==================== toggle_check_bank_flat
toggle_check_bank_flat, clock nets:
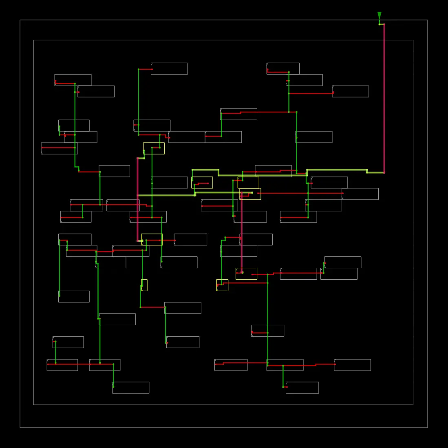
toggle_check_bank_flat, the metal 2 layer:
Scale: 3 px per µm.
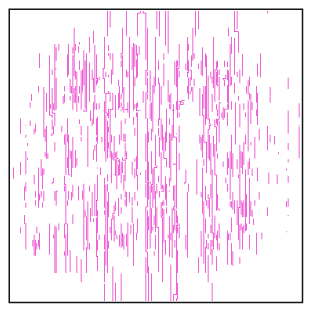
toggle_check_bank_flat, power grid:
Scale: 4 px per µm. Pins as bars on the die edge. Tap cells in gray.
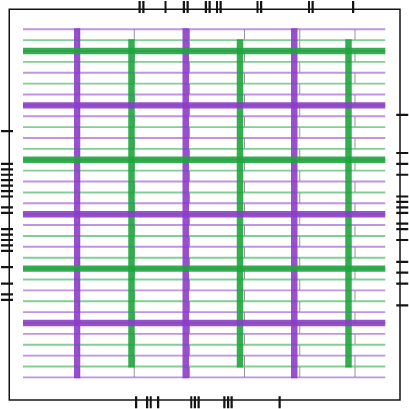
### config.mk
export PLATFORM = sky130hd
export DESIGN_NAME = toggle_check_bank_flat
export DESIGN_NICKNAME = d
export VERILOG_FILES = /design/src/rtl/toggle_check_bank_if.sv /design/src/rtl/toggle_check_bank.sv /design/src/flat_wrapper.sv
export SDC_FILE = /design/constraint.sdc
export NUM_CORES = 1
export LEC_CHECK = 0
export ABC_AREA = 1
export CAP_MARGIN = 5
export CORE_MARGIN = 3
export CORE_UTILIZATION = 30
export CTS_CLUSTER_DIAMETER = 150
export CTS_CLUSTER_SIZE = 28
export DETAILED_ROUTE_END_ITERATION = 10
export PLACE_DENSITY = 0.55
export SLEW_MARGIN = 15
export SYNTH_ARGS = -nofsm -noshare
export SYNTH_HDL_FRONTEND = slang
export SYNTH_SLANG_ARGS = --single-unit
### constraint.sdc
create_clock -name clk -period 1.1 [get_ports clk]
set_input_delay 0.22 -clock clk [delete_from_list [all_inputs] [get_ports clk]]
set_output_delay 0.22 -clock clk [all_outputs]
set_load 0.05 [all_outputs]
### src/rtl/toggle_check_bank_if.sv
// toggle_check_bank_if: observation inputs and violation reporting outputs of the checker bank
interface toggle_check_bank_if #(
    parameter int CHANNELS = 4,
    parameter int COUNT_W  = 8
);
    localparam int FC_W = CHANNELS > 1 ? $clog2(CHANNELS) : 1;

    logic [CHANNELS-1:0]         en;
    logic [CHANNELS-1:0]         q;
    logic [CHANNELS-1:0]         z;
    logic                        clear;
    logic [CHANNELS-1:0]         fail;
    logic [CHANNELS-1:0]         err_sticky;
    logic [CHANNELS*COUNT_W-1:0] err_count;
    logic                        any_err;
    logic                        first_valid;
    logic [FC_W-1:0]             first_chan;

    modport master (
        output en, q, z, clear,
        input  fail, err_sticky, err_count, any_err, first_valid, first_chan
    );

    modport slave (
        input  en, q, z, clear,
        output fail, err_sticky, err_count, any_err, first_valid, first_chan
    );
endinterface

### src/rtl/toggle_check_bank.sv
// toggle_check_bank: per-channel follow/complement checker with pulses, sticky flags, counters and first-fail capture
module toggle_check_bank #(
    parameter int                  CHANNELS    = 4,
    parameter int                  LATENCY     = 1,
    parameter int                  COUNT_W     = 8,
    parameter logic [CHANNELS-1:0] INVERT_MASK = '0
) (
    input logic                clk,
    input logic                reset,
    toggle_check_bank_if.slave bus
);
    localparam int FC_W = CHANNELS > 1 ? $clog2(CHANNELS) : 1;
    localparam int RUN_W = $clog2(LATENCY + 1);
    localparam logic [RUN_W-1:0] RUN_MAX = RUN_W'(LATENCY);
    localparam logic [COUNT_W-1:0] CNT_MAX = '1;

    logic [CHANNELS-1:0] hist [LATENCY];
    logic [RUN_W-1:0]    run  [CHANNELS];
    logic [COUNT_W-1:0]  cnt  [CHANNELS];
    logic [CHANNELS-1:0] armed;
    logic [CHANNELS-1:0] viol;
    logic [CHANNELS-1:0] fail;
    logic [CHANNELS-1:0] sticky;
    logic                first_valid;
    logic [FC_W-1:0]     first_chan;
    logic [FC_W-1:0]     low_idx;

    // a check fires only after LATENCY+1 consecutive enabled cycles; expected value is the oldest history tap
    always_comb begin
        for (int i = 0; i < CHANNELS; i++)
            armed[i] = bus.en[i] && (run[i] == RUN_MAX);
        viol = armed & (bus.z ^ hist[LATENCY-1] ^ INVERT_MASK);
    end

    // lowest violating channel index, scanned from the top so the lowest wins
    always_comb begin
        low_idx = '0;
        for (int i = CHANNELS - 1; i >= 0; i--)
            if (viol[i]) low_idx = FC_W'(i);
    end

    // q history shift and per-channel enable-run counters; only reset touches these
    always_ff @(posedge clk) begin
        if (reset) begin
            for (int k = 0; k < LATENCY; k++) hist[k] <= '0;
            for (int i = 0; i < CHANNELS; i++) run[i] <= '0;
        end else begin
            hist[0] <= bus.q;
            for (int k = 1; k < LATENCY; k++) hist[k] <= hist[k-1];
            for (int i = 0; i < CHANNELS; i++)
                run[i] <= !bus.en[i] ? '0 : (run[i] == RUN_MAX ? RUN_MAX : run[i] + 1'b1);
        end
    end

    // violation reporting; a same-cycle violation overrides clear
    always_ff @(posedge clk) begin
        if (reset) begin
            fail        <= '0;
            sticky      <= '0;
            first_valid <= 1'b0;
            first_chan  <= '0;
            for (int i = 0; i < CHANNELS; i++) cnt[i] <= '0;
        end else begin
            fail   <= viol;
            sticky <= (bus.clear ? '0 : sticky) | viol;
            for (int i = 0; i < CHANNELS; i++)
                cnt[i] <= viol[i] ? (bus.clear ? COUNT_W'(1) : (cnt[i] == CNT_MAX ? CNT_MAX : cnt[i] + 1'b1))
                                  : (bus.clear ? '0 : cnt[i]);
            if ((bus.clear || !first_valid) && |viol) begin
                first_valid <= 1'b1;
                first_chan  <= low_idx;
            end else if (bus.clear) begin
                first_valid <= 1'b0;
                first_chan  <= '0;
            end
        end
    end

    genvar g;
    generate
        for (g = 0; g < CHANNELS; g++) begin : g_cnt
            assign bus.err_count[g*COUNT_W +: COUNT_W] = cnt[g];
        end
    endgenerate

    assign bus.fail        = fail;
    assign bus.err_sticky  = sticky;
    assign bus.any_err     = |sticky;
    assign bus.first_valid = first_valid;
    assign bus.first_chan  = first_chan;
endmodule
### src/flat_wrapper.sv
// flat-port wrapper written by rule: the top's interface ports become plain ports
module toggle_check_bank_flat 
#(
    parameter int                  CHANNELS    = 4,
    parameter int                  LATENCY     = 1,
    parameter int                  COUNT_W     = 8,
    parameter logic [CHANNELS-1:0] INVERT_MASK = '0
)
  (clk, reset, bus_en, bus_q, bus_z, bus_clear, bus_fail, bus_err_sticky, bus_err_count, bus_any_err, bus_first_valid, bus_first_chan);
  toggle_check_bank_if #(.CHANNELS(CHANNELS), .COUNT_W(COUNT_W)) bus_i ();
  input logic clk;
  input logic reset;
  input wire logic [$bits(bus_i.en)-1:0] bus_en;
  input wire logic [$bits(bus_i.q)-1:0] bus_q;
  input wire logic [$bits(bus_i.z)-1:0] bus_z;
  input wire logic [$bits(bus_i.clear)-1:0] bus_clear;
  output wire logic [$bits(bus_i.fail)-1:0] bus_fail;
  output wire logic [$bits(bus_i.err_sticky)-1:0] bus_err_sticky;
  output wire logic [$bits(bus_i.err_count)-1:0] bus_err_count;
  output wire logic [$bits(bus_i.any_err)-1:0] bus_any_err;
  output wire logic [$bits(bus_i.first_valid)-1:0] bus_first_valid;
  output wire logic [$bits(bus_i.first_chan)-1:0] bus_first_chan;
  assign bus_i.en = bus_en;
  assign bus_i.q = bus_q;
  assign bus_i.z = bus_z;
  assign bus_i.clear = bus_clear;
  assign bus_fail = bus_i.fail;
  assign bus_err_sticky = bus_i.err_sticky;
  assign bus_err_count = bus_i.err_count;
  assign bus_any_err = bus_i.any_err;
  assign bus_first_valid = bus_i.first_valid;
  assign bus_first_chan = bus_i.first_chan;
  toggle_check_bank #(.CHANNELS(CHANNELS), .LATENCY(LATENCY), .COUNT_W(COUNT_W), .INVERT_MASK(INVERT_MASK)) u_core (.clk(clk), .reset(reset), .bus(bus_i));
endmodule
==> impl_metrics.py <==
# Physical implementation metrics
metrics = {
    "outcome": {
        "status": "finished with violations",
        "violations": "negative setup slack",
    },
    "grt": {
        "use_met3": 0.0337,
        "grt_use_met1": 0.193,
    },
    "finish": {
        "comb_cells": 244,
        "final-nonclk-buf-share": 0.367,
        "syn_to_final_growth_pct": 97.5,
        "n_fill_cell": 682,
        "stdcell_count": 605,
        "clk_share": 0.0190,
        "clkbuf_count": 6,
    },
    "power_and_ir_drop": {
        "p_per_area_nw_per_um2": 707,
        "combinationalPowerShare": 0.147,
        "p_seq_frac": 0.527,
        "swShare": 0.271,
    },
    "setup_path": {
        "cp-endpoint": "u_core.cnt[0][2]",
        "critPathKind": "flip-flop to flip-flop",
        "rr_startpoint": "u_core.cnt[0][0]",
        "path_max_fanout": 5,
        "cp.required_ps": 1330,
    },
    "yosys": {
        "synthXorXnorAreaFrac": 0.0105,
        "ys_sh_adder": 0.0200,
        "edf_count": 0,
        "ys_ff": 51,
        "ys_types": 28,
        "ys_cells": 354,
        "synthesis.instances": 354,
    },
    "timing": {
        "fin_ws_ps": -214,
        "setup_viol": 64,
    },
    "placement": {
        "dp_hpwl_um": 5400,
    },
    "clocking": {
        "cts_tree": "built",
        "clk_pin_slew_ps": 90,
        "clk_path_buf_depth": 2,
    },
    "worst_hold_path": {
        "hold_depth": 3,
    },
    "drt": {
        "via_per_inst": 4.67,
        "final_antenna_net_count": 0,
    },
    "job": {
        "cap_violations": 0,
    },
}
Notes on 'clock nets' of toggle_check_bank_flat above:
FFs & Latches: 51
CTS Buf Count: 5

Notes on 'the metal 2 layer' of toggle_check_bank_flat above:
nets with wire on the layer: 451
share of all routed wire: 49%
longest straight run: 26.9 µm
vias after detailed routing: 2823
Post-Route WL: 7470 µm
met2 usage: 0.282

Notes on 'power grid' of toggle_check_bank_flat above:
[VDD] green
[VSS] purple
rows: 32
tap cells: 102
met4 straps: 6
met1 rails: 33
Die W: 97.3 µm
Core ar.: 7890 µm²
IR drop worst, VDD: 0.000566 V
Die H: 97.3 µm

==> repair_timing <==
item	in CTS	in global routing
endpoints found under the setup margin	70	74
pin swaps	27	21
cloned	0	0
setup buffers	31	8
resized	82	47
==> worst max-delay path: stages (launching register included) <==
cell and delay (ps):
dfxtp_4 370, ha_4 130, nand2_2 40, inv_2 70
nand4_1 180, nor2_4 220, o21ai_1 90, a21oi_1 140
==> state kept, by name, indices dropped and copies added (netlist names) <==
name / count
u_core.cnt: 32
u_core.hist: 4
u_core.bus.first_chan: 2
u_core.bus.fail: 4
u_core.bus.err_sticky: 4
u_core.run: 4
u_core.bus.first_valid: 1
==> power by group through the flow <==
stage	clock network [mW]	logic [mW]	registers, mW
2_1_floorplan	0	0.153	1.94
3_3_place_gp	0	0.435	1.89
3_5_place_dp	0	0.440	1.89
4_1_cts	1.18	0.486	1.85
5_1_grt	1.25	0.551	1.85
6_report	1.14	0.513	1.84
==> placed cells by master, fill, tap and decap left out, types with 11 or more instances in the layout <==
cell type,n
buf_4,58
buf_6,31
inv_2,18
nand3_2,13
buf_12,45
dfxtp_2,12
nand2_1,65
nand3_1,13
nand2_2,11
o21ai_1,11
dfxtp_4,30
a21oi_1,23
nor2_1,26
inv_1,32

==================== uart_tx_streamer_flat
<file path="src/rtl/uart_tx_streamer_if.sv">
// +----------------------------------------------------------------------------+
// | uart_tx_streamer_if : valid/ready byte-write channel into the TX streamer  |
// | Rev 1.0                                                                    |
// +----------------------------------------------------------------------------+
`default_nettype none

interface uart_tx_streamer_if #(
    parameter int DATA_BITS = 8
);
    logic [DATA_BITS-1:0] wr_data;
    logic                 wr_valid;
    logic                 wr_ready;

    modport master (output wr_data, output wr_valid, input  wr_ready);
    modport slave  (input  wr_data, input  wr_valid, output wr_ready);
endinterface

`default_nettype wire

</file>
<file path="src/rtl/uart_tx_streamer.sv">
// +----------------------------------------------------------------------------+
// | uart_tx_streamer : byte FIFO feeding an 8N1 UART serializer (16x ticks).   |
// | Optional even parity bit with macro UART_TX_PARITY_EN.  Rev 1.0            |
// +----------------------------------------------------------------------------+
`default_nettype none

module uart_tx_streamer #(
    parameter int DATA_BITS     = 8,
    parameter int STOP_BIT_TICK = 16,
    parameter int BR_LIMIT      = 326,
    parameter int BR_BITS       = 9,
    parameter int FIFO_EXP      = 4
) (
    input  wire logic          clk_50MHz,
    input  wire logic          reset,
    uart_tx_streamer_if.slave  wr,
    output logic               tx,
    output logic               tx_busy,
    output logic               tx_done_tick,
    output logic               fifo_full,
    output logic               fifo_empty,
    output logic [FIFO_EXP:0]  fifo_count
);

    localparam int DEPTH   = 1 << FIFO_EXP;
    localparam int TICK_MX = (STOP_BIT_TICK > 16) ? STOP_BIT_TICK : 16;
    localparam int TICK_W  = $clog2(TICK_MX);
    localparam int BIT_W   = (DATA_BITS > 1) ? $clog2(DATA_BITS) : 1;

    typedef enum logic [2:0] {
        IDLE   = 3'd0,
        START  = 3'd1,
        DATA   = 3'd2,
        STOP   = 3'd3
`ifdef UART_TX_PARITY_EN
        , PARITY = 3'd4
`endif
    } state_t;

    // ---------------- FIFO ----------------
    logic [DATA_BITS-1:0] mem [DEPTH];
    logic [FIFO_EXP-1:0]  wptr;
    logic [FIFO_EXP-1:0]  rptr;
    logic                 push;
    logic                 pop;
    logic [DATA_BITS-1:0] head;

    assign fifo_full   = (fifo_count == (FIFO_EXP+1)'(DEPTH));
    assign fifo_empty  = (fifo_count == '0);
    assign wr.wr_ready = !fifo_full;
    assign push        = wr.wr_valid && !fifo_full;
    assign head        = mem[rptr];

    always_ff @(posedge clk_50MHz) begin
        if (push) begin
            mem[wptr] <= wr.wr_data;
        end
    end

    always_ff @(posedge clk_50MHz or negedge reset) begin
        if (!reset) begin
            wptr       <= '0;
            rptr       <= '0;
            fifo_count <= '0;
        end else begin
            if (push) wptr <= wptr + FIFO_EXP'(1);
            if (pop)  rptr <= rptr + FIFO_EXP'(1);
            case ({push, pop})
                2'b10:   fifo_count <= fifo_count + (FIFO_EXP+1)'(1);
                2'b01:   fifo_count <= fifo_count - (FIFO_EXP+1)'(1);
                default: fifo_count <= fifo_count;
            endcase
        end
    end

    // ---------------- Serializer ----------------
    state_t               state;
    logic [BR_BITS-1:0]   br_cnt;
    logic [TICK_W-1:0]    s_cnt;
    logic [BIT_W-1:0]     bit_cnt;
    logic [DATA_BITS-1:0] shift;
    logic [DATA_BITS-1:0] shift_nxt;
    logic                 tick;
    logic                 bit_end;
    logic                 stop_end;
`ifdef UART_TX_PARITY_EN
    logic                 par;
`endif

    assign tick      = (br_cnt == BR_BITS'(BR_LIMIT - 1));
    assign bit_end   = tick && (s_cnt == TICK_W'(15));
    assign stop_end  = tick && (s_cnt == TICK_W'(STOP_BIT_TICK - 1));
    assign shift_nxt = shift >> 1;

    // A byte is taken from the FIFO only when idle or at the very end of a stop bit,
    // which is what gives back-to-back frames with no idle gap.
    assign pop          = !fifo_empty && ((state == IDLE) || ((state == STOP) && stop_end));
    assign tx_done_tick = (state == STOP) && stop_end;

    always_ff @(posedge clk_50MHz or negedge reset) begin
        if (!reset) begin
            state   <= IDLE;
            tx      <= 1'b1;
            tx_busy <= 1'b0;
            br_cnt  <= '0;
            s_cnt   <= '0;
            bit_cnt <= '0;
            shift   <= '0;
`ifdef UART_TX_PARITY_EN
            par     <= 1'b0;
`endif
        end else begin
            if ((state == IDLE) && pop) begin
                br_cnt <= '0;
            end else if (tick) begin
                br_cnt <= '0;
            end else begin
                br_cnt <= br_cnt + BR_BITS'(1);
            end

            case (state)
                IDLE: begin
                    tx <= 1'b1;
                    if (pop) begin
                        shift   <= head;
`ifdef UART_TX_PARITY_EN
                        par     <= ^head;
`endif
                        s_cnt   <= '0;
                        tx      <= 1'b0;
                        tx_busy <= 1'b1;
                        state   <= START;
                    end
                end
                START: begin
                    if (bit_end) begin
                        s_cnt   <= '0;
                        bit_cnt <= '0;
                        tx      <= shift[0];
                        state   <= DATA;
                    end else if (tick) begin
                        s_cnt <= s_cnt + TICK_W'(1);
                    end
                end
                DATA: begin
                    if (bit_end) begin
                        s_cnt <= '0;
                        if (bit_cnt == BIT_W'(DATA_BITS - 1)) begin
`ifdef UART_TX_PARITY_EN
                            tx    <= par;
                            state <= PARITY;
`else
                            tx    <= 1'b1;
                            state <= STOP;
`endif
                        end else begin
                            bit_cnt <= bit_cnt + BIT_W'(1);
                            shift   <= shift_nxt;
                            tx      <= shift_nxt[0];
                        end
                    end else if (tick) begin
                        s_cnt <= s_cnt + TICK_W'(1);
                    end
                end
`ifdef UART_TX_PARITY_EN
                PARITY: begin
                    if (bit_end) begin
                        s_cnt <= '0;
                        tx    <= 1'b1;
                        state <= STOP;
                    end else if (tick) begin
                        s_cnt <= s_cnt + TICK_W'(1);
                    end
                end
`endif
                STOP: begin
                    if (stop_end) begin
                        s_cnt <= '0;
                        if (pop) begin
                            shift <= head;
`ifdef UART_TX_PARITY_EN
                            par   <= ^head;
`endif
                            tx    <= 1'b0;
                            state <= START;
                        end else begin
                            tx      <= 1'b1;
                            tx_busy <= 1'b0;
                            state   <= IDLE;
                        end
                    end else if (tick) begin
                        s_cnt <= s_cnt + TICK_W'(1);
                    end
                end
                default: begin
                    tx      <= 1'b1;
                    tx_busy <= 1'b0;
                    state   <= IDLE;
                end
            endcase
        end
    end

endmodule

`default_nettype wire

</file>
<file path="src/flat_wrapper.sv">
// flat-port wrapper written by rule: the top's interface ports become plain ports
module uart_tx_streamer_flat 
#(
    parameter int DATA_BITS     = 8,
    parameter int STOP_BIT_TICK = 16,
    parameter int BR_LIMIT      = 326,
    parameter int BR_BITS       = 9,
    parameter int FIFO_EXP      = 4
)
  (clk_50MHz, reset, tx, tx_busy, tx_done_tick, fifo_full, fifo_empty, fifo_count, wr_wr_data, wr_wr_valid, wr_wr_ready);
  uart_tx_streamer_if #(.DATA_BITS(DATA_BITS)) wr_i ();
  input  wire logic clk_50MHz;
  input  wire logic reset;
  output logic tx;
  output logic tx_busy;
  output logic tx_done_tick;
  output logic fifo_full;
  output logic fifo_empty;
  output logic [FIFO_EXP:0] fifo_count;
  input wire logic [$bits(wr_i.wr_data)-1:0] wr_wr_data;
  input wire logic [$bits(wr_i.wr_valid)-1:0] wr_wr_valid;
  output wire logic [$bits(wr_i.wr_ready)-1:0] wr_wr_ready;
  assign wr_i.wr_data = wr_wr_data;
  assign wr_i.wr_valid = wr_wr_valid;
  assign wr_wr_ready = wr_i.wr_ready;
  uart_tx_streamer #(.DATA_BITS(DATA_BITS), .STOP_BIT_TICK(STOP_BIT_TICK), .BR_LIMIT(BR_LIMIT), .BR_BITS(BR_BITS), .FIFO_EXP(FIFO_EXP)) u_core (.clk_50MHz(clk_50MHz), .reset(reset), .wr(wr_i), .tx(tx), .tx_busy(tx_busy), .tx_done_tick(tx_done_tick), .fifo_full(fifo_full), .fifo_empty(fifo_empty), .fifo_count(fifo_count));
endmodule
</file>
<file path="config.mk">
export PLATFORM = sky130hd
export DESIGN_NAME = uart_tx_streamer_flat
export DESIGN_NICKNAME = d
export VERILOG_FILES = /design/src/rtl/uart_tx_streamer_if.sv /design/src/rtl/uart_tx_streamer.sv /design/src/flat_wrapper.sv
export SDC_FILE = /design/constraint.sdc
export NUM_CORES = 1
export LEC_CHECK = 0
export CORE_MARGIN = 1.5
export CORE_UTILIZATION = 60
export CTS_BUF_LIST = sky130_fd_sc_hd__clkbuf_8
export DETAILED_ROUTE_END_ITERATION = 16
export HOLD_SLACK_MARGIN = 0.1
export PLACE_DENSITY = 0.78
export SYNTH_ARGS = -nofsm -noshare
export SYNTH_HDL_FRONTEND = slang
export SYNTH_SLANG_ARGS = --single-unit
</file>
<file path="constraint.sdc">
create_clock -name clk_50MHz -period 4.4 [get_ports clk_50MHz]
set_input_delay 0.88 -clock clk_50MHz [delete_from_list [all_inputs] [get_ports clk_50MHz]]
set_output_delay 0.88 -clock clk_50MHz [all_outputs]
set_load 0.02 [all_outputs]
</file>
uart_tx_streamer_flat, signal wires by layer:
Scale: 3 px per µm.
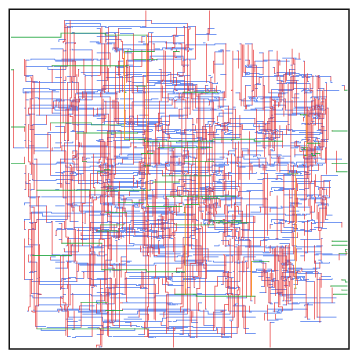
[metal 3] green | wire length: 624 µm
[metal 1] blue | wire length: 6100 µm
[metal 4] orange | wire length: 201 µm
[metal 2] red | wire length: 6870 µm
Post-Route WL: 13800 µm
vias after detailed routing: 3995

uart_tx_streamer_flat, clock nets:
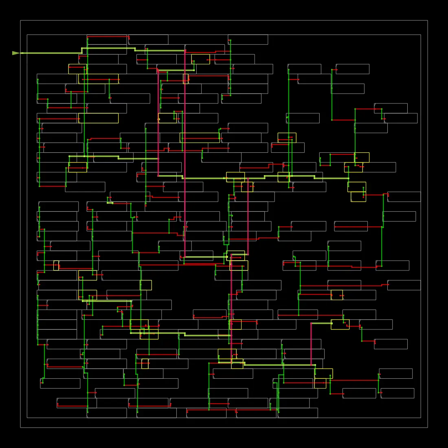
Setup Skew: 13.5 ps
Clock net power: 1.16 mW
Num Clock Sinks: 169
# clk buffers: 17

uart_tx_streamer_flat, metal 3:
Scale: 2 px per µm. Cells faint in the background.
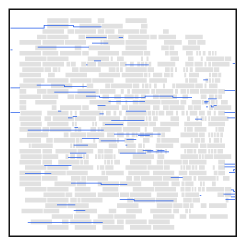
longest straight run: 37.7 µm
main direction: horizontal
nets with wire on the layer: 50
share of all routed wire: 4.5%
wire length on this layer: 624 µm
met3 usage: 0.0578

==> impl_metrics.py <==
# Physical implementation metrics
metrics = {
    "outcome": {
        "status": "completed",
    },
    "clocking": {
        "postCtsHoldBufs": 0,
        "cts-root-buf": "clkbuf_8",
        "cts_resized": 0,
        "htreeDepth": 4,
        "clk_path_buf_depth": 2,
        "cts_tree": "built",
    },
    "yosys": {
        "ys_types": 50,
        "synth_area_um2": 7230,
        "fp_nets": 507,
        "ys_area_um2": 7230,
        "synthAoiAreaFrac": 0.0623,
    },
    "setup_path": {
        "crit_family": "simple AND/OR/NAND/NOR gates",
        "cp-endpoint": "fifo_empty",
        "r2r_slack_ps": 1180,
        "crit_path_end_kind": "primary output",
    },
    "timing": {
        "holdWs_ps": 488,
        "fin_crit_ps": 3230,
        "rsz0062_at_grt": "no",
    },
    "finish": {
        "mostFrequentLayoutCells": "edfxtp_1 (128), nor2_1 (45), dfrtp_1 (39), mux2i_1 (31), nand2_1 (27)",
        "inverters": 13,
        "lay_top_count": "edfxtp_1",
        "ff_count": 169,
        "stdcell_count": 657,
    },
    "grt": {
        "antenna_found_initial": 0,
        "grt_usage": 0.242,
    },
    "floorplanning": {
        "die_area_um2": 12700,
        "die_h_um": 113,
    },
    "placement": {
        "post_dp_cell_area_um2": 7560,
        "port_buffers": 21,
        "detailedPlace.worstSlack_ps": 1060,
        "dp_hpwl_um": 8900,
    },
    "worst_hold_path": {
        "hp-start": "u_core.bit_cnt[1]",
    },
    "drt": {
        "drc_errors": 0,
    },
}
## routing by layer
layer | up-vias | track usage | share of wire
met1 | 2000 | 0.332 | 0.44
li1 | 1861 | - | -
met5 | - | 0 | 0
met4 | 0 | 0.0819 | 0.014
met2 | 116 | 0.389 | 0.50
met3 | 18 | 0.0578 | 0.045
## Yosys cell counts, types with 2 or more instances
cell      instances  area [µm²]
nand3_1          13        65.1
mux4_2           18         405
edfxtp_1        128        3840
a21o_1            3        22.5
xnor2_1           9        78.8
nand2_1          27         101
a31oi_1           6        37.5
a21oi_1          16        80.1
nand4_1           2        12.5
nor2_1           45         169
buf_1             2        7.51
inv_1            13        48.8
mux2i_1          31         310
mux2_2            4        45.0
and2_1            3        18.8
a22o_1            3        26.3
xor2_1            8        70.1
nor2b_1           4        25.0
buf_2            10        50.1
ha_1             19         238
and4_1            2        17.5
clkbuf_1          7        26.3
dfrtp_1          40        1000
nand2b_1          4        25.0
a22oi_1           9        67.6
and3_1            4        25.0
nor3_1           10        50.1
o21ai_0          10        50.1
a222oi_1          5        50.1
## power by group
part           internal (mW)  total, mW  switching (mW)
clock                  0.576       1.16           0.588
combinational          0.780       1.73           0.947
sequential              2.00       2.33           0.326
total                   3.36       5.22            1.86

==================== counter_frame_tx_flat
===== src/rtl/counter_frame_pkg.sv =====
// Shared constants, slot-count helper and serializer state type for counter_frame_tx.
// COUNTER_FRAME_CHECKSUM_EN adds a trailing XOR checksum slot to every frame.
package counter_frame_pkg;

  localparam int TAG_W  = 3;
  localparam int PAY_W  = 5;
  localparam int SLOT_W = 8;
  localparam logic [TAG_W-1:0] CHK_TAG = 3'b111;

`ifdef COUNTER_FRAME_CHECKSUM_EN
  localparam int CHK_SLOTS = 1;
`else
  localparam int CHK_SLOTS = 0;
`endif

  typedef enum logic {IDLE, SEND} state_t;

  // ceil((cnt_w + 1) / PAY_W): counter bits plus the restart flag
  function automatic int num_slots(input int cnt_w);
    return (cnt_w + PAY_W) / PAY_W;
  endfunction

  function automatic int frame_w(input int cnt_w);
    return SLOT_W * (num_slots(cnt_w) + CHK_SLOTS);
  endfunction

endpackage


===== src/rtl/counter_frame_tx_if.sv =====
// Byte-serial valid/ready link between the frame serializer and the board-side sink.
interface counter_frame_tx_if;
  logic [7:0] tx_data;
  logic       tx_valid;
  logic       tx_ready;

  modport master (output tx_data, output tx_valid, input tx_ready);
  modport slave  (input tx_data, input tx_valid, output tx_ready);
endinterface


===== src/rtl/frame_serializer.sv =====
// Streams a captured frame MSB-slot-first over the byte link; owns slot index and FSM.
module frame_serializer
  import counter_frame_pkg::*;
#(
  parameter int TOTAL_SLOTS = 4,
  parameter int FRAME_W     = 32
) (
  input  logic               clock,
  input  logic               reset_n,
  input  logic               load,
  input  logic [FRAME_W-1:0] frame_next,
  output logic               can_accept,
  output logic               busy,
  counter_frame_tx_if.master tx
);

  localparam int IDX_W = (TOTAL_SLOTS > 1) ? $clog2(TOTAL_SLOTS) : 1;

  state_t             state;
  logic [IDX_W-1:0]   idx;
  logic [FRAME_W-1:0] shift_q;
  logic               handshake;

  assign handshake  = tx.tx_valid && tx.tx_ready;
  // A new frame may load on the very cycle the last slot leaves, giving gapless frames
  assign can_accept = (state == IDLE) || (handshake && (idx == '0));
  assign tx.tx_data = shift_q[FRAME_W-1 -: SLOT_W];

  // NOTE: sequential state uses non-blocking assignments so every register
  // samples pre-edge values, independent of statement order.
  always_ff @(posedge clock or negedge reset_n) begin
    if (!reset_n) begin
      state       <= IDLE;
      idx         <= '0;
      shift_q     <= '0;
      tx.tx_valid <= 1'b0;
      busy        <= 1'b0;
    end else if (load) begin
      state       <= SEND;
      idx         <= IDX_W'(TOTAL_SLOTS - 1);
      shift_q     <= frame_next;
      tx.tx_valid <= 1'b1;
      busy        <= 1'b1;
    end else if (handshake) begin
      if (idx == '0) begin
        state       <= IDLE;
        tx.tx_valid <= 1'b0;
        busy        <= 1'b0;
      end else begin
        idx     <= idx - IDX_W'(1);
        shift_q <= shift_q << SLOT_W;
      end
    end
  end

endmodule


===== src/rtl/counter_frame_tx.sv =====
// Free-running up/down counter with snapshot capture into tagged 8-bit slots.
// Define COUNTER_FRAME_CHECKSUM_EN to append an XOR checksum slot to each frame.
module counter_frame_tx
  import counter_frame_pkg::*;
#(
  parameter int              CNT_W    = 16,
  parameter longint unsigned STEP     = 1,
  parameter int              SATURATE = 0
) (
  input  logic                      clock,
  input  logic                      reset_n,
  input  logic                      en,
  input  logic                      dir,
  input  logic                      clear,
  input  logic                      sample,
  output logic [CNT_W-1:0]          count,
  output logic                      wrap,
  output logic [frame_w(CNT_W)-1:0] frame_out,
  output logic                      frame_valid,
  counter_frame_tx_if.master        tx,
  output logic                      busy,
  output logic                      sample_drop
);

  localparam int NUM_SLOTS   = num_slots(CNT_W);
  localparam int TOTAL_SLOTS = NUM_SLOTS + CHK_SLOTS;
  localparam int FRAME_W     = frame_w(CNT_W);
  localparam int WORD_W      = PAY_W * NUM_SLOTS;
  localparam logic [CNT_W-1:0] STEP_C = CNT_W'(STEP);
  localparam logic [CNT_W-1:0] MAX_C  = '1;

  logic               restart_flag;
  logic               can_accept;
  logic               accept;
  logic [CNT_W:0]     sum_up;
  logic [CNT_W:0]     sum_dn;
  logic [WORD_W-1:0]  word;
  logic [FRAME_W-1:0] frame_next;

  // The extra MSB is the carry/borrow that marks a wrap or a blocked clamp
  assign sum_up = {1'b0, count} + {1'b0, STEP_C};
  assign sum_dn = {1'b0, count} - {1'b0, STEP_C};
  assign accept = sample && can_accept;

  // NOTE: every combinational output gets a default first, so no path can
  // leave it unassigned and infer a latch.
  always_comb begin
    word             = '0;
    word[CNT_W:0]    = {count, restart_flag};
    frame_next       = '0;
    for (int k = 0; k < NUM_SLOTS; k++) begin
      frame_next[SLOT_W*(k+CHK_SLOTS) +: SLOT_W] = {TAG_W'(k), word[PAY_W*k +: PAY_W]};
    end
`ifdef COUNTER_FRAME_CHECKSUM_EN
    begin
      logic [PAY_W-1:0] chk;
      chk = '0;
      for (int k = 0; k < NUM_SLOTS; k++) begin
        chk = chk ^ word[PAY_W*k +: PAY_W];
      end
      frame_next[SLOT_W-1:0] = {CHK_TAG, chk};
    end
`endif
  end

  always_ff @(posedge clock or negedge reset_n) begin
    if (!reset_n) begin
      count        <= '0;
      wrap         <= 1'b0;
      restart_flag <= 1'b1;
      frame_out    <= '0;
      frame_valid  <= 1'b0;
      sample_drop  <= 1'b0;
    end else begin
      if (clear) begin
        count <= '0;
        wrap  <= 1'b0;
      end else if (en) begin
        if (dir) begin
          if (sum_up[CNT_W]) count <= (SATURATE != 0) ? MAX_C : sum_up[CNT_W-1:0];
          else               count <= sum_up[CNT_W-1:0];
          wrap <= sum_up[CNT_W];
        end else begin
          if (sum_dn[CNT_W]) count <= (SATURATE != 0) ? '0 : sum_dn[CNT_W-1:0];
          else               count <= sum_dn[CNT_W-1:0];
          wrap <= sum_dn[CNT_W];
        end
      end else begin
        wrap <= 1'b0;
      end

      // clear outranks the capture's flag clear when both land together
      if (clear)       restart_flag <= 1'b1;
      else if (accept) restart_flag <= 1'b0;

      if (accept) frame_out <= frame_next;
      frame_valid <= accept;
      sample_drop <= sample && !can_accept;
    end
  end

  frame_serializer #(
    .TOTAL_SLOTS (TOTAL_SLOTS),
    .FRAME_W     (FRAME_W)
  ) u_serializer (
    .clock      (clock),
    .reset_n    (reset_n),
    .load       (accept),
    .frame_next (frame_next),
    .can_accept (can_accept),
    .busy       (busy),
    .tx         (tx)
  );

endmodule

===== src/flat_wrapper.sv =====
// flat-port wrapper written by rule: the top's interface ports become plain ports
module counter_frame_tx_flat import counter_frame_pkg::*;
#(
  parameter int              CNT_W    = 16,
  parameter longint unsigned STEP     = 1,
  parameter int              SATURATE = 0
)
  (clock, reset_n, en, dir, clear, sample, count, wrap, frame_out, frame_valid, busy, sample_drop, tx_tx_data, tx_tx_valid, tx_tx_ready);
  counter_frame_tx_if tx_i ();
  input  logic clock;
  input  logic reset_n;
  input  logic en;
  input  logic dir;
  input  logic clear;
  input  logic sample;
  output logic [CNT_W-1:0] count;
  output logic wrap;
  output logic [frame_w(CNT_W)-1:0] frame_out;
  output logic frame_valid;
  output logic busy;
  output logic sample_drop;
  output wire logic [$bits(tx_i.tx_data)-1:0] tx_tx_data;
  output wire logic [$bits(tx_i.tx_valid)-1:0] tx_tx_valid;
  input wire logic [$bits(tx_i.tx_ready)-1:0] tx_tx_ready;
  assign tx_tx_data = tx_i.tx_data;
  assign tx_tx_valid = tx_i.tx_valid;
  assign tx_i.tx_ready = tx_tx_ready;
  counter_frame_tx #(.CNT_W(CNT_W), .STEP(STEP), .SATURATE(SATURATE)) u_core (.clock(clock), .reset_n(reset_n), .en(en), .dir(dir), .clear(clear), .sample(sample), .count(count), .wrap(wrap), .frame_out(frame_out), .frame_valid(frame_valid), .tx(tx_i), .busy(busy), .sample_drop(sample_drop));
endmodule

===== config.mk =====
export PLATFORM = sky130hd
export DESIGN_NAME = counter_frame_tx_flat
export DESIGN_NICKNAME = d
export VERILOG_FILES = /design/src/rtl/counter_frame_pkg.sv /design/src/rtl/counter_frame_tx_if.sv /design/src/rtl/frame_serializer.sv /design/src/rtl/counter_frame_tx.sv /design/src/flat_wrapper.sv
export SDC_FILE = /design/constraint.sdc
export NUM_CORES = 1
export LEC_CHECK = 0
export CAP_MARGIN = 20
export CORE_AREA = 2 2 79 81
export DETAILED_ROUTE_END_ITERATION = 10
export DIE_AREA = 0 0 81 83
export PLACE_DENSITY = 0.83
export SETUP_SLACK_MARGIN = 0.15
export SLEW_MARGIN = 20
export SYNTH_ARGS = -nofsm -noshare
export SYNTH_HDL_FRONTEND = slang
export SYNTH_SLANG_ARGS = --single-unit

===== constraint.sdc =====
create_clock -name clock -period 4.7 [get_ports clock]
set_input_delay 0.94 -clock clock [delete_from_list [all_inputs] [get_ports clock]]
set_output_delay 0.94 -clock clock [all_outputs]
set_load 0.05 [all_outputs]

counter_frame_tx_flat, clock nets:
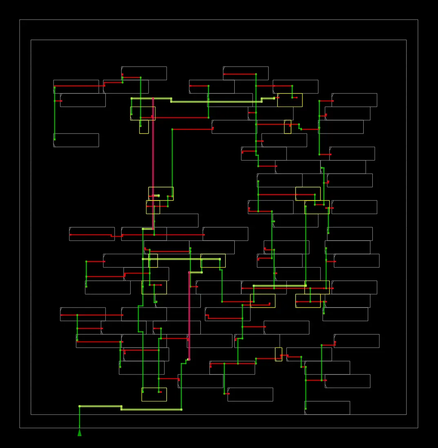
FFs & Latches: 65
Latency at later pin: 340 ps
Setup Skew: 9.52 ps
Clock net power: 0.421 mW
# clk buffers: 13

==> impl_metrics.py <==
# Physical implementation metrics
metrics = {
    "outcome": {
        "status": "completed",
    },
    "clocking": {
        "postCtsHoldBufs": 0,
        "cts_tree": "built",
        "clk_path_buf_depth": 2,
    },
    "setup_path": {
        "crit_family": "buffers and inverters",
        "crit_path_end_kind": "flip-flop",
        "critPathLaunch": "tx_tx_ready",
        "crit_arrival_ps": 3310,
        "crit_chain": "clkdlybuf4s50_1 -> a21oi_1 -> nand2b_1 -> buf_4 -> clkinv_1 -> a222oi_1 -> inv_1",
        "cp_slowest_stage_delay_ps": 600,
    },
    "power_and_ir_drop": {
        "p_per_area_nw_per_um2": 578,
        "ir_worst_vdd_v": 0.000359,
        "combinationalPowerShare": 0.428,
    },
    "finish": {
        "clk_share": 0.0473,
        "layout.nets": 372,
    },
    "yosys": {
        "yosys.area.top_type_share": 0.515,
        "ys_ff": 65,
        "top_cell": "dfrtp_1",
    },
    "job": {
        "warnings": 27,
    },
    "grt": {
        "antenna_found_initial": 0,
        "grt_usage": 0.216,
        "grt_pass1_wl_um": 11300,
    },
    "placement": {
        "port_buffers": 55,
    },
    "drt": {
        "wirelength_um": 6740,
    },
}
counter_frame_tx_flat, the metal 2 layer:
Scale: 3 px per µm.
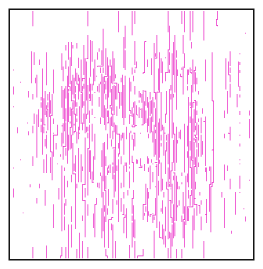
nets with wire on the layer: 313
longest straight run: 29.9 µm
wire length on this layer: 3210 µm
share of all routed wire: 48%
main direction: vertical
vias after detailed routing: 2468
met2 usage: 0.319

## flip-flops by register name (all words and copies together), names as in the netlist
signal and flops:
u_core.frame_valid 1, u_core.restart_flag 1, u_core.frame_out 18, u_core.u_serializer.state 1
u_core.u_serializer.shift_q 24, u_core.count 16, u_core.u_serializer.idx 2, u_core.sample_drop 1
u_core.wrap 1
## per-stage QoR
step / setup WS (ps) / cell area [µm²] / instances
final: 1610 / 3730 / 442
after floorplan: 2480 / 3150 / 337
after CTS: 1670 / 3730 / 442
after global placement: 1500 / 3550 / 426
after global routing: 1410 / 3730 / 442
after detailed placement: 1350 / 3550 / 426
## kinds of logic (layout without fill, tap and decap cells)
logic type,Yosys count,after routing,synth area share
AOI/OAI and AO/OA,49,49,0.113
xor gates and xnor gates,15,15,0.0422
adders and majority gates,3,3,0.0121
buffers and inverters,66,96,0.112
DFF,65,65,0.523
muxes,2,2,0.00644
other,1,12,0.00121
and+or+nand+nor,125,125,0.189
## per-layer routing
layer  global-route usage  wire length [µm]  up-vias  part of all wire
met5                    0                 0        -                 0
li1                     -                 -     1142                 -
met1                0.314              3060     1207              0.45
met4               0.0817                44        0            0.0065
met2                0.319              3210      114              0.48
met3               0.0446               419        5             0.062

==================== gf163_inverter
gf163_inverter, metal 3:
Scale: 1 px per µm. Cells faint in the background.
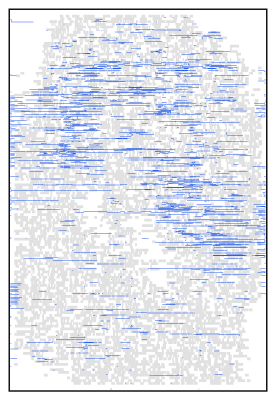
gf163_inverter, signal wires by layer:
Scale: 1 px per µm.
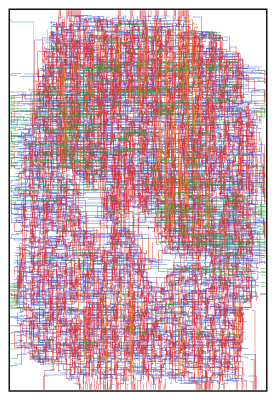
## src/rtl/gf163_pkg.sv

```systemverilog
// Shared GF(2^163) constants, FSM encoding and a divide-by-x helper.
// Field polynomial f(x) = x^163 + x^80 + x^47 + x^9 + 1.
package gf163_pkg;

  localparam int unsigned M = 163;

  localparam logic [M:0] F_POLY = (164'(1) << 163) | (164'(1) << 80) | (164'(1) << 47) |
                                  (164'(1) << 9) | 164'(1);

  typedef enum logic [1:0] {
    StIdle,
    StRun,
    StFin
  } inv_state_e;

  // g * x^-1 mod f: make g even by adding f, then shift; the result always fits in M bits.
  function automatic logic [M-1:0] div_x(input logic [M-1:0] g);
    logic [M:0] t;
    t = g[0] ? ({1'b0, g} ^ F_POLY) : {1'b0, g};
    return t[M:1];
  endfunction

endpackage

```

## src/rtl/gf163_msb_index.sv

```systemverilog
// Combinational leading-one detector: index of the highest set bit (0 when val is 0).
module gf163_msb_index (
  input  logic [163:0] val,
  output logic [7:0]   idx
);

  always_comb begin
    idx = '0;
    for (int i = 0; i < 164; i++) begin
      if (val[i]) idx = 8'(i);
    end
  end

endmodule

```

## src/rtl/gf163_inverter.sv

```systemverilog
// GF(2^163) inverter using the binary extended Euclidean algorithm, one step per cycle.
// Invariants: g1*a == u and g2*a == v (mod f); finishes when u or v reaches 1.
module gf163_inverter #(
  parameter int unsigned M       = gf163_pkg::M,
  parameter int unsigned MAX_CYC = 4 * M
) (
  input  logic         clk,
  input  logic         rst_n,
  input  logic         start,
  input  logic [M-1:0] a,
  output logic         busy,
  output logic         done,
  output logic [M-1:0] c,
  output logic         err
);
  import gf163_pkg::*;

  localparam int unsigned W = M + 1;

  inv_state_e   state_q, state_d;
  logic [W-1:0] u_q, u_d, v_q, v_d;
  logic [M-1:0] g1_q, g1_d, g2_q, g2_d;
  logic [M-1:0] c_q, c_d;
  logic         err_q, err_d;
  logic [9:0]   cnt_q, cnt_d;
  logic [7:0]   deg_u, deg_v;

  gf163_msb_index u_msb_u (
    .val (u_q),
    .idx (deg_u)
  );

  gf163_msb_index u_msb_v (
    .val (v_q),
    .idx (deg_v)
  );

  always_comb begin
    state_d = state_q;
    u_d     = u_q;
    v_d     = v_q;
    g1_d    = g1_q;
    g2_d    = g2_q;
    c_d     = c_q;
    err_d   = err_q;
    cnt_d   = cnt_q;
    unique case (state_q)
      StIdle: begin
        if (start) begin
          cnt_d = '0;
          if (a == '0) begin
            state_d = StFin;
            c_d     = '0;
            err_d   = 1'b1;
          end else begin
            state_d = StRun;
            u_d     = {1'b0, a};
            v_d     = F_POLY;
            g1_d    = M'(1);
            g2_d    = '0;
          end
        end
      end
      StRun: begin
        if (u_q == W'(1)) begin
          state_d = StFin;
          c_d     = g1_q;
          err_d   = 1'b0;
        end else if (v_q == W'(1)) begin
          state_d = StFin;
          c_d     = g2_q;
          err_d   = 1'b0;
        end else if (cnt_q == 10'(MAX_CYC)) begin
          state_d = StFin;
          c_d     = '0;
          err_d   = 1'b1;
        end else begin
          cnt_d = cnt_q + 10'd1;
          if (!u_q[0]) begin
            u_d  = u_q >> 1;
            g1_d = div_x(g1_q);
          end else if (!v_q[0]) begin
            v_d  = v_q >> 1;
            g2_d = div_x(g2_q);
          end else if (deg_u >= deg_v) begin
            u_d  = u_q ^ v_q;
            g1_d = g1_q ^ g2_q;
          end else begin
            v_d  = v_q ^ u_q;
            g2_d = g2_q ^ g1_q;
          end
        end
      end
      StFin: state_d = StIdle;
      default: state_d = StIdle;
    endcase
  end

  always_ff @(posedge clk) begin
    if (!rst_n) begin
      state_q <= StIdle;
      u_q     <= '0;
      v_q     <= '0;
      g1_q    <= '0;
      g2_q    <= '0;
      c_q     <= '0;
      err_q   <= 1'b0;
      cnt_q   <= '0;
    end else begin
      state_q <= state_d;
      u_q     <= u_d;
      v_q     <= v_d;
      g1_q    <= g1_d;
      g2_q    <= g2_d;
      c_q     <= c_d;
      err_q   <= err_d;
      cnt_q   <= cnt_d;
    end
  end

  assign busy = (state_q == StRun);
  assign done = (state_q == StFin);
  assign c    = c_q;
  assign err  = err_q;

endmodule

```

## config.mk

```make
export PLATFORM = sky130hd
export DESIGN_NAME = gf163_inverter
export DESIGN_NICKNAME = d
export VERILOG_FILES = /design/src/rtl/gf163_pkg.sv /design/src/rtl/gf163_msb_index.sv /design/src/rtl/gf163_inverter.sv
export SDC_FILE = /design/constraint.sdc
export NUM_CORES = 2
export LEC_CHECK = 0
export ABC_CLOCK_PERIOD_IN_PS = 9800
export CAP_MARGIN = 40
export CORE_ASPECT_RATIO = 1.5
export CORE_MARGIN = 4
export CORE_UTILIZATION = 52
export DETAILED_ROUTE_END_ITERATION = 16
export PLACE_DENSITY_LB_ADDON = 0.2
export SETUP_SLACK_MARGIN = 0.4
export SLEW_MARGIN = 15
export SYNTH_ARGS = -nofsm -noshare
export SYNTH_HDL_FRONTEND = slang
export SYNTH_SLANG_ARGS = --single-unit
```

## constraint.sdc

```tcl
create_clock -name clk -period 9.8 [get_ports clk]
set_clock_uncertainty 0.1 [all_clocks]
set_input_delay 2.94 -clock clk [delete_from_list [all_inputs] [get_ports clk]]
set_output_delay 2.94 -clock clk [all_outputs]
set_load 0.01 [all_outputs]
```

==> impl_metrics.py <==
# Physical implementation metrics
metrics = {
    "outcome": {
        "status": "completed",
    },
    "power_and_ir_drop": {
        "power_leader": "registers",
        "leakage_nw": 17.7,
        "seq_power_mw": 3.85,
    },
    "setup_path": {
        "cp_slowest_cell": "nor4_1",
    },
    "finish": {
        "dominant_cells": "logic gates",
        "inverters": 157,
        "clk_share": 0.0514,
    },
    "floorplanning": {
        "initial_core_util": 0.523,
    },
    "job": {
        "cap_violations": 0,
    },
    "yosys": {
        "ys_ff": 830,
        "area_leaders": "dfxtp_1 (35%), o211ai_1 (5.8%), xnor2_1 (5.3%)",
    },
    "drt": {
        "routed.top_layer": "met5",
    },
    "clocking": {
        "clk_path_buf_depth": 3,
    },
    "grt": {
        "gr-max-usage-layer": "met2",
    },
}
## Picture notes: 'metal 3' of gf163_inverter
longest straight run: 117 µm
main direction: horizontal
nets with wire on the layer: 713
share of all routed wire: 7.8%
wire length on this layer: 12500 µm
met3 usage: 0.0536
Post-Route WL: 161000 µm

## Picture notes: 'signal wires by layer' of gf163_inverter
[metal 4] orange | wire length: 7180 µm
[metal 1] blue | wire length: 66.3 mm
[metal 3] green | wire length: 12500 µm
[metal 2] red | wire length: 74.7 mm
[metal 5] purple | wire length: 13.8 µm
routed len/inst: 21.9 µm
Total GRT Usage: 0.312
vias after detailed routing: 47600

-- path summary, 6_finish.rpt --
kind,slack (ps),to,start
worst max-delay path,2740,g2_q[66],a[97]
worst min register to register,360,c[97],c[97]
worst max register to register,3570,u_q[132],u_q[85]
worst min-delay path,360,c[97],c[97]
-- state kept, by name, summed over array words and instances (netlist names) --
| signal | count |
|---|---|
| c | 163 |
| cnt_q | 10 |
| err | 1 |
| g1_q | 163 |
| g2_q | 163 |
| state_q | 2 |
| u_q | 164 |
| v_q | 164 |
-- cell families after synthesis --
family | Yosys count | synth area share
AND-OR/OR-AND | 2340 | 0.323
AND/OR/NAND/NOR | 1811 | 0.175
flip-flops | 830 | 0.346
buffers and inverters | 773 | 0.0652
XOR/XNOR | 298 | 0.0544
multiplexers | 162 | 0.0338
adder cells (fa/ha/maj) | 10 | 0.00261
-- stage by stage --
| step | total power, mW | hold WS [ps] | area, µm² |
|---|---|---|---|
| after floorplan | 5.56 | 358 | 48000 |
| after global placement | 6.27 | 343 | 50900 |
| after detailed placement | 6.34 | 345 | 51300 |
| after CTS | 9.70 | 366 | 54100 |
| after global routing | 10.1 | 380 | 54200 |
| final | 9.72 | 360 | 54200 |

==================== blink
blink, signal wires by layer:
Scale: 6 px per µm.
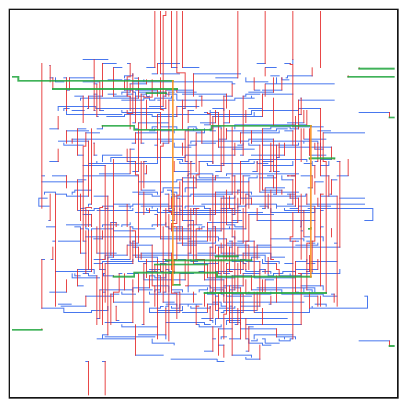
blink, metal 3:
Scale: 4 px per µm. Cells faint in the background.
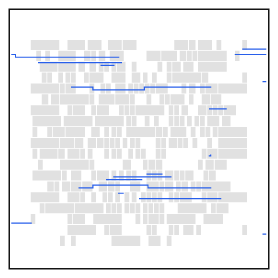
**src/rtl/blink_pkg.sv**
```systemverilog
// rtl/blink_pkg.sv - shared step encoding, lamp patterns and 7-segment codes for blink
//
// Purpose: single source for the turn-signal step encoding, the lamp
//          patterns each step drives, and the active-low 7-segment codes.
// Ports:   none (package).
package blink_pkg;

  typedef enum logic [1:0] {
    S0 = 2'd0,
    S1 = 2'd1,
    S2 = 2'd2,
    S3 = 2'd3
  } step_t;

  localparam logic [2:0] LAMP_OFF = 3'b000;
  localparam logic [2:0] LAMP_ONE = 3'b001;
  localparam logic [2:0] LAMP_TWO = 3'b011;
  localparam logic [2:0] LAMP_ALL = 3'b111;

  // Active-low segments, bit7 = decimal point (kept off).
  localparam logic [7:0] SEG_0     = 8'hC0;
  localparam logic [7:0] SEG_1     = 8'hF9;
  localparam logic [7:0] SEG_2     = 8'hA4;
  localparam logic [7:0] SEG_3     = 8'hB0;
  localparam logic [7:0] SEG_H     = 8'h89;
  localparam logic [7:0] SEG_BLANK = 8'hFF;

  function automatic step_t next_step(input step_t s);
    case (s)
      S0:      return S1;
      S1:      return S2;
      S2:      return S3;
      default: return S0;
    endcase
  endfunction

  function automatic logic [2:0] lamp_pattern(input step_t s);
    case (s)
      S0:      return LAMP_OFF;
      S1:      return LAMP_ONE;
      S2:      return LAMP_TWO;
      default: return LAMP_ALL;
    endcase
  endfunction

  function automatic logic [7:0] step_segments(input step_t s);
    case (s)
      S0:      return SEG_0;
      S1:      return SEG_1;
      S2:      return SEG_2;
      default: return SEG_3;
    endcase
  endfunction

endpackage

```
**src/rtl/clock_divider.sv**
```systemverilog
// rtl/clock_divider.sv - clock-enable tick generator for blink
//
// Purpose: counts 0..DIVIDE_BY-1 and asserts tick for one cycle while the
//          count sits at DIVIDE_BY-1; the output is an enable, not a clock.
// Ports:   clock - system clock (rising edge)
//          reset - synchronous, active-low; zeroes the counter
//          clear - synchronous restart of the counter to 0
//          tick  - one-cycle enable pulse every DIVIDE_BY cycles
module clock_divider #(
  parameter int unsigned DIVIDE_BY = 1000000
) (
  input  logic clock,
  input  logic reset,
  input  logic clear,
  output logic tick
);

  localparam logic [23:0] LAST = 24'(DIVIDE_BY - 1);

  logic [23:0] count;

  // With DIVIDE_BY = 1 LAST is 0, so tick is high every cycle.
  assign tick = (count == LAST);

  always_ff @(posedge clock) begin
    if (!reset || clear || tick) begin
      count <= 24'd0;
    end else begin
      count <= count + 24'd1;
    end
  end

endmodule

```
**src/rtl/blink.sv**
```systemverilog
// rtl/blink.sv - turn-signal / hazard lamp animator with 7-segment step display
//
// Purpose: sequential turn animation (000,001,011,111) or hazard flash
//          (000/111) advanced by a divided tick; any change of hazards or
//          turnChange restarts the animation.
// Config:  BLINK_HEX_EN - when defined, hex shows the step digit or 'H';
//          otherwise hex is held blank (8'hFF).
// Ports:   clock      - system clock (rising edge)
//          reset      - synchronous, active-low
//          hazards    - 1 = hazard flash, 0 = sequential turn
//          turnChange - direction select; any level change restarts
//          leftLEDs   - left lamps, bit0 innermost
//          rightLEDs  - right lamps, bit0 innermost
//          hex        - active-low 7-segment code, bit7 = decimal point
module blink
  import blink_pkg::*;
#(
  parameter int unsigned DIVIDE_BY = 1000000
) (
  input  logic       clock,
  input  logic       reset,
  input  logic       hazards,
  input  logic       turnChange,
  output logic [2:0] leftLEDs,
  output logic [2:0] rightLEDs,
  output logic [7:0] hex
);

  step_t step;
  logic  phase;
  logic  turn_q;
  logic  hazards_q;
  logic  tick;
  logic  restart;

  assign restart = (turnChange != turn_q) || (hazards != hazards_q);

  clock_divider #(.DIVIDE_BY(DIVIDE_BY)) u_divider (
    .clock (clock),
    .reset (reset),
    .clear (restart),
    .tick  (tick)
  );

  // Restart is tested before tick, so a coincident tick is dropped.
  always_ff @(posedge clock) begin
    turn_q    <= turnChange;
    hazards_q <= hazards;
    if (!reset || restart) begin
      step  <= S0;
      phase <= 1'b0;
    end else if (tick) begin
      if (hazards) begin
        phase <= ~phase;
      end else begin
        step <= next_step(step);
      end
    end
  end

  logic [2:0] lamps;

  assign lamps     = hazards ? (phase ? LAMP_ALL : LAMP_OFF) : lamp_pattern(step);
  assign leftLEDs  = lamps;
  assign rightLEDs = lamps;

`ifdef BLINK_HEX_EN
  assign hex = hazards ? SEG_H : step_segments(step);
`else
  assign hex = SEG_BLANK;
`endif

endmodule

```
**config.mk**
```make
export PLATFORM = sky130hd
export DESIGN_NAME = blink
export DESIGN_NICKNAME = d
export VERILOG_FILES = /design/src/rtl/blink_pkg.sv /design/src/rtl/clock_divider.sv /design/src/rtl/blink.sv
export SDC_FILE = /design/constraint.sdc
export NUM_CORES = 1
export LEC_CHECK = 0
export ABC_AREA = 1
export CORE_MARGIN = 5
export CORE_UTILIZATION = 60
export DETAILED_ROUTE_END_ITERATION = 12
export PLACE_DENSITY = 0.8
export SYNTH_ARGS = -nofsm -noshare
export SYNTH_HDL_FRONTEND = slang
export SYNTH_SLANG_ARGS = --single-unit
```
**constraint.sdc**
```tcl
create_clock -name clock -period 4.2 [get_ports clock]
set_clock_uncertainty 0.05 [all_clocks]
set_input_delay 1.26 -clock clock [delete_from_list [all_inputs] [get_ports clock]]
set_output_delay 1.26 -clock clock [all_outputs]
set_load 0.01 [all_outputs]
```
==> impl_metrics.py <==
# Physical implementation metrics
metrics = {
    "yosys": {
        "ys_seq_frac": 0.326,
        "simple_gate_area_frac": 0.400,
        "synthAoiAreaFrac": 0.0891,
        "area_leaders": "dfxtp_1 (33%), nand2_1 (15%), nor2_1 (11%)",
        "synthXorXnorAreaFrac": 0.0344,
        "ys_ff": 29,
    },
    "finish": {
        "seq_area_um2": 581,
    },
    "worst_hold_path": {
        "min_to": "u_divider.count[0]",
        "hp-start": "u_divider.count[0]",
    },
    "power_and_ir_drop": {
        "pwr-share-clk": 0.395,
        "p_per_area_nw_per_um2": 259,
        "leakage_nw": 0.640,
        "seq_power_mw": 0.278,
    },
    "timing": {
        "report.final.hold_viol_count": 0,
    },
    "setup_path": {
        "critPathKind": "primary input to primary output",
        "cp-endpoint": "rightLEDs[0]",
        "critPathLaunchType": "primary input",
    },
    "grt": {
        "use_met2": 0.296,
        "grt_remaining_overflow": 0,
        "antenna_found_initial": 0,
    },
    "job": {
        "cap_violations": 0,
    },
    "clocking": {
        "cts_resized": 0,
        "clk_latency_ps": 340,
    },
    "floorplanning": {
        "die_h_um": 64.5,
        "die_w_um": 64.5,
    },
    "outcome": {
        "status": "completed",
    },
    "drt": {
        "dr_wl_met3_um": 193,
        "drc_errors": 0,
    },
}
## Picture notes: 'signal wires by layer' of blink
[metal 2] red | wire length: 1630 µm
[metal 1] blue | wire length: 1750 µm
[metal 3] green | wire length: 194 µm
[metal 4] orange | wire length: 59.2 µm
vias after detailed routing: 1564
Total GRT Usage: 0.192
routed len/inst: 11.9 µm
Post-Route WL: 3630 µm

## Picture notes: 'metal 3' of blink
wire length on this layer: 194 µm
main direction: horizontal
share of all routed wire: 5.3%
nets with wire on the layer: 14
longest straight run: 25.8 µm
met3 usage: 0.0674

[cells by family (layout without fill, tap and decap cells)]
logic type,count (synthesis),after routing
DFF,29,29
AOI/OAI and AO/OA,23,23
and+or+nand+nor,160,160
other,1,8
xor gates and xnor gates,7,7
buffers and inverters,39,43
adders and majority gates,5,5
[layout make-up]
| class | count | area share |
|---|---|---|
| Multi-Input combinational cell | 203 | 0.539 |
| Sequential cell | 29 | 0.305 |
| Clock buffer | 7 | 0.0342 |
| Timing Repair Buffer | 9 | 0.0473 |
| Clock inverter | 1 | 0.00263 |
| Tap cell | 31 | 0.0204 |
| Inverter | 26 | 0.0513 |
[critical path: cells and delay by family]
| family | cells | cell delay (ps) |
|---|---|---|
| buffers and inverters | 2 | 1180 |
| AND-OR/OR-AND | 1 | 120 |
| AND/OR/NAND/NOR | 1 | 140 |
[metrics by stage]
| step | setup WS [ps] | instance area, µm² | power, mW | std cells |
|---|---|---|---|---|
| floorplan | 1100 | 1810 | 0.306 | 271 |
| global placement | 241 | 1830 | 0.304 | 298 |
| detailed placement | 186 | 1830 | 0.304 | 298 |
| CTS | 183 | 1900 | 0.498 | 306 |
| global route | 93.0 | 1900 | 0.516 | 306 |
| finish | 190 | 1900 | 0.492 | 306 |

==================== sdram_burst_dma
sdram_burst_dma, power grid:
Scale: 2 px per µm. Pins as bars on the die edge. Tap cells in gray.
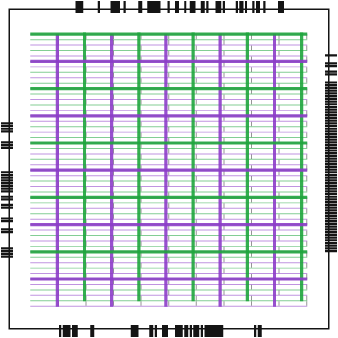
sdram_burst_dma, clock nets:
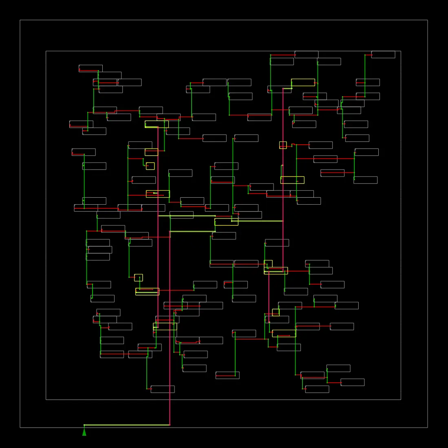
$ cat config.mk
export PLATFORM = sky130hd
export DESIGN_NAME = sdram_burst_dma
export DESIGN_NICKNAME = d
export VERILOG_FILES = /design/src/rtl/sdram_burst_dma.sv
export SDC_FILE = /design/constraint.sdc
export NUM_CORES = 1
export LEC_CHECK = 0
export CORE_MARGIN = 10
export CORE_UTILIZATION = 30
export CTS_CLUSTER_DIAMETER = 150
export DETAILED_ROUTE_END_ITERATION = 8
export PLACE_DENSITY_LB_ADDON = 0.1
export SETUP_SLACK_MARGIN = 0.05
export SYNTH_ARGS = -nofsm -noshare
export SYNTH_HDL_FRONTEND = slang
export SYNTH_SLANG_ARGS = --single-unit
export TNS_END_PERCENT = 1
$ cat constraint.sdc
create_clock -name clk -period 4 [get_ports clk]
set_clock_uncertainty 0.2 [all_clocks]
set_input_delay 1.2 -clock clk [delete_from_list [all_inputs] [get_ports clk]]
set_output_delay 1.2 -clock clk [all_outputs]
set_load 0.02 [all_outputs]
$ cat src/rtl/sdram_burst_dma.sv
// Burst DMA between the on-chip dual-port buffer and the SDRAM controller.
// Moves xfer_len words in fixed BURST-beat requests, either buffer->SDRAM or SDRAM->buffer.
module sdram_burst_dma #(
    parameter int unsigned   DW    = 16,
    parameter int unsigned   SAW   = 25,
    parameter int unsigned   MAW   = 10,
    parameter int unsigned   BURST = 8,
    parameter logic [DW-1:0] PAD   = '0
) (
    input  logic            clk,
    input  logic            rst_n,
    input  logic            wr_start,
    input  logic            rd_start,
    input  logic            abort,
    input  logic [MAW:0]    xfer_len,
    input  logic [SAW-1:0]  sd_base_wr,
    input  logic [SAW-1:0]  sd_base_rd,
    input  logic            ready,
    output logic            wr_req,
    output logic            rd_req,
    input  logic            wr_valid,
    input  logic            rd_valid,
    output logic [SAW-1:0]  adr_sdram,
    output logic [DW-1:0]   data_to_sdram,
    input  logic [DW-1:0]   data_from_sdram,
    output logic [MAW-1:0]  mem_rd_addr,
    input  logic [DW-1:0]   mem_rd_data,
    output logic            mem_we,
    output logic [MAW-1:0]  mem_wr_addr,
    output logic [DW-1:0]   mem_wr_data,
    output logic            busy,
    output logic            done,
    output logic            aborted
);

    localparam int unsigned BW = $clog2(BURST);
    localparam int unsigned LW = MAW + 1;
    // idx runs up to len rounded up to a whole burst, which can exceed the buffer depth
    localparam int unsigned IW = ((MAW > BW) ? MAW : BW) + 1;

    typedef enum logic [2:0] {
        S_IDLE,
        S_WAIT_RDY,
        S_REQ,
        S_DATA,
        S_NEXT,
        S_FIN
    } state_e;

    state_e           state_q, state_d;
    logic             dir_wr_q, dir_wr_d;
    logic [SAW-1:0]   base_q, base_d;
    logic [LW-1:0]    len_q, len_d;
    logic [IW-1:0]    idx_q, idx_d;
    logic [BW-1:0]    beat_q, beat_d;
    logic             wr_req_q, wr_req_d;
    logic             rd_req_q, rd_req_d;
    logic [SAW-1:0]   adr_q, adr_d;
    logic             mem_we_q, mem_we_d;
    logic [MAW-1:0]   mem_wr_addr_q, mem_wr_addr_d;
    logic [DW-1:0]    mem_wr_data_q, mem_wr_data_d;
    logic             busy_q, busy_d;
    logic             done_q, done_d;
    logic             aborted_q, aborted_d;

    logic             beat_c;
    logic             in_range_c;

    // A beat only counts while a burst is in its data phase, in the job's direction
    assign beat_c     = (state_q == S_DATA) && (dir_wr_q ? wr_valid : rd_valid);
    assign in_range_c = idx_q < IW'(len_q);

    // Look one word ahead on a write beat so the next word is ready after the 1-cycle buffer latency
    assign mem_rd_addr   = (state_q == S_IDLE) ? '0
                         : MAW'(idx_q + IW'(beat_c && dir_wr_q));
    assign data_to_sdram = ((state_q == S_DATA) && dir_wr_q)
                         ? (in_range_c ? mem_rd_data : PAD) : '0;

    assign wr_req      = wr_req_q;
    assign rd_req      = rd_req_q;
    assign adr_sdram   = adr_q;
    assign mem_we      = mem_we_q;
    assign mem_wr_addr = mem_wr_addr_q;
    assign mem_wr_data = mem_wr_data_q;
    assign busy        = busy_q;
    assign done        = done_q;
    assign aborted     = aborted_q;

    // Next-state and registered-output logic
    always_comb begin
        state_d       = state_q;
        dir_wr_d      = dir_wr_q;
        base_d        = base_q;
        len_d         = len_q;
        idx_d         = idx_q;
        beat_d        = beat_q;
        wr_req_d      = wr_req_q;
        rd_req_d      = rd_req_q;
        adr_d         = adr_q;
        mem_we_d      = 1'b0;
        mem_wr_addr_d = mem_wr_addr_q;
        mem_wr_data_d = mem_wr_data_q;
        busy_d        = busy_q;
        done_d        = 1'b0;
        aborted_d     = aborted_q;

        case (state_q)
            S_IDLE: begin
                if (wr_start || rd_start) begin
                    dir_wr_d  = wr_start;
                    base_d    = wr_start ? sd_base_wr : sd_base_rd;
                    len_d     = xfer_len;
                    idx_d     = '0;
                    beat_d    = '0;
                    busy_d    = 1'b1;
                    aborted_d = 1'b0;
                    state_d   = (xfer_len == '0) ? S_FIN : S_WAIT_RDY;
                end
            end
            S_WAIT_RDY: begin
                if (ready) begin
                    adr_d    = base_q + SAW'(idx_q);
                    wr_req_d = dir_wr_q;
                    rd_req_d = !dir_wr_q;
                    state_d  = S_REQ;
                end
            end
            S_REQ: begin
                state_d = S_DATA;
            end
            S_DATA: begin
                if (beat_c) begin
                    wr_req_d = 1'b0;
                    rd_req_d = 1'b0;
                    idx_d    = idx_q + IW'(1);
                    beat_d   = beat_q + BW'(1);
                    if (!dir_wr_q) begin
                        mem_wr_data_d = data_from_sdram;
                        mem_wr_addr_d = MAW'(idx_q);
                        mem_we_d      = in_range_c;
                    end
                    // Every burst runs to full length; trailing beats are padded or discarded
                    if (beat_q == BW'(BURST - 1)) begin
                        beat_d  = '0;
                        state_d = S_NEXT;
                    end
                end
            end
            S_NEXT: begin
                if (!in_range_c || abort) begin
                    aborted_d = in_range_c;
                    state_d   = S_FIN;
                end else begin
                    state_d = S_WAIT_RDY;
                end
            end
            S_FIN: begin
                done_d  = 1'b1;
                busy_d  = 1'b0;
                state_d = S_IDLE;
            end
            default: begin
                state_d = S_IDLE;
            end
        endcase
    end

    always_ff @(posedge clk or negedge rst_n) begin
        if (!rst_n) begin
            state_q       <= S_IDLE;
            dir_wr_q      <= 1'b0;
            base_q        <= '0;
            len_q         <= '0;
            idx_q         <= '0;
            beat_q        <= '0;
            wr_req_q      <= 1'b0;
            rd_req_q      <= 1'b0;
            adr_q         <= '0;
            mem_we_q      <= 1'b0;
            mem_wr_addr_q <= '0;
            mem_wr_data_q <= '0;
            busy_q        <= 1'b0;
            done_q        <= 1'b0;
            aborted_q     <= 1'b0;
        end else begin
            state_q       <= state_d;
            dir_wr_q      <= dir_wr_d;
            base_q        <= base_d;
            len_q         <= len_d;
            idx_q         <= idx_d;
            beat_q        <= beat_d;
            wr_req_q      <= wr_req_d;
            rd_req_q      <= rd_req_d;
            adr_q         <= adr_d;
            mem_we_q      <= mem_we_d;
            mem_wr_addr_q <= mem_wr_addr_d;
            mem_wr_data_q <= mem_wr_data_d;
            busy_q        <= busy_d;
            done_q        <= done_d;
            aborted_q     <= aborted_d;
        end
    end

endmodule

==> impl_metrics.py <==
# Physical implementation metrics
metrics = {
    "outcome": {
        "status": "completed",
    },
    "floorplanning": {
        "taps": 260,
    },
    "finish": {
        "dominant_cells": "logic gates",
        "logic_area_um2": 2900,
        "drive_gt1_frac": 0.165,
    },
    "yosys": {
        "synthAoiAreaFrac": 0.128,
        "synth_area_um2": 5800,
        "syn_avg_cell_area_um2": 9.94,
        "synthXorXnorAreaFrac": 0.0514,
        "area_leaders": "dfrtp_1 (48%), o21ai_0 (6.3%), nand2_1 (6.1%)",
    },
    "drt": {
        "drt_iter0_drc": 194,
    },
    "worst_hold_path": {
        "hold_class": "flip-flop to flip-flop",
    },
    "job": {
        "warnings": 28,
    },
    "grt": {
        "antenna_found_initial": 1,
        "grt_max_degree": 55,
    },
    "clocking": {
        "clk_pin_slew_ps": 60,
    },
}
## Picture notes: 'power grid' of sdram_burst_dma
[VDD] green
[VSS] purple
rows: 50
met1 rails: 51
signal pins: 184
met5 straps: 10
met4 straps: 10
Die H: 159 µm
Die W: 159 µm

## Picture notes: 'clock nets' of sdram_burst_dma
CTS Buf Count: 9
# clk buffers: 10
Clock net power: 0.878 mW

-- worst max-delay path: cells and delay by family --
family	cells	cell delay, ps
xor gates and xnor gates	1	140
adders and majority gates	1	180
buffers and inverters	2	370
and+or+nand+nor	5	580
-- stage by stage --
step           total power, mW  TNS, ps  hold slack (ps)  utilization  worst slack, ps
6_report                  5.26        0              279        0.452              114
5_1_grt                   5.67        0              312        0.452             11.2
4_1_cts                   5.32        0              286        0.449             1.72
3_5_place_dp              4.40    -5160              270        0.429             -656
3_3_place_gp              4.34    -4870              265        0.429             -597
2_1_floorplan             3.23        0              247            -              290
-- flip-flops by register name (all words and copies together), names as in the netlist, 3 cells and up --
signal       cells
len_q           11
state_q          3
mem_wr_data     16
beat_q           3
mem_wr_addr     10
adr_sdram       25
idx_q           11
base_q          25
-- kinds of logic (layout without fill, tap and decap cells) --
| kind of cell | after synthesis | after routing |
|---|---|---|
| AOI/OAI and AO/OA | 127 | 127 |
| xor gates and xnor gates | 34 | 34 |
| adders and majority gates | 27 | 27 |
| buffers and inverters | 44 | 257 |
| DFF | 111 | 111 |
| muxes | 53 | 53 |
| and+or+nand+nor | 187 | 187 |

==================== pc_unit
<file path="src/rtl/pc_unit.sv">
// Program-counter unit with a circular return-address stack and four next-PC modes.
// Optional macro MISALIGN_TRAP_EN turns misaligned targets into a trap instead of masking them.
module pc_unit #(
    parameter int unsigned       WIDTH        = 32,
    parameter logic [WIDTH-1:0]  RESET_VECTOR = WIDTH'(107),
    parameter int unsigned       INC          = 1,
    parameter int unsigned       RAS_DEPTH    = 4,
    parameter int unsigned       ALIGN        = 0,
    parameter logic [WIDTH-1:0]  TRAP_VECTOR  = '0
) (
    input  logic                         clk,
    input  logic                         reset,
    input  logic                         pc_write,
    input  logic [1:0]                   mode,
    input  logic                         link,
    input  logic [WIDTH-1:0]             offset,
    input  logic [WIDTH-1:0]             target,
    input  logic                         clr_flags,
    output logic [WIDTH-1:0]             pc,
    output logic [$clog2(RAS_DEPTH):0]   ras_count,
    output logic                         ras_overflow,
    output logic                         ras_underflow,
    output logic                         trap
);
    localparam int PTR_W = $clog2(RAS_DEPTH);
    localparam int CNT_W = PTR_W + 1;
    localparam logic [WIDTH-1:0] LOW_MASK = WIDTH'((64'd1 << ALIGN) - 64'd1);

`ifdef MISALIGN_TRAP_EN
    localparam bit TRAP_EN = 1'b1;
`else
    localparam bit TRAP_EN = 1'b0;
`endif

    logic [WIDTH-1:0] pc_reg;
    logic [PTR_W-1:0] top_ptr_reg;
    logic [CNT_W-1:0] ras_count_reg;
    logic             overflow_reg;
    logic             underflow_reg;
    logic             trap_reg;
    logic [WIDTH-1:0] ras_mem [RAS_DEPTH];

    logic [WIDTH-1:0] seq_pc;
    logic [WIDTH-1:0] raw_next;
    logic [WIDTH-1:0] next_pc;
    logic [PTR_W-1:0] top_idx;
    logic [PTR_W-1:0] ras_waddr;
    logic             ras_empty;
    logic             ras_full;
    logic             do_pop;
    logic             do_push;
    logic             ras_we;
    logic             misaligned;
    logic             set_overflow;
    logic             set_underflow;

    always_comb begin
        seq_pc    = pc_reg + WIDTH'(INC);
        ras_empty = (ras_count_reg == '0);
        ras_full  = (ras_count_reg == CNT_W'(RAS_DEPTH));
        top_idx   = top_ptr_reg - PTR_W'(1);
        do_pop    = (mode == 2'd3) && !ras_empty;
        // A linked return reuses the popped slot, so only a plain link moves the pointer up.
        do_push   = link && !do_pop;
        ras_we    = pc_write && link;
        ras_waddr = do_pop ? top_idx : top_ptr_reg;

        raw_next = seq_pc;
        case (mode)
            2'd1:    raw_next = pc_reg + offset;
            2'd2:    raw_next = target;
            2'd3:    raw_next = ras_empty ? seq_pc : ras_mem[top_idx];
            default: raw_next = seq_pc;
        endcase

        misaligned = TRAP_EN && ((raw_next & LOW_MASK) != '0);
        if (misaligned)
            next_pc = TRAP_VECTOR;
        else if (TRAP_EN)
            next_pc = raw_next;
        else
            next_pc = raw_next & ~LOW_MASK;

        set_overflow  = pc_write && do_push && ras_full;
        set_underflow = pc_write && (mode == 2'd3) && ras_empty;
    end

    always_ff @(posedge clk or negedge reset) begin
        if (!reset) begin
            pc_reg        <= RESET_VECTOR;
            top_ptr_reg   <= '0;
            ras_count_reg <= '0;
            overflow_reg  <= 1'b0;
            underflow_reg <= 1'b0;
            trap_reg      <= 1'b0;
        end else begin
            trap_reg <= 1'b0;
            if (pc_write) begin
                pc_reg   <= next_pc;
                trap_reg <= misaligned;
                if (do_pop && !link) begin
                    top_ptr_reg   <= top_idx;
                    ras_count_reg <= ras_count_reg - CNT_W'(1);
                end else if (do_push) begin
                    top_ptr_reg <= top_ptr_reg + PTR_W'(1);
                    if (!ras_full)
                        ras_count_reg <= ras_count_reg + CNT_W'(1);
                end
            end
            // A flag raised this cycle takes priority over a clear request.
            if (set_overflow)
                overflow_reg <= 1'b1;
            else if (clr_flags)
                overflow_reg <= 1'b0;
            if (set_underflow)
                underflow_reg <= 1'b1;
            else if (clr_flags)
                underflow_reg <= 1'b0;
        end
    end

    always_ff @(posedge clk) begin
        if (reset && ras_we)
            ras_mem[ras_waddr] <= seq_pc;
    end

    assign pc            = pc_reg;
    assign ras_count     = ras_count_reg;
    assign ras_overflow  = overflow_reg;
    assign ras_underflow = underflow_reg;
    assign trap          = trap_reg;
endmodule

</file>
<file path="config.mk">
export PLATFORM = sky130hd
export DESIGN_NAME = pc_unit
export DESIGN_NICKNAME = d
export VERILOG_FILES = /design/src/rtl/pc_unit.sv
export SDC_FILE = /design/constraint.sdc
export NUM_CORES = 1
export LEC_CHECK = 0
export ABC_AREA = 1
export ABC_CLOCK_PERIOD_IN_PS = 8500
export CAP_MARGIN = 30
export CORE_ASPECT_RATIO = 1.25
export CORE_UTILIZATION = 40
export CTS_BUF_LIST = sky130_fd_sc_hd__clkbuf_2
export DETAILED_ROUTE_END_ITERATION = 16
export GPL_TIMING_DRIVEN = 1
export PLACE_DENSITY = 0.57
export SYNTH_ARGS = -nofsm -noshare
export SYNTH_HDL_FRONTEND = slang
export SYNTH_SLANG_ARGS = --single-unit
</file>
<file path="constraint.sdc">
create_clock -name clk -period 8.5 [get_ports clk]
set_clock_uncertainty 0.05 [all_clocks]
set_input_delay 1.7 -clock clk [delete_from_list [all_inputs] [get_ports clk]]
set_output_delay 1.7 -clock clk [all_outputs]
set_load 0.005 [all_outputs]
</file>
==> impl_metrics.py <==
# Physical implementation metrics
metrics = {
    "yosys": {
        "ys_seq_frac": 0.455,
        "area_leaders": "edfxtp_1 (36%), nand2_1 (16%), dfrtp_1 (8.0%)",
        "ys_sh_adder": 0.0439,
        "synth_area_um2": 10600,
        "fp_nets": 1502,
        "ys_area_um2": 10600,
        "ys_cells": 1395,
        "synthAoiAreaFrac": 0.103,
    },
    "setup_path": {
        "cp-endpoint": "ras_mem[1][28]",
        "rr_startpoint": "top_ptr_reg[1]",
        "critPathKind": "primary input to flip-flop",
        "path_max_fanout": 19,
    },
    "timing": {
        "fin_crit_ps": 4380,
        "setup_viol": 0,
        "holdWs_ps": 495,
        "period_used_share": 0.515,
        "maxSlewViolCount": 0,
    },
    "floorplanning": {
        "die_w_um": 148,
        "rows": 66,
    },
    "grt": {
        "antenna_found_initial": 2,
        "grt_pass1_vias": 9328,
    },
    "placement": {
        "place_congestion": 0.931,
    },
    "finish": {
        "seq_area_um2": 4830,
        "antennaDiodeCount": 1,
        "mostFrequentLayoutCells": "nand2_1 (456), inv_1 (195), nor2_1 (145), edfxtp_1 (128), clkdlybuf4s50_1 (106)",
        "clkbuf_count": 22,
        "final-nonclk-buf-share": 0.0948,
    },
    "drt": {
        "drt_iter0_drc": 650,
        "dr.pass1.iters": 5,
    },
    "power_and_ir_drop": {
        "power_leader": "combinational logic",
        "p_seq_frac": 0.378,
    },
    "clocking": {
        "cts-root-buf": "clkbuf_2",
        "clock-sinks": 167,
        "clk_path_buf_depth": 2,
    },
    "worst_hold_path": {
        "hold_depth": 2,
        "hp-start": "ras_overflow",
    },
    "job": {
        "warnings": 27,
        "cap_violations": 0,
    },
    "outcome": {
        "status": "completed",
    },
}
## synth_stat cells (2+ instances only)
master and instances:
nand2_1 456, inv_1 195, nor2_1 149, edfxtp_1 128, nand3_1 77, a21oi_1 61, o21ai_0 49, dfrtp_1 34
ha_1 34, o22ai_1 34, clkbuf_1 19, xor2_1 17, or2_2 13, nand4_1 12, nand3b_1 11, nor3_1 11
buf_2 10, a22oi_1 7, inv_2 7, o2111ai_1 6, o21ai_1 6, a211o_1 5, a21o_1 5, dfstp_2 5
o31ai_1 5, nor2_2 4, xnor2_1 4, and2_1 3, buf_1 3, nand3_4 3, a22o_1 2, a41oi_1 2
clkinv_1 2, fa_1 2, nor2_4 2, o211ai_1 2
## per-layer routing
| metal | routed length [µm] | vias up | GRT usage |
|---|---|---|---|
| li1 | - | 4766 | - |
| met1 | 14700 | 4482 | 0.328 |
| met2 | 16700 | 248 | 0.452 |
| met3 | 1560 | 44 | 0.0382 |
| met4 | 876 | 2 | 0.0891 |
| met5 | 17 | - | 0 |
## critical path, stage by stage
cell and delay, ps:
clkdlybuf4s50_1 610, nand2_1 110, inv_2 230, nand2_1 490, xor2_1 440, inv_1 130, nor2_2 590, buf_4 420
pc_unit, metal 3:
Scale: 1.5 px per µm. Cells faint in the background.
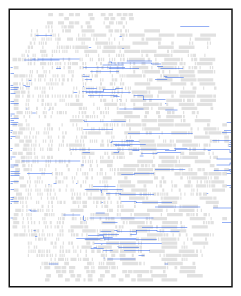
nets with wire on the layer: 119
longest straight run: 65.8 µm
met3 usage: 0.0382
Post-Route WL: 33800 µm

pc_unit, signal wires by layer:
Scale: 2 px per µm.
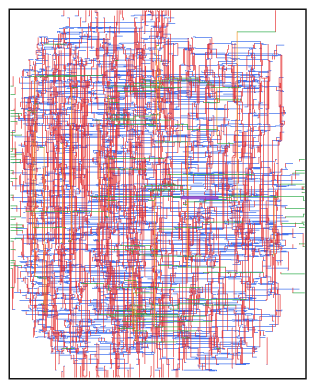
[metal 4] orange | wire length: 877 µm
[metal 2] red | wire length: 16700 µm
[metal 3] green | wire length: 1560 µm
[metal 5] purple | wire length: 17.5 µm
[metal 1] blue | wire length: 14700 µm
routed len/inst: 18.2 µm
vias after detailed routing: 9542


==================== hazard_ctrl
hazard_ctrl, the metal 2 layer:
Scale: 3 px per µm.
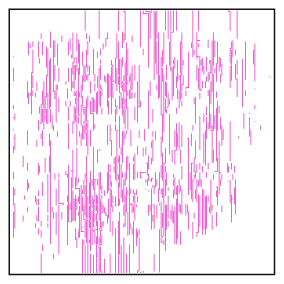
hazard_ctrl, signal wires by layer:
Scale: 4 px per µm.
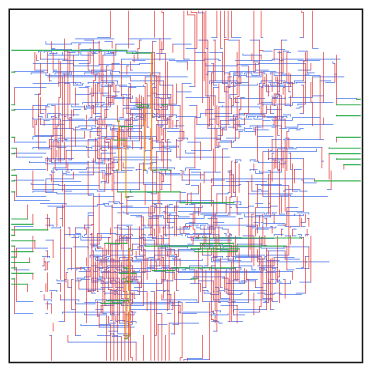
### src/rtl/hazard_ctrl_pkg.sv
// Shared definitions for the hazard controller: opcodes, tracked register
// numbers and the controller state encoding.
package hazard_ctrl_pkg;

  localparam logic [5:0] OP_RTYPE = 6'b000000;
  localparam logic [5:0] OP_LW    = 6'b100011;
  localparam logic [5:0] OP_SW    = 6'b101011;
  localparam logic [5:0] OP_BNE   = 6'b000101;
  localparam logic [5:0] OP_ADDI  = 6'b001000;
  localparam logic [5:0] OP_J     = 6'b000010;

  localparam logic [4:0] REG_T0 = 5'd8;
  localparam logic [4:0] REG_T1 = 5'd9;
  localparam logic [4:0] REG_T2 = 5'd10;
  localparam logic [4:0] REG_T3 = 5'd11;
  localparam logic [4:0] REG_T4 = 5'd12;
  localparam logic [4:0] REG_T5 = 5'd13;
  localparam logic [4:0] REG_S0 = 5'd16;
  localparam logic [4:0] REG_S1 = 5'd17;
  localparam logic [4:0] REG_S2 = 5'd18;
  localparam logic [4:0] REG_S3 = 5'd19;
  localparam logic [4:0] REG_S4 = 5'd20;
  localparam logic [4:0] REG_S5 = 5'd21;

  typedef enum logic [1:0] {
    RUN   = 2'd0,
    STALL = 2'd1,
    FLUSH = 2'd2
  } state_e;

  // Only t0-t5 and s0-s5 are scoreboarded; everything else never hazards.
  function automatic logic is_tracked(input logic [4:0] r);
    return ((r >= REG_T0) && (r <= REG_T5)) || ((r >= REG_S0) && (r <= REG_S5));
  endfunction

endpackage

### src/rtl/hazard_ctrl_instr_regdecode.sv
// Combinational register-usage decode of one instruction word: which
// registers it reads, which it writes, and whether it is a jump.
module instr_regdecode
  import hazard_ctrl_pkg::*;
(
  input  logic [31:0] instr,
  output logic [4:0]  src1,
  output logic        src1_vld,
  output logic [4:0]  src2,
  output logic        src2_vld,
  output logic [4:0]  dest,
  output logic        dest_vld,
  output logic        is_jump
);

  logic [5:0] op_s;
  logic [4:0] rs_s;
  logic [4:0] rt_s;
  logic [4:0] rd_s;
  logic       nop_s;

  assign op_s  = instr[31:26];
  assign rs_s  = instr[25:21];
  assign rt_s  = instr[20:16];
  assign rd_s  = instr[15:11];
  assign nop_s = (instr == 32'h0000_0000);

  // Opcode decode into source/destination fields; unknown opcodes act as NOP.
  always_comb begin
    src1     = rs_s;
    src2     = rt_s;
    dest     = 5'd0;
    src1_vld = 1'b0;
    src2_vld = 1'b0;
    dest_vld = 1'b0;
    is_jump  = 1'b0;
    if (nop_s) begin
      is_jump = 1'b0;
    end else begin
      case (op_s)
        OP_RTYPE: begin
          src1_vld = 1'b1;
          src2_vld = 1'b1;
          dest     = rd_s;
          dest_vld = 1'b1;
        end
        OP_LW, OP_ADDI: begin
          src1_vld = 1'b1;
          dest     = rt_s;
          dest_vld = 1'b1;
        end
        OP_SW, OP_BNE: begin
          src1_vld = 1'b1;
          src2_vld = 1'b1;
        end
        OP_J: begin
          is_jump = 1'b1;
        end
        default: begin
          is_jump = 1'b0;
        end
      endcase
    end
  end

endmodule

### src/rtl/hazard_ctrl.sv
// Issue/stall/flush controller for the forwarding-less 5-stage MIPS core,
// with its own destination scoreboard and saturating debug counters.
module hazard_ctrl
  import hazard_ctrl_pkg::*;
#(
  parameter int PIPE_DEPTH = 3,
  parameter int CNT_W      = 16
) (
  input  logic             clk,
  input  logic             rst,
  input  logic [31:0]      if_instr,
  input  logic             branch_taken,
  output logic             stall_if,
  output logic             bubble_id,
  output logic             flush_if,
  output logic [1:0]       state,
  output logic [CNT_W-1:0] stall_cnt,
  output logic [CNT_W-1:0] flush_cnt
);

  logic [4:0]            src1_s;
  logic                  src1_vld_s;
  logic [4:0]            src2_s;
  logic                  src2_vld_s;
  logic [4:0]            dest_s;
  logic                  dest_vld_s;
  logic                  is_jump_s;

  logic [PIPE_DEPTH-1:0] sb_vld_r;
  logic [4:0]            sb_dest_r [PIPE_DEPTH];
  logic [PIPE_DEPTH-1:0] kept_vld_s;
  logic                  hazard_s;
  logic                  stall_s;
  logic                  bubble_s;
  logic                  issue_s;
  logic                  new_vld_s;
  logic                  flush_if_r;
  state_e                state_r;
  logic [CNT_W-1:0]      stall_cnt_r;
  logic [CNT_W-1:0]      flush_cnt_r;

  instr_regdecode u_decode (
    .instr    (if_instr),
    .src1     (src1_s),
    .src1_vld (src1_vld_s),
    .src2     (src2_s),
    .src2_vld (src2_vld_s),
    .dest     (dest_s),
    .dest_vld (dest_vld_s),
    .is_jump  (is_jump_s)
  );

  // RAW check of the IF sources against every in-flight destination.
  always_comb begin
    hazard_s = 1'b0;
    for (int i = 0; i < PIPE_DEPTH; i++) begin
      hazard_s = hazard_s | (sb_vld_r[i] &
                 ((src1_vld_s & is_tracked(src1_s) & (sb_dest_r[i] == src1_s)) |
                  (src2_vld_s & is_tracked(src2_s) & (sb_dest_r[i] == src2_s))));
    end
  end

  // Priority resolution: redirect, then pending flush, then hazard, then issue.
  always_comb begin
    stall_s  = 1'b0;
    bubble_s = 1'b0;
    issue_s  = 1'b0;
    if (branch_taken) begin
      bubble_s = 1'b1;
    end else if (flush_if_r) begin
      bubble_s = 1'b1;
    end else if (hazard_s) begin
      stall_s  = 1'b1;
      bubble_s = 1'b1;
    end else begin
      issue_s = 1'b1;
    end
  end

  // A taken branch kills the wrong-path instruction sitting in ID before the shift.
  always_comb begin
    kept_vld_s    = sb_vld_r;
    kept_vld_s[0] = sb_vld_r[0] & ~branch_taken;
    new_vld_s     = issue_s & dest_vld_s & is_tracked(dest_s);
  end

  // Scoreboard shift register: entry 0 tracks ID, the last entry MEM.
  always_ff @(posedge clk or negedge rst) begin
    if (!rst) begin
      sb_vld_r <= '0;
      for (int i = 0; i < PIPE_DEPTH; i++) begin
        sb_dest_r[i] <= 5'd0;
      end
    end else begin
      sb_vld_r     <= {kept_vld_s[PIPE_DEPTH-2:0], new_vld_s};
      sb_dest_r[0] <= dest_s;
      for (int i = 1; i < PIPE_DEPTH; i++) begin
        sb_dest_r[i] <= sb_dest_r[i-1];
      end
    end
  end

  // Controller state and the registered flush request.
  always_ff @(posedge clk or negedge rst) begin
    if (!rst) begin
      state_r    <= RUN;
      flush_if_r <= 1'b0;
    end else if (branch_taken) begin
      state_r    <= FLUSH;
      flush_if_r <= 1'b1;
    end else if (flush_if_r) begin
      state_r    <= RUN;
      flush_if_r <= 1'b0;
    end else if (hazard_s) begin
      state_r    <= STALL;
      flush_if_r <= 1'b0;
    end else if (is_jump_s) begin
      state_r    <= FLUSH;
      flush_if_r <= 1'b1;
    end else begin
      state_r    <= RUN;
      flush_if_r <= 1'b0;
    end
  end

  // Saturating debug counters for stall and flush cycles.
  always_ff @(posedge clk or negedge rst) begin
    if (!rst) begin
      stall_cnt_r <= '0;
      flush_cnt_r <= '0;
    end else begin
      if (stall_s && (stall_cnt_r != {CNT_W{1'b1}})) begin
        stall_cnt_r <= stall_cnt_r + {{(CNT_W-1){1'b0}}, 1'b1};
      end else begin
        stall_cnt_r <= stall_cnt_r;
      end
      if (flush_if_r && (flush_cnt_r != {CNT_W{1'b1}})) begin
        flush_cnt_r <= flush_cnt_r + {{(CNT_W-1){1'b0}}, 1'b1};
      end else begin
        flush_cnt_r <= flush_cnt_r;
      end
    end
  end

  assign stall_if  = stall_s;
  assign bubble_id = bubble_s;
  assign flush_if  = flush_if_r;
  assign state     = state_r;
  assign stall_cnt = stall_cnt_r;
  assign flush_cnt = flush_cnt_r;

endmodule

### config.mk
export PLATFORM = sky130hd
export DESIGN_NAME = hazard_ctrl
export DESIGN_NICKNAME = d
export VERILOG_FILES = /design/src/rtl/hazard_ctrl_pkg.sv /design/src/rtl/hazard_ctrl_instr_regdecode.sv /design/src/rtl/hazard_ctrl.sv
export SDC_FILE = /design/constraint.sdc
export NUM_CORES = 1
export LEC_CHECK = 0
export ABC_AREA = 1
export CORE_MARGIN = 4
export CORE_UTILIZATION = 51
export DETAILED_ROUTE_END_ITERATION = 6
export PLACE_DENSITY = 0.81
export SLEW_MARGIN = 20
export SYNTH_ARGS = -nofsm -noshare
export SYNTH_HDL_FRONTEND = slang
export SYNTH_HIERARCHICAL = 1
export SYNTH_SLANG_ARGS = --single-unit
### constraint.sdc
create_clock -name clk -period 2.5 [get_ports clk]
set_clock_uncertainty 0.05 [all_clocks]
set_input_delay 0.25 -clock clk [delete_from_list [all_inputs] [get_ports clk]]
set_output_delay 0.25 -clock clk [all_outputs]
set_load 0.005 [all_outputs]
==> impl_metrics.py <==
# Physical implementation metrics
metrics = {
    "floorplanning": {
        "die_area_um2": 7730,
        "initial_core_util": 0.538,
        "die_w_um": 87.9,
        "die_h_um": 87.9,
    },
    "yosys": {
        "synthesis.instances": 438,
        "ys_ff": 52,
        "simple_gate_area_frac": 0.371,
        "syn_avg_cell_area_um2": 7.44,
        "ys.flop_type": "dfrtp_1",
        "fp_nets": 475,
        "yosys.area.top_type_share": 0.399,
    },
    "setup_path": {
        "crit_path_end_kind": "primary output",
        "cp.required_ps": 2200,
    },
    "grt": {
        "use_met3": 0.0442,
    },
    "clocking": {
        "clock-sinks": 52,
        "cts_inserted_buffers": 5,
    },
    "finish": {
        "final-nonclk-buf-share": 0.201,
        "drive_gt1_frac": 0.113,
        "n_fill_cell": 513,
        "comb-cell-share": 0.408,
        "seq_share": 0.308,
    },
    "worst_hold_path": {
        "hold_class": "primary input to asynchronous set/reset pin",
    },
    "timing": {
        "report.final.hold_viol_count": 0,
    },
    "outcome": {
        "status": "completed",
    },
    "placement": {
        "dp_cells": 584,
    },
}
Notes on 'the metal 2 layer' of hazard_ctrl above:
share of all routed wire: 49%
wire length on this layer: 3760 µm
nets with wire on the layer: 449
met2 usage: 0.353
vias after detailed routing: 3012

Notes on 'signal wires by layer' of hazard_ctrl above:
[metal 2] red | wire length: 3760 µm
[metal 1] blue | wire length: 3550 µm
[metal 4] orange | wire length: 108 µm
[metal 3] green | wire length: 334 µm
Total GRT Usage: 0.211
routed len/inst: 13.0 µm
Post-Route WL: 7750 µm

[critical path, cell delays in order]
cell and delay [ps]:
clkdlybuf4s50_1 410, nor2_1 110, nand2_1 70, nor2_2 150, nand2_2 80, nor2_4 140
nor2_1 70, a21boi_2 150, nand2_2 80, nor2_1 40, nand2_1 60, nand2_1 60
nand2_2 90, nand3_2 100, nand2_2 70, inv_2 40, clkbuf_2 100
[state kept, by name, indices dropped and copies added (netlist names)]
name	cells
flush_cnt	16
state	1
stall_cnt	16
sb_dest_r	15
sb_vld_r	3
flush_if	1
[metrics by stage]
stage                      util  TNS [ps]  instance area [µm²]
after floorplan               -         0                 3260
after global placement    0.671     -2920                 4070
after detailed placement  0.671     -5220                 4070
after CTS                 0.693         0                 4200
after global routing      0.698     -1.12                 4230
final                     0.698         0                 4230
[timing repair]
action,4_1_cts,5_1_grt
pin swaps,12,12
setup endpoints to repair,2,2
buffers inserted,2,2
resized,22,13
[cell families after synthesis]
logic type                 count (synthesis)
and+or+nand+nor                          274
buffers and inverters                     57
DFF                                       52
xor gates and xnor gates                  48
AOI/OAI and AO/OA                          5
adders and majority gates                  2

==================== mdp3_message_parser
**src/rtl/mdp3_message_parser.sv**
```systemverilog
// MDP3 incremental-refresh record parser: pulls five 64-bit words from a show-behind FIFO,
// validates the trailer byte and presents the decoded book-update fields with a one-cycle strobe.
module mdp3_message_parser #(
  parameter int         WORDS_PER_MSG = 5,
  parameter logic [7:0] TRAILER_BYTE  = 8'hC9
) (
  input  logic        clk,
  input  logic        reset_n,
  input  logic [63:0] MESSAGE,
  input  logic        not_empty,
  output logic        parser_ready,
  output logic        message_ready,
  output logic [1:0]  ACTION,
  output logic [1:0]  ENTRY_TYPE,
  output logic [31:0] SECURITY_ID,
  output logic [63:0] PRICE,
  output logic [15:0] QUANTITY,
  output logic [7:0]  NUM_ORDERS
);

  localparam int              CW   = $clog2(WORDS_PER_MSG + 1);
  localparam logic [CW-1:0]   LAST = CW'(WORDS_PER_MSG);

  typedef enum logic [1:0] {IDLE, COLLECT, CHECK, EMIT} state_t;

  state_t        state;
  logic [CW-1:0] req_count;
  logic [CW-1:0] rx_count;
  logic          rd_pending;
  logic [63:0]   words [WORDS_PER_MSG];

  // The read request has to follow not_empty in the same cycle, so it stays combinational.
  assign parser_ready = (state == COLLECT) && not_empty && (req_count < LAST);

  always_ff @(posedge clk) begin
    if (rd_pending) begin
      words[rx_count] <= MESSAGE;
    end
  end

  always_ff @(posedge clk or negedge reset_n) begin
    if (!reset_n) begin
      state         <= IDLE;
      req_count     <= '0;
      rx_count      <= '0;
      rd_pending    <= 1'b0;
      message_ready <= 1'b0;
      ACTION        <= '0;
      ENTRY_TYPE    <= '0;
      SECURITY_ID   <= '0;
      PRICE         <= '0;
      QUANTITY      <= '0;
      NUM_ORDERS    <= '0;
    end else begin
      message_ready <= 1'b0;
      rd_pending    <= parser_ready;
      if (parser_ready) begin
        req_count <= req_count + 1'b1;
      end
      if (rd_pending) begin
        rx_count <= rx_count + 1'b1;
      end
      case (state)
        IDLE: begin
          if (not_empty) begin
            state <= COLLECT;
          end
        end
        COLLECT: begin
          if (rd_pending && (rx_count == LAST - 1'b1)) begin
            state <= CHECK;
          end
        end
        CHECK: begin
          req_count <= '0;
          rx_count  <= '0;
          // Multi-byte fields arrive little-endian; byte 0 of each word sits in bits 63:56.
          if (words[4][47:40] == TRAILER_BYTE) begin
            ACTION        <= words[1][25:24];
            ENTRY_TYPE    <= words[1][17:16];
            SECURITY_ID   <= {words[2][55:48], words[2][63:56], words[1][7:0], words[1][15:8]};
            PRICE         <= {32'd0, words[2][23:16], words[2][31:24], words[2][39:32], words[2][47:40]};
            QUANTITY      <= {words[2][7:0], words[2][15:8]};
            NUM_ORDERS    <= words[4][63:56];
            message_ready <= 1'b1;
            state         <= EMIT;
          end else begin
            state <= IDLE;
          end
        end
        EMIT: begin
          state <= not_empty ? COLLECT : IDLE;
        end
        default: state <= IDLE;
      endcase
    end
  end

  logic unused_bits;
  assign unused_bits = ^{words[0], words[1][63:26], words[1][23:18], words[3],
                         words[4][55:48], words[4][39:0]};

endmodule

```
**config.mk**
```make
export PLATFORM = sky130hd
export DESIGN_NAME = mdp3_message_parser
export DESIGN_NICKNAME = d
export VERILOG_FILES = /design/src/rtl/mdp3_message_parser.sv
export SDC_FILE = /design/constraint.sdc
export NUM_CORES = 1
export LEC_CHECK = 0
export CORE_UTILIZATION = 48
export DETAILED_ROUTE_END_ITERATION = 8
export PLACE_DENSITY_LB_ADDON = 0.3
export SLEW_MARGIN = 15
export SYNTH_ARGS = -nofsm -noshare
export SYNTH_HDL_FRONTEND = slang
export SYNTH_SLANG_ARGS = --single-unit
```
**constraint.sdc**
```tcl
create_clock -name clk -period 9.1 [get_ports clk]
set_input_delay 1.365 -clock clk [delete_from_list [all_inputs] [get_ports clk]]
set_output_delay 1.365 -clock clk [all_outputs]
set_load 0.01 [all_outputs]
```
mdp3_message_parser, signal wires by layer:
Scale: 3 px per µm.
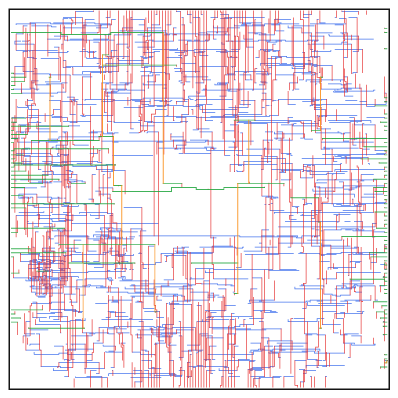
[metal 4] orange | wire length: 297 µm
[metal 1] blue | wire length: 5340 µm
[metal 2] red | wire length: 6710 µm
[metal 3] green | wire length: 736 µm
vias after detailed routing: 3668
routed len/inst: 17.3 µm
Total GRT Usage: 0.172

mdp3_message_parser, power grid:
Scale: 3 px per µm. Pins as bars on the die edge. Tap cells in gray.
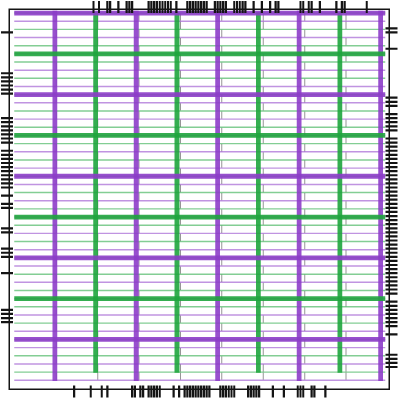
[VDD] green
[VSS] purple
signal pins: 193
met4 straps: 9
met5 straps: 9
Core ar.: 15100 µm²
IR drop worst, VDD: 0.000173 V
Die W: 126 µm

mdp3_message_parser, metal 3:
Scale: 2 px per µm. Cells faint in the background.
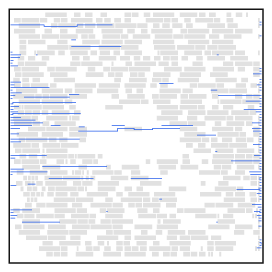
nets with wire on the layer: 105
longest straight run: 34.3 µm
main direction: horizontal
wire length on this layer: 736 µm
met3 usage: 0.0455
Post-Route WL: 13100 µm

[layout make-up]
| cell class | instances | area share |
|---|---|---|
| inverters | 3 | 0.00115 |
| multi-input cells | 161 | 0.167 |
| well taps | 188 | 0.0241 |
| repair buffers | 166 | 0.169 |
| flip-flops and latches | 202 | 0.570 |
| clock buffers | 29 | 0.0611 |
| clock inverters | 8 | 0.00860 |
[layer usage]
layer	part of all wire	vias up	routed length, µm
li1	-	1660	-
met1	0.41	1851	5340
met2	0.51	131	6710
met3	0.056	26	736
met4	0.023	0	297
met5	0	-	0
[cells in the mapped netlist]
cell type,count
buf_4,33
nand3_4,1
mux2_2,45
buf_6,6
and4bb_2,2
dfrtp_1,102
and2_1,1
nor2b_1,1
o211ai_1,1
conb_1,1
nand3_1,4
nor2_1,3
xor2_1,1
xnor2_1,1
mux2i_1,3
nor4b_1,2
mux2_4,47
a21oi_1,2
nand2_1,2
inv_1,3
clkbuf_1,1
ha_1,3
nand2b_1,2
and3b_1,1
buf_2,4
nor3_1,1
o21ai_0,4
edfxtp_1,100
nand3b_1,2
==> impl_metrics.py <==
# Physical implementation metrics
metrics = {
    "clocking": {
        "clk_latency_ps": 480,
        "postCtsHoldBufs": 0,
        "cts-root-buf": "clkbuf_16",
    },
    "setup_path": {
        "path_common_cell": "clkdlybuf4s50_1",
        "cp_slowest_cell": "clkdlybuf4s50_1",
        "crit_arrival_ps": 2840,
        "rr_startpoint": "state[0]",
    },
    "grt": {
        "grt_pass1_vias": 4019,
        "gr-max-usage-layer": "met2",
    },
    "timing": {
        "setup_viol": 0,
        "holdWs_ps": 475,
    },
    "power_and_ir_drop": {
        "p_switching_mw": 0.447,
        "powerClk_mw": 0.832,
        "comb_cell_power_mw": 0.153,
    },
    "outcome": {
        "status": "completed",
    },
    "yosys": {
        "synth_area_um2": 7400,
    },
    "job": {
        "warnings": 27,
    },
    "floorplanning": {
        "io_pins": 193,
        "initial_core_util": 0.488,
    },
    "finish": {
        "utilization": 0.644,
        "seq_area_um2": 5560,
    },
}

==================== req_encoder16
req_encoder16, the metal 2 layer:
Scale: 3 px per µm.
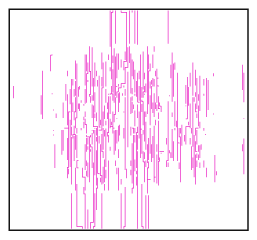
[src/rtl/req_enc_pkg.sv]
// req_enc_pkg
//   Shared sizes and types for the 16-to-4 request encoder.
//   N_IN    number of request lines
//   IDX_W   index width
//   idx_t   line index, vec_t request/pending vector, state_t offer FSM state
package req_enc_pkg;

  localparam int N_IN  = 16;
  localparam int IDX_W = $clog2(N_IN);

  typedef logic [IDX_W-1:0] idx_t;
  typedef logic [N_IN-1:0]  vec_t;

  typedef enum logic {
    ST_IDLE  = 1'b0,
    ST_OFFER = 1'b1
  } state_t;

endpackage

[src/rtl/prio_enc16.sv]
// prio_enc16
//   Combinational 16-line priority encoder with a rotating start point.
//   The search begins at line 'base' and walks upward, wrapping past 15 to 0;
//   the first set line found wins. With base = 0 this is plain
//   lowest-index-first priority.
// Ports
//   vec   in   16  candidate lines
//   base  in   4   first line to examine
//   idx   out  4   winning line (0 when none set)
//   any   out  1   at least one line of vec is set
module prio_enc16
  import req_enc_pkg::*;
(
  input  vec_t vec,
  input  idx_t base,
  output idx_t idx,
  output logic any
);

  idx_t pos;

  always_comb begin
    idx = '0;
    any = 1'b0;
    pos = '0;
    for (int i = 0; i < N_IN; i++) begin
      // 4-bit addition wraps modulo 16 on its own
      pos = base + idx_t'(i);
      if (!any && vec[pos]) begin
        idx = pos;
        any = 1'b1;
      end
    end
  end

endmodule

[src/rtl/req_encoder16.sv]
// req_encoder16
//   16-to-4 request encoder. Request strobes are merged into a pending
//   register; one line at a time is offered as a 4-bit index over a
//   valid/ready handshake, and the served line is cleared on accept.
//   Build option: REQ_ENCODER_ROUND_ROBIN_EN selects round-robin arbitration
//   (search starts one past the last granted line); otherwise the lowest
//   pending index wins.
// Ports
//   clk        in   1   rising-edge clock
//   rst        in   1   asynchronous active-high reset
//   req        in   16  request strobes, sampled every clock
//   clr        in   1   synchronous clear of all state (overrides everything)
//   out_idx    out  4   index of the line being offered
//   out_valid  out  1   out_idx is valid
//   out_ready  in   1   consumer accepts; transfer = out_valid & out_ready
//   pending    out  16  registered pending vector, includes the offered line
//   dup_err    out  1   sticky: request seen on a line already pending
//
// state    | meaning
// ST_IDLE  | nothing pending, out_valid low, out_idx holds last grant
// ST_OFFER | out_idx offered with out_valid high, held until accepted
module req_encoder16
  import req_enc_pkg::*;
(
  input  logic             clk,
  input  logic             rst,
  input  logic [N_IN-1:0]  req,
  input  logic             clr,
  output logic [IDX_W-1:0] out_idx,
  output logic             out_valid,
  input  logic             out_ready,
  output logic [N_IN-1:0]  pending,
  output logic             dup_err
);

  state_t state_q, state_d;
  vec_t   pending_q;
  idx_t   idx_q, idx_d;
  logic   valid_q, valid_d;
  logic   dup_q, dup_d;

  logic   xfer;
  vec_t   acc_mask;
  vec_t   nxt;
  idx_t   pe_base;
  idx_t   pe_idx;
  logic   pe_any;

  assign xfer     = valid_q & out_ready;
  assign acc_mask = xfer ? (vec_t'(1) << idx_q) : '0;
  // Clearing the accepted bit before OR-ing req lets a same-cycle request re-arm it.
  // In ST_IDLE acc_mask is zero, so this is simply pending | req.
  assign nxt      = (pending_q & ~acc_mask) | req;
  assign dup_d    = dup_q | (|(req & pending_q & ~acc_mask));

`ifdef REQ_ENCODER_ROUND_ROBIN_EN
  idx_t rr_ptr;

  always_ff @(posedge clk or posedge rst) begin
    if (rst) begin
      rr_ptr <= '0;
    end else if (clr) begin
      rr_ptr <= '0;
    end else if (xfer) begin
      rr_ptr <= idx_q + idx_t'(1);
    end
  end

  // On a transfer the next pick must already start past the line just
  // granted, so use the value rr_ptr is about to take.
  assign pe_base = xfer ? (idx_q + idx_t'(1)) : rr_ptr;
`else
  assign pe_base = '0;
`endif

  prio_enc16 u_prio (
    .vec  (nxt),
    .base (pe_base),
    .idx  (pe_idx),
    .any  (pe_any)
  );

  always_comb begin
    state_d = state_q;
    valid_d = valid_q;
    idx_d   = idx_q;
    unique case (state_q)
      ST_IDLE: begin
        if (pe_any) begin
          state_d = ST_OFFER;
          valid_d = 1'b1;
          idx_d   = pe_idx;
        end
      end
      ST_OFFER: begin
        if (xfer) begin
          if (pe_any) begin
            idx_d = pe_idx;
          end else begin
            state_d = ST_IDLE;
            valid_d = 1'b0;
          end
        end
      end
      default: begin
        state_d = ST_IDLE;
        valid_d = 1'b0;
      end
    endcase
  end

  always_ff @(posedge clk or posedge rst) begin
    if (rst) begin
      state_q   <= ST_IDLE;
      pending_q <= '0;
      valid_q   <= 1'b0;
      idx_q     <= '0;
      dup_q     <= 1'b0;
    end else if (clr) begin
      state_q   <= ST_IDLE;
      pending_q <= '0;
      valid_q   <= 1'b0;
      idx_q     <= '0;
      dup_q     <= 1'b0;
    end else begin
      state_q   <= state_d;
      pending_q <= nxt;
      valid_q   <= valid_d;
      idx_q     <= idx_d;
      dup_q     <= dup_d;
    end
  end

  assign out_idx   = idx_q;
  assign out_valid = valid_q;
  assign pending   = pending_q;
  assign dup_err   = dup_q;

endmodule
[config.mk]
export PLATFORM = sky130hd
export DESIGN_NAME = req_encoder16
export DESIGN_NICKNAME = d
export VERILOG_FILES = /design/src/rtl/req_enc_pkg.sv /design/src/rtl/prio_enc16.sv /design/src/rtl/req_encoder16.sv
export SDC_FILE = /design/constraint.sdc
export NUM_CORES = 1
export LEC_CHECK = 0
export ABC_AREA = 0
export CORE_ASPECT_RATIO = 0.9
export CORE_MARGIN = 10
export CORE_UTILIZATION = 47
export CTS_CLUSTER_DIAMETER = 120
export CTS_CLUSTER_SIZE = 25
export DETAILED_ROUTE_END_ITERATION = 10
export PLACE_DENSITY = 0.91
export SLEW_MARGIN = 5
export SYNTH_ARGS = -nofsm -noshare
export SYNTH_HDL_FRONTEND = slang
export SYNTH_SLANG_ARGS = --single-unit
export TNS_END_PERCENT = 50
[constraint.sdc]
create_clock -name clk -period 3 [get_ports clk]
set_input_delay 0.45 -clock clk [delete_from_list [all_inputs] [get_ports clk]]
set_output_delay 0.45 -clock clk [all_outputs]
set_load 0.01 [all_outputs]
==> impl_metrics.py <==
# Physical implementation metrics
metrics = {
    "finish": {
        "clk_share": 0.0131,
        "inverters": 5,
        "final_area_um2": 2000,
        "comb-cell-share": 0.421,
        "seq_area_um2": 576,
        "lay_top_count": "clkdlybuf4s50_1",
        "n_fill_cell": 281,
        "syn_to_final_growth_pct": 35.5,
        "logic_area_um2": 843,
        "largest_reg_flops": 16,
        "antennaDiodeCount": 0,
    },
    "yosys": {
        "synth_area_um2": 1480,
        "yosys.area.top_type_share": 0.390,
        "area_leaders": "dfrtp_1 (39%), nor2_1 (5.3%), o21a_1 (3.0%)",
    },
    "drt": {
        "via_per_inst": 5.90,
        "final_antenna_net_count": 0,
        "wl_per_cell_um": 17.4,
    },
    "placement": {
        "post_dp_cell_area_um2": 1980,
        "dp_cells": 252,
        "port_buffers": 41,
    },
    "clocking": {
        "clock-sinks": 23,
        "cts_inserted_buffers": 3,
        "clk_latency_ps": 320,
        "htreeDepth": 1,
        "clk_path_buf_depth": 2,
        "postCtsHoldBufs": 0,
    },
    "power_and_ir_drop": {
        "finalPower_mw": 0.721,
        "internal_power_mw": 0.499,
    },
    "grt": {
        "antenna_found_initial": 0,
        "grt_remaining_overflow": 0,
        "grt_pass1_vias": 1457,
    },
    "floorplanning": {
        "die_w_um": 79.1,
        "io_pins": 42,
        "initial_core_util": 0.486,
        "rows": 19,
        "taps": 42,
    },
    "setup_path": {
        "rr_worst_depth": 8,
        "cp_slowest_stage_delay_ps": 590,
        "crit_path_end_kind": "flip-flop",
    },
    "timing": {
        "slew_headroom": 0.399,
        "period_used_share": 0.871,
        "report.final.hold_viol_count": 0,
        "worstMarginPinSlew_ps": 900,
    },
    "outcome": {
        "status": "completed",
    },
}
About 'the metal 2 layer' of req_encoder16:
longest straight run: 34.3 µm
nets with wire on the layer: 211
main direction: vertical
share of all routed wire: 47%
met2 usage: 0.252
Post-Route WL: 4450 µm
vias after detailed routing: 1510

## per-layer routing
layer	part of all wire	global-route usage
met3	0.088	0.0443
met1	0.43	0.190
met2	0.47	0.252
met5	0	0
met4	0.0097	0.0517
## power by group through the flow
stage	logic, mW	registers [mW]	clock network [mW]
finish	0.215	0.359	0.146
global route	0.234	0.362	0.160
CTS	0.216	0.358	0.147
detailed placement	0.214	0.364	0
global placement	0.211	0.363	0
floorplan	0.0998	0.365	0
## cell families (layout without fill, tap and decap cells)
group / after synthesis / after routing / share of synthesized area
and+or+nand+nor: 72 / 72 / 0.280
AOI/OAI and AO/OA: 59 / 59 / 0.290
DFF: 23 / 23 / 0.389
buffers and inverters: 13 / 60 / 0.0398
## worst max-delay path, delay by kind of cell
| kind | cells | cell delay, ps |
|---|---|---|
| compound gates | 2 | 650 |
| buf+inv | 2 | 700 |
| simple gates | 4 | 1040 |
## cells in the mapped netlist (all sizes together), types with 3 or more instances
cell and n:
dfrtp 23, nor2 22, nand2 11, a21oi 8
o21a 6, o31ai 6, or2 6, or3 6
clkbuf 5, inv 5, nand4 5, o22ai 5
nand3b 4, o211ai 4, o22a 4, o31a 4
a31oi 3, and2 3, and3 3, buf 3
nand2b 3, nand3 3, o21ai 3

==================== packed_sample_framer
packed_sample_framer, the metal 2 layer:
Scale: 1 px per µm.
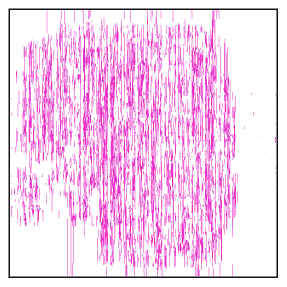
packed_sample_framer, signal wires by layer:
Scale: 1.5 px per µm.
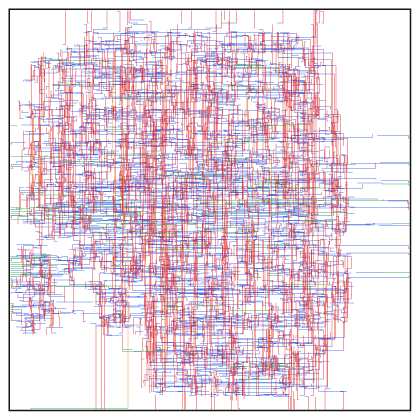
packed_sample_framer, clock nets:
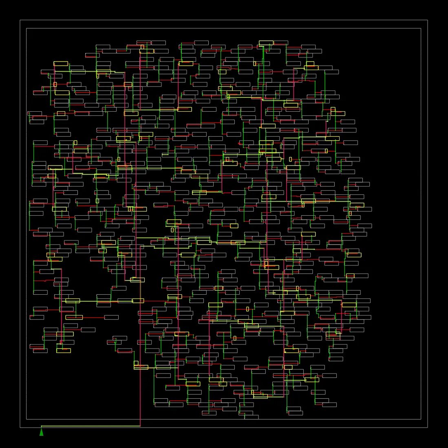
**src/rtl/packed_sample_framer.sv**
```systemverilog
// Packs 16-bit real/imag sign-bit words into a 32-bit AXI-Stream through a small FIFO.
// Frames of FRAME_WORDS words get tlast; FIFO-full drops are counted and flagged.
module packed_sample_framer #(
    parameter int FIFO_DEPTH  = 16,
    parameter int FRAME_WORDS = 256,
    parameter int CNT_W       = 16
) (
    input  logic                          aclk,
    input  logic                          areset,
    input  logic                          enable,
    input  logic                          s_tvalid,
    input  logic [15:0]                   s_real,
    input  logic [15:0]                   s_imag,
    output logic [31:0]                   m_tdata,
    output logic                          m_tvalid,
    input  logic                          m_tready,
    output logic                          m_tlast,
    output logic [$clog2(FIFO_DEPTH):0]   fifo_level,
    output logic [CNT_W-1:0]              drop_count,
    output logic                          overflow
);

    localparam int AW = $clog2(FIFO_DEPTH);
    localparam int IW = (FRAME_WORDS > 1) ? $clog2(FRAME_WORDS) : 1;
    localparam int DW = 33;

    logic [DW-1:0]    mem_q [FIFO_DEPTH];
    logic [DW-1:0]    mem_d [FIFO_DEPTH];
    logic [AW:0]      wr_ptr_q, wr_ptr_d;
    logic [AW:0]      rd_ptr_q, rd_ptr_d;
    logic [IW-1:0]    wr_idx_q, wr_idx_d;
    logic             active_q, active_d;
    logic [CNT_W-1:0] drop_count_q, drop_count_d;
    logic             overflow_q, overflow_d;

    logic [AW:0]      level;
    logic             full;
    logic             active_next;
    logic             wr_en;
    logic             drop;
    logic             rd_en;
    logic             word_last;

    // Next-state logic: framing, write/drop decision, pointer and counter updates.
    always_comb begin
        mem_d        = mem_q;
        wr_ptr_d     = wr_ptr_q;
        rd_ptr_d     = rd_ptr_q;
        wr_idx_d     = wr_idx_q;
        drop_count_d = drop_count_q;
        overflow_d   = overflow_q;

        level       = wr_ptr_q - rd_ptr_q;
        full        = (level == (AW+1)'(FIFO_DEPTH));
        // Enable only takes effect between frames, so a started frame always completes.
        active_next = (wr_idx_q == '0) ? enable : active_q;
        active_d    = active_next;
        wr_en       = s_tvalid & active_next & ~full;
        drop        = s_tvalid & active_next & full;
        rd_en       = (level != '0) & m_tready;
        word_last   = (wr_idx_q == IW'(FRAME_WORDS - 1));

        if (wr_en) begin
            mem_d[wr_ptr_q[AW-1:0]] = {s_imag, s_real, word_last};
            wr_ptr_d                = wr_ptr_q + (AW+1)'(1);
            wr_idx_d                = word_last ? '0 : wr_idx_q + IW'(1);
        end else begin
            wr_ptr_d = wr_ptr_q;
        end

        // A dropped word leaves wr_idx alone so tlast stays aligned to stored words.
        if (drop) begin
            overflow_d = 1'b1;
            if (drop_count_q != {CNT_W{1'b1}}) begin
                drop_count_d = drop_count_q + CNT_W'(1);
            end else begin
                drop_count_d = drop_count_q;
            end
        end else begin
            overflow_d = overflow_q;
        end

        if (rd_en) begin
            rd_ptr_d = rd_ptr_q + (AW+1)'(1);
        end else begin
            rd_ptr_d = rd_ptr_q;
        end
    end

    // State registers with asynchronous reset, including FIFO storage.
    always_ff @(posedge aclk or posedge areset) begin
        if (areset) begin
            for (int i = 0; i < FIFO_DEPTH; i++) begin
                mem_q[i] <= '0;
            end
            wr_ptr_q     <= '0;
            rd_ptr_q     <= '0;
            wr_idx_q     <= '0;
            active_q     <= 1'b0;
            drop_count_q <= '0;
            overflow_q   <= 1'b0;
        end else begin
            for (int i = 0; i < FIFO_DEPTH; i++) begin
                mem_q[i] <= mem_d[i];
            end
            wr_ptr_q     <= wr_ptr_d;
            rd_ptr_q     <= rd_ptr_d;
            wr_idx_q     <= wr_idx_d;
            active_q     <= active_d;
            drop_count_q <= drop_count_d;
            overflow_q   <= overflow_d;
        end
    end

    assign m_tdata    = mem_q[rd_ptr_q[AW-1:0]][DW-1:1];
    assign m_tlast    = mem_q[rd_ptr_q[AW-1:0]][0];
    assign m_tvalid   = (wr_ptr_q != rd_ptr_q);
    assign fifo_level = wr_ptr_q - rd_ptr_q;
    assign drop_count = drop_count_q;
    assign overflow   = overflow_q;

endmodule

```
**config.mk**
```make
export PLATFORM = sky130hd
export DESIGN_NAME = packed_sample_framer
export DESIGN_NICKNAME = d
export VERILOG_FILES = /design/src/rtl/packed_sample_framer.sv
export SDC_FILE = /design/constraint.sdc
export NUM_CORES = 1
export LEC_CHECK = 0
export ABC_CLOCK_PERIOD_IN_PS = 38200
export CAP_MARGIN = 20
export CORE_MARGIN = 4
export CORE_UTILIZATION = 40
export CTS_CLUSTER_SIZE = 25
export DETAILED_ROUTE_END_ITERATION = 8
export GPL_TIMING_DRIVEN = 0
export PLACE_DENSITY = 0.65
export SYNTH_ARGS = -nofsm -noshare
export SYNTH_HDL_FRONTEND = slang
export SYNTH_SLANG_ARGS = --single-unit
```
**constraint.sdc**
```tcl
create_clock -name aclk -period 38.2 [get_ports aclk]
set_clock_uncertainty 0.1 [all_clocks]
set_input_delay 3.82 -clock aclk [delete_from_list [all_inputs] [get_ports aclk]]
set_output_delay 3.82 -clock aclk [all_outputs]
set_load 0.05 [all_outputs]
```
==> impl_metrics.py <==
# Physical implementation metrics
metrics = {
    "yosys": {
        "ys_types": 45,
        "yosys.area.top_type_share": 0.528,
        "edf_count": 0,
        "ys_ff": 564,
        "ys_area_um2": 26700,
        "top_cell": "dfrtp_1",
    },
    "floorplanning": {
        "initial_core_util": 0.405,
        "taps": 864,
    },
    "grt": {
        "grt_remaining_overflow": 0,
    },
    "placement": {
        "detailedPlace.worstSlack_ps": 29600,
        "dp_cells": 2524,
    },
    "setup_path": {
        "cp.depth": 6,
        "cp.required_ps": 34280,
        "critPathLaunch": "rd_ptr_q[1]",
        "rr_worst_depth": 14,
        "path_max_fanout": 10,
        "rr_startpoint": "rd_ptr_q[1]",
        "crit_arrival_ps": 5290,
    },
    "finish": {
        "syn_to_final_growth_pct": 15.8,
        "final_area_um2": 31000,
        "stdcell_count": 2632,
        "n_fill_cell": 5529,
        "inverters": 11,
        "logic_area_um2": 11600,
        "seq_share": 0.456,
        "antennaDiodeCount": 2,
        "utilization": 0.469,
    },
    "timing": {
        "period_used_share": 0.241,
        "finalSetupTns_ps": 0,
    },
    "outcome": {
        "status": "completed",
    },
    "clocking": {
        "postCtsHoldBufs": 0,
    },
}
Notes on 'the metal 2 layer' of packed_sample_framer above:
main direction: vertical
nets with wire on the layer: 1690
wire length on this layer: 31.4 mm
vias after detailed routing: 14300
Post-Route WL: 64800 µm
met2 usage: 0.302

Notes on 'signal wires by layer' of packed_sample_framer above:
[metal 4] orange | wire length: 1230 µm
[metal 3] green | wire length: 2300 µm
[metal 2] red | wire length: 31.4 mm
[metal 1] blue | wire length: 29.8 mm
Total GRT Usage: 0.184
routed len/inst: 24.6 µm

Notes on 'clock nets' of packed_sample_framer above:
Clock net power: 0.581 mW
FFs & Latches: 564
Latency at later pin: 610 ps
# clk buffers: 88

-- cell families (layout without fill, tap and decap cells) --
| group | Yosys count | in the layout | share of synthesized area |
|---|---|---|---|
| AND-OR/OR-AND | 21 | 21 | 0.00477 |
| XOR/XNOR | 27 | 27 | 0.00884 |
| adder cells (fa/ha/maj) | 13 | 13 | 0.00636 |
| buffers and inverters | 146 | 354 | 0.0390 |
| flip-flops | 564 | 564 | 0.528 |
| multiplexers | 696 | 696 | 0.392 |
| other | 0 | 2 | 0 |
| AND/OR/NAND/NOR | 91 | 91 | 0.0210 |
-- report_power, final --
group / internal (mW) / switching, mW
Sequential: 0.600 / 0.00309
Clock: 0.343 / 0.238
Combinational: 0.108 / 0.186
Total: 1.05 / 0.427
-- metal layers --
metal	up-vias	track usage	wire, µm
met3	86	0.0284	2300
met2	234	0.302	31400
li1	6127	-	-
met5	-	0	0
met1	7853	0.261	29800
met4	0	0.0440	1230
-- flip-flops by register name, summed over array words and instances (netlist names) --
| name | flops |
|---|---|
| mem_q | 528 |
| drop_count | 16 |
| wr_idx_q | 8 |
| rd_ptr_q | 5 |
| wr_ptr_q | 5 |
| active_q | 1 |
| overflow | 1 |


==> layout pictures side by side <==
Power grid.
shot_01.png
Scale: 2 px per µm. Pins as bars on the die edge. Tap cells in gray.
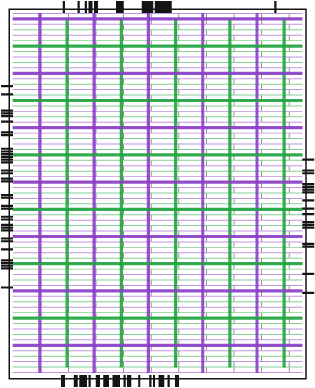
shot_02.png
Scale: 3 px per µm. Pins as bars on the die edge. Tap cells in gray.
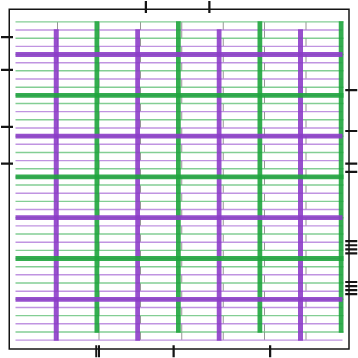
shot_03.png
Scale: 4 px per µm. Pins as bars on the die edge. Tap cells in gray.
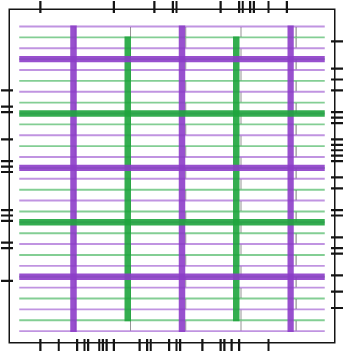
shot_04.png
Scale: 4 px per µm. Pins as bars on the die edge. Tap cells in gray.
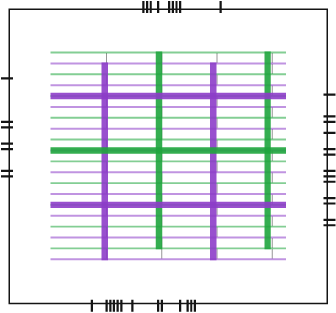
shot_05.png
Scale: 1 px per µm. Pins as bars on the die edge. Tap cells in gray.
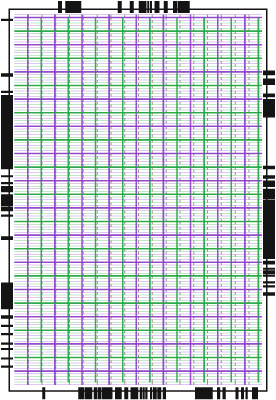
shot_06.png
Scale: 4 px per µm. Pins as bars on the die edge. Tap cells in gray.
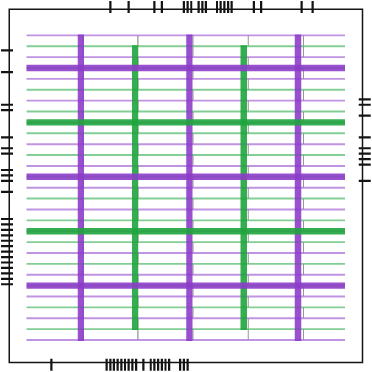
shot_03.png is counter_frame_tx_flat.
shot_02.png is uart_tx_streamer_flat.
shot_01.png is pc_unit.
shot_05.png is gf163_inverter.
shot_06.png is hazard_ctrl.
shot_04.png is req_encoder16.

Key to shot_04.png:
[VDD] green
[VSS] purple
met5 straps: 3
rows: 19
tap cells: 42
signal pins: 42
met4 straps: 4


==> notes/layouts.md <==
Pictures saved along the way, in no particular order.

Signal wires by layer.
image #1
Scale: 4 px per µm.
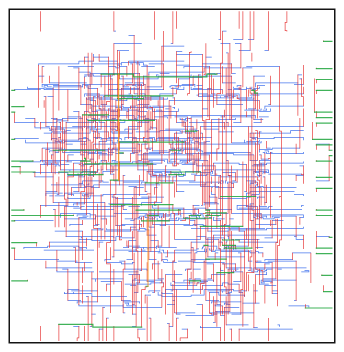
image #2
Scale: 4 px per µm.
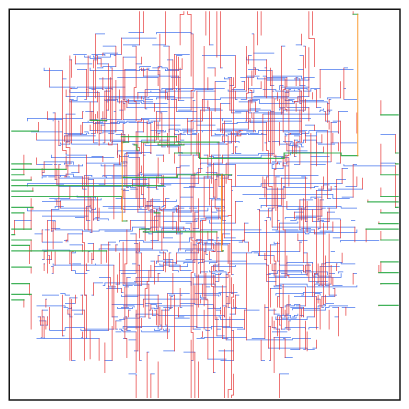
image #3
Scale: 2 px per µm.
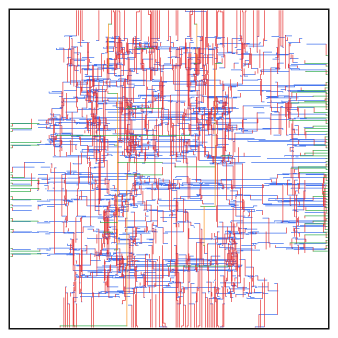
image #4
Scale: 4 px per µm.
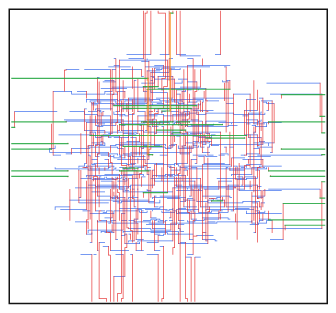
The one with the smallest die is image #4.
The one with the most wire is image #3.
- image #1 = counter_frame_tx_flat
- image #4 = req_encoder16
- image #3 = sdram_burst_dma
- image #2 = toggle_check_bank_flat

Key to image #2:
[metal 1] blue | wire length: 3330 µm
[metal 2] red | wire length: 3690 µm
[metal 3] green | wire length: 379 µm
[metal 4] orange | wire length: 74.1 µm

No activity file was given, so power comes from the tool's default toggle rates.
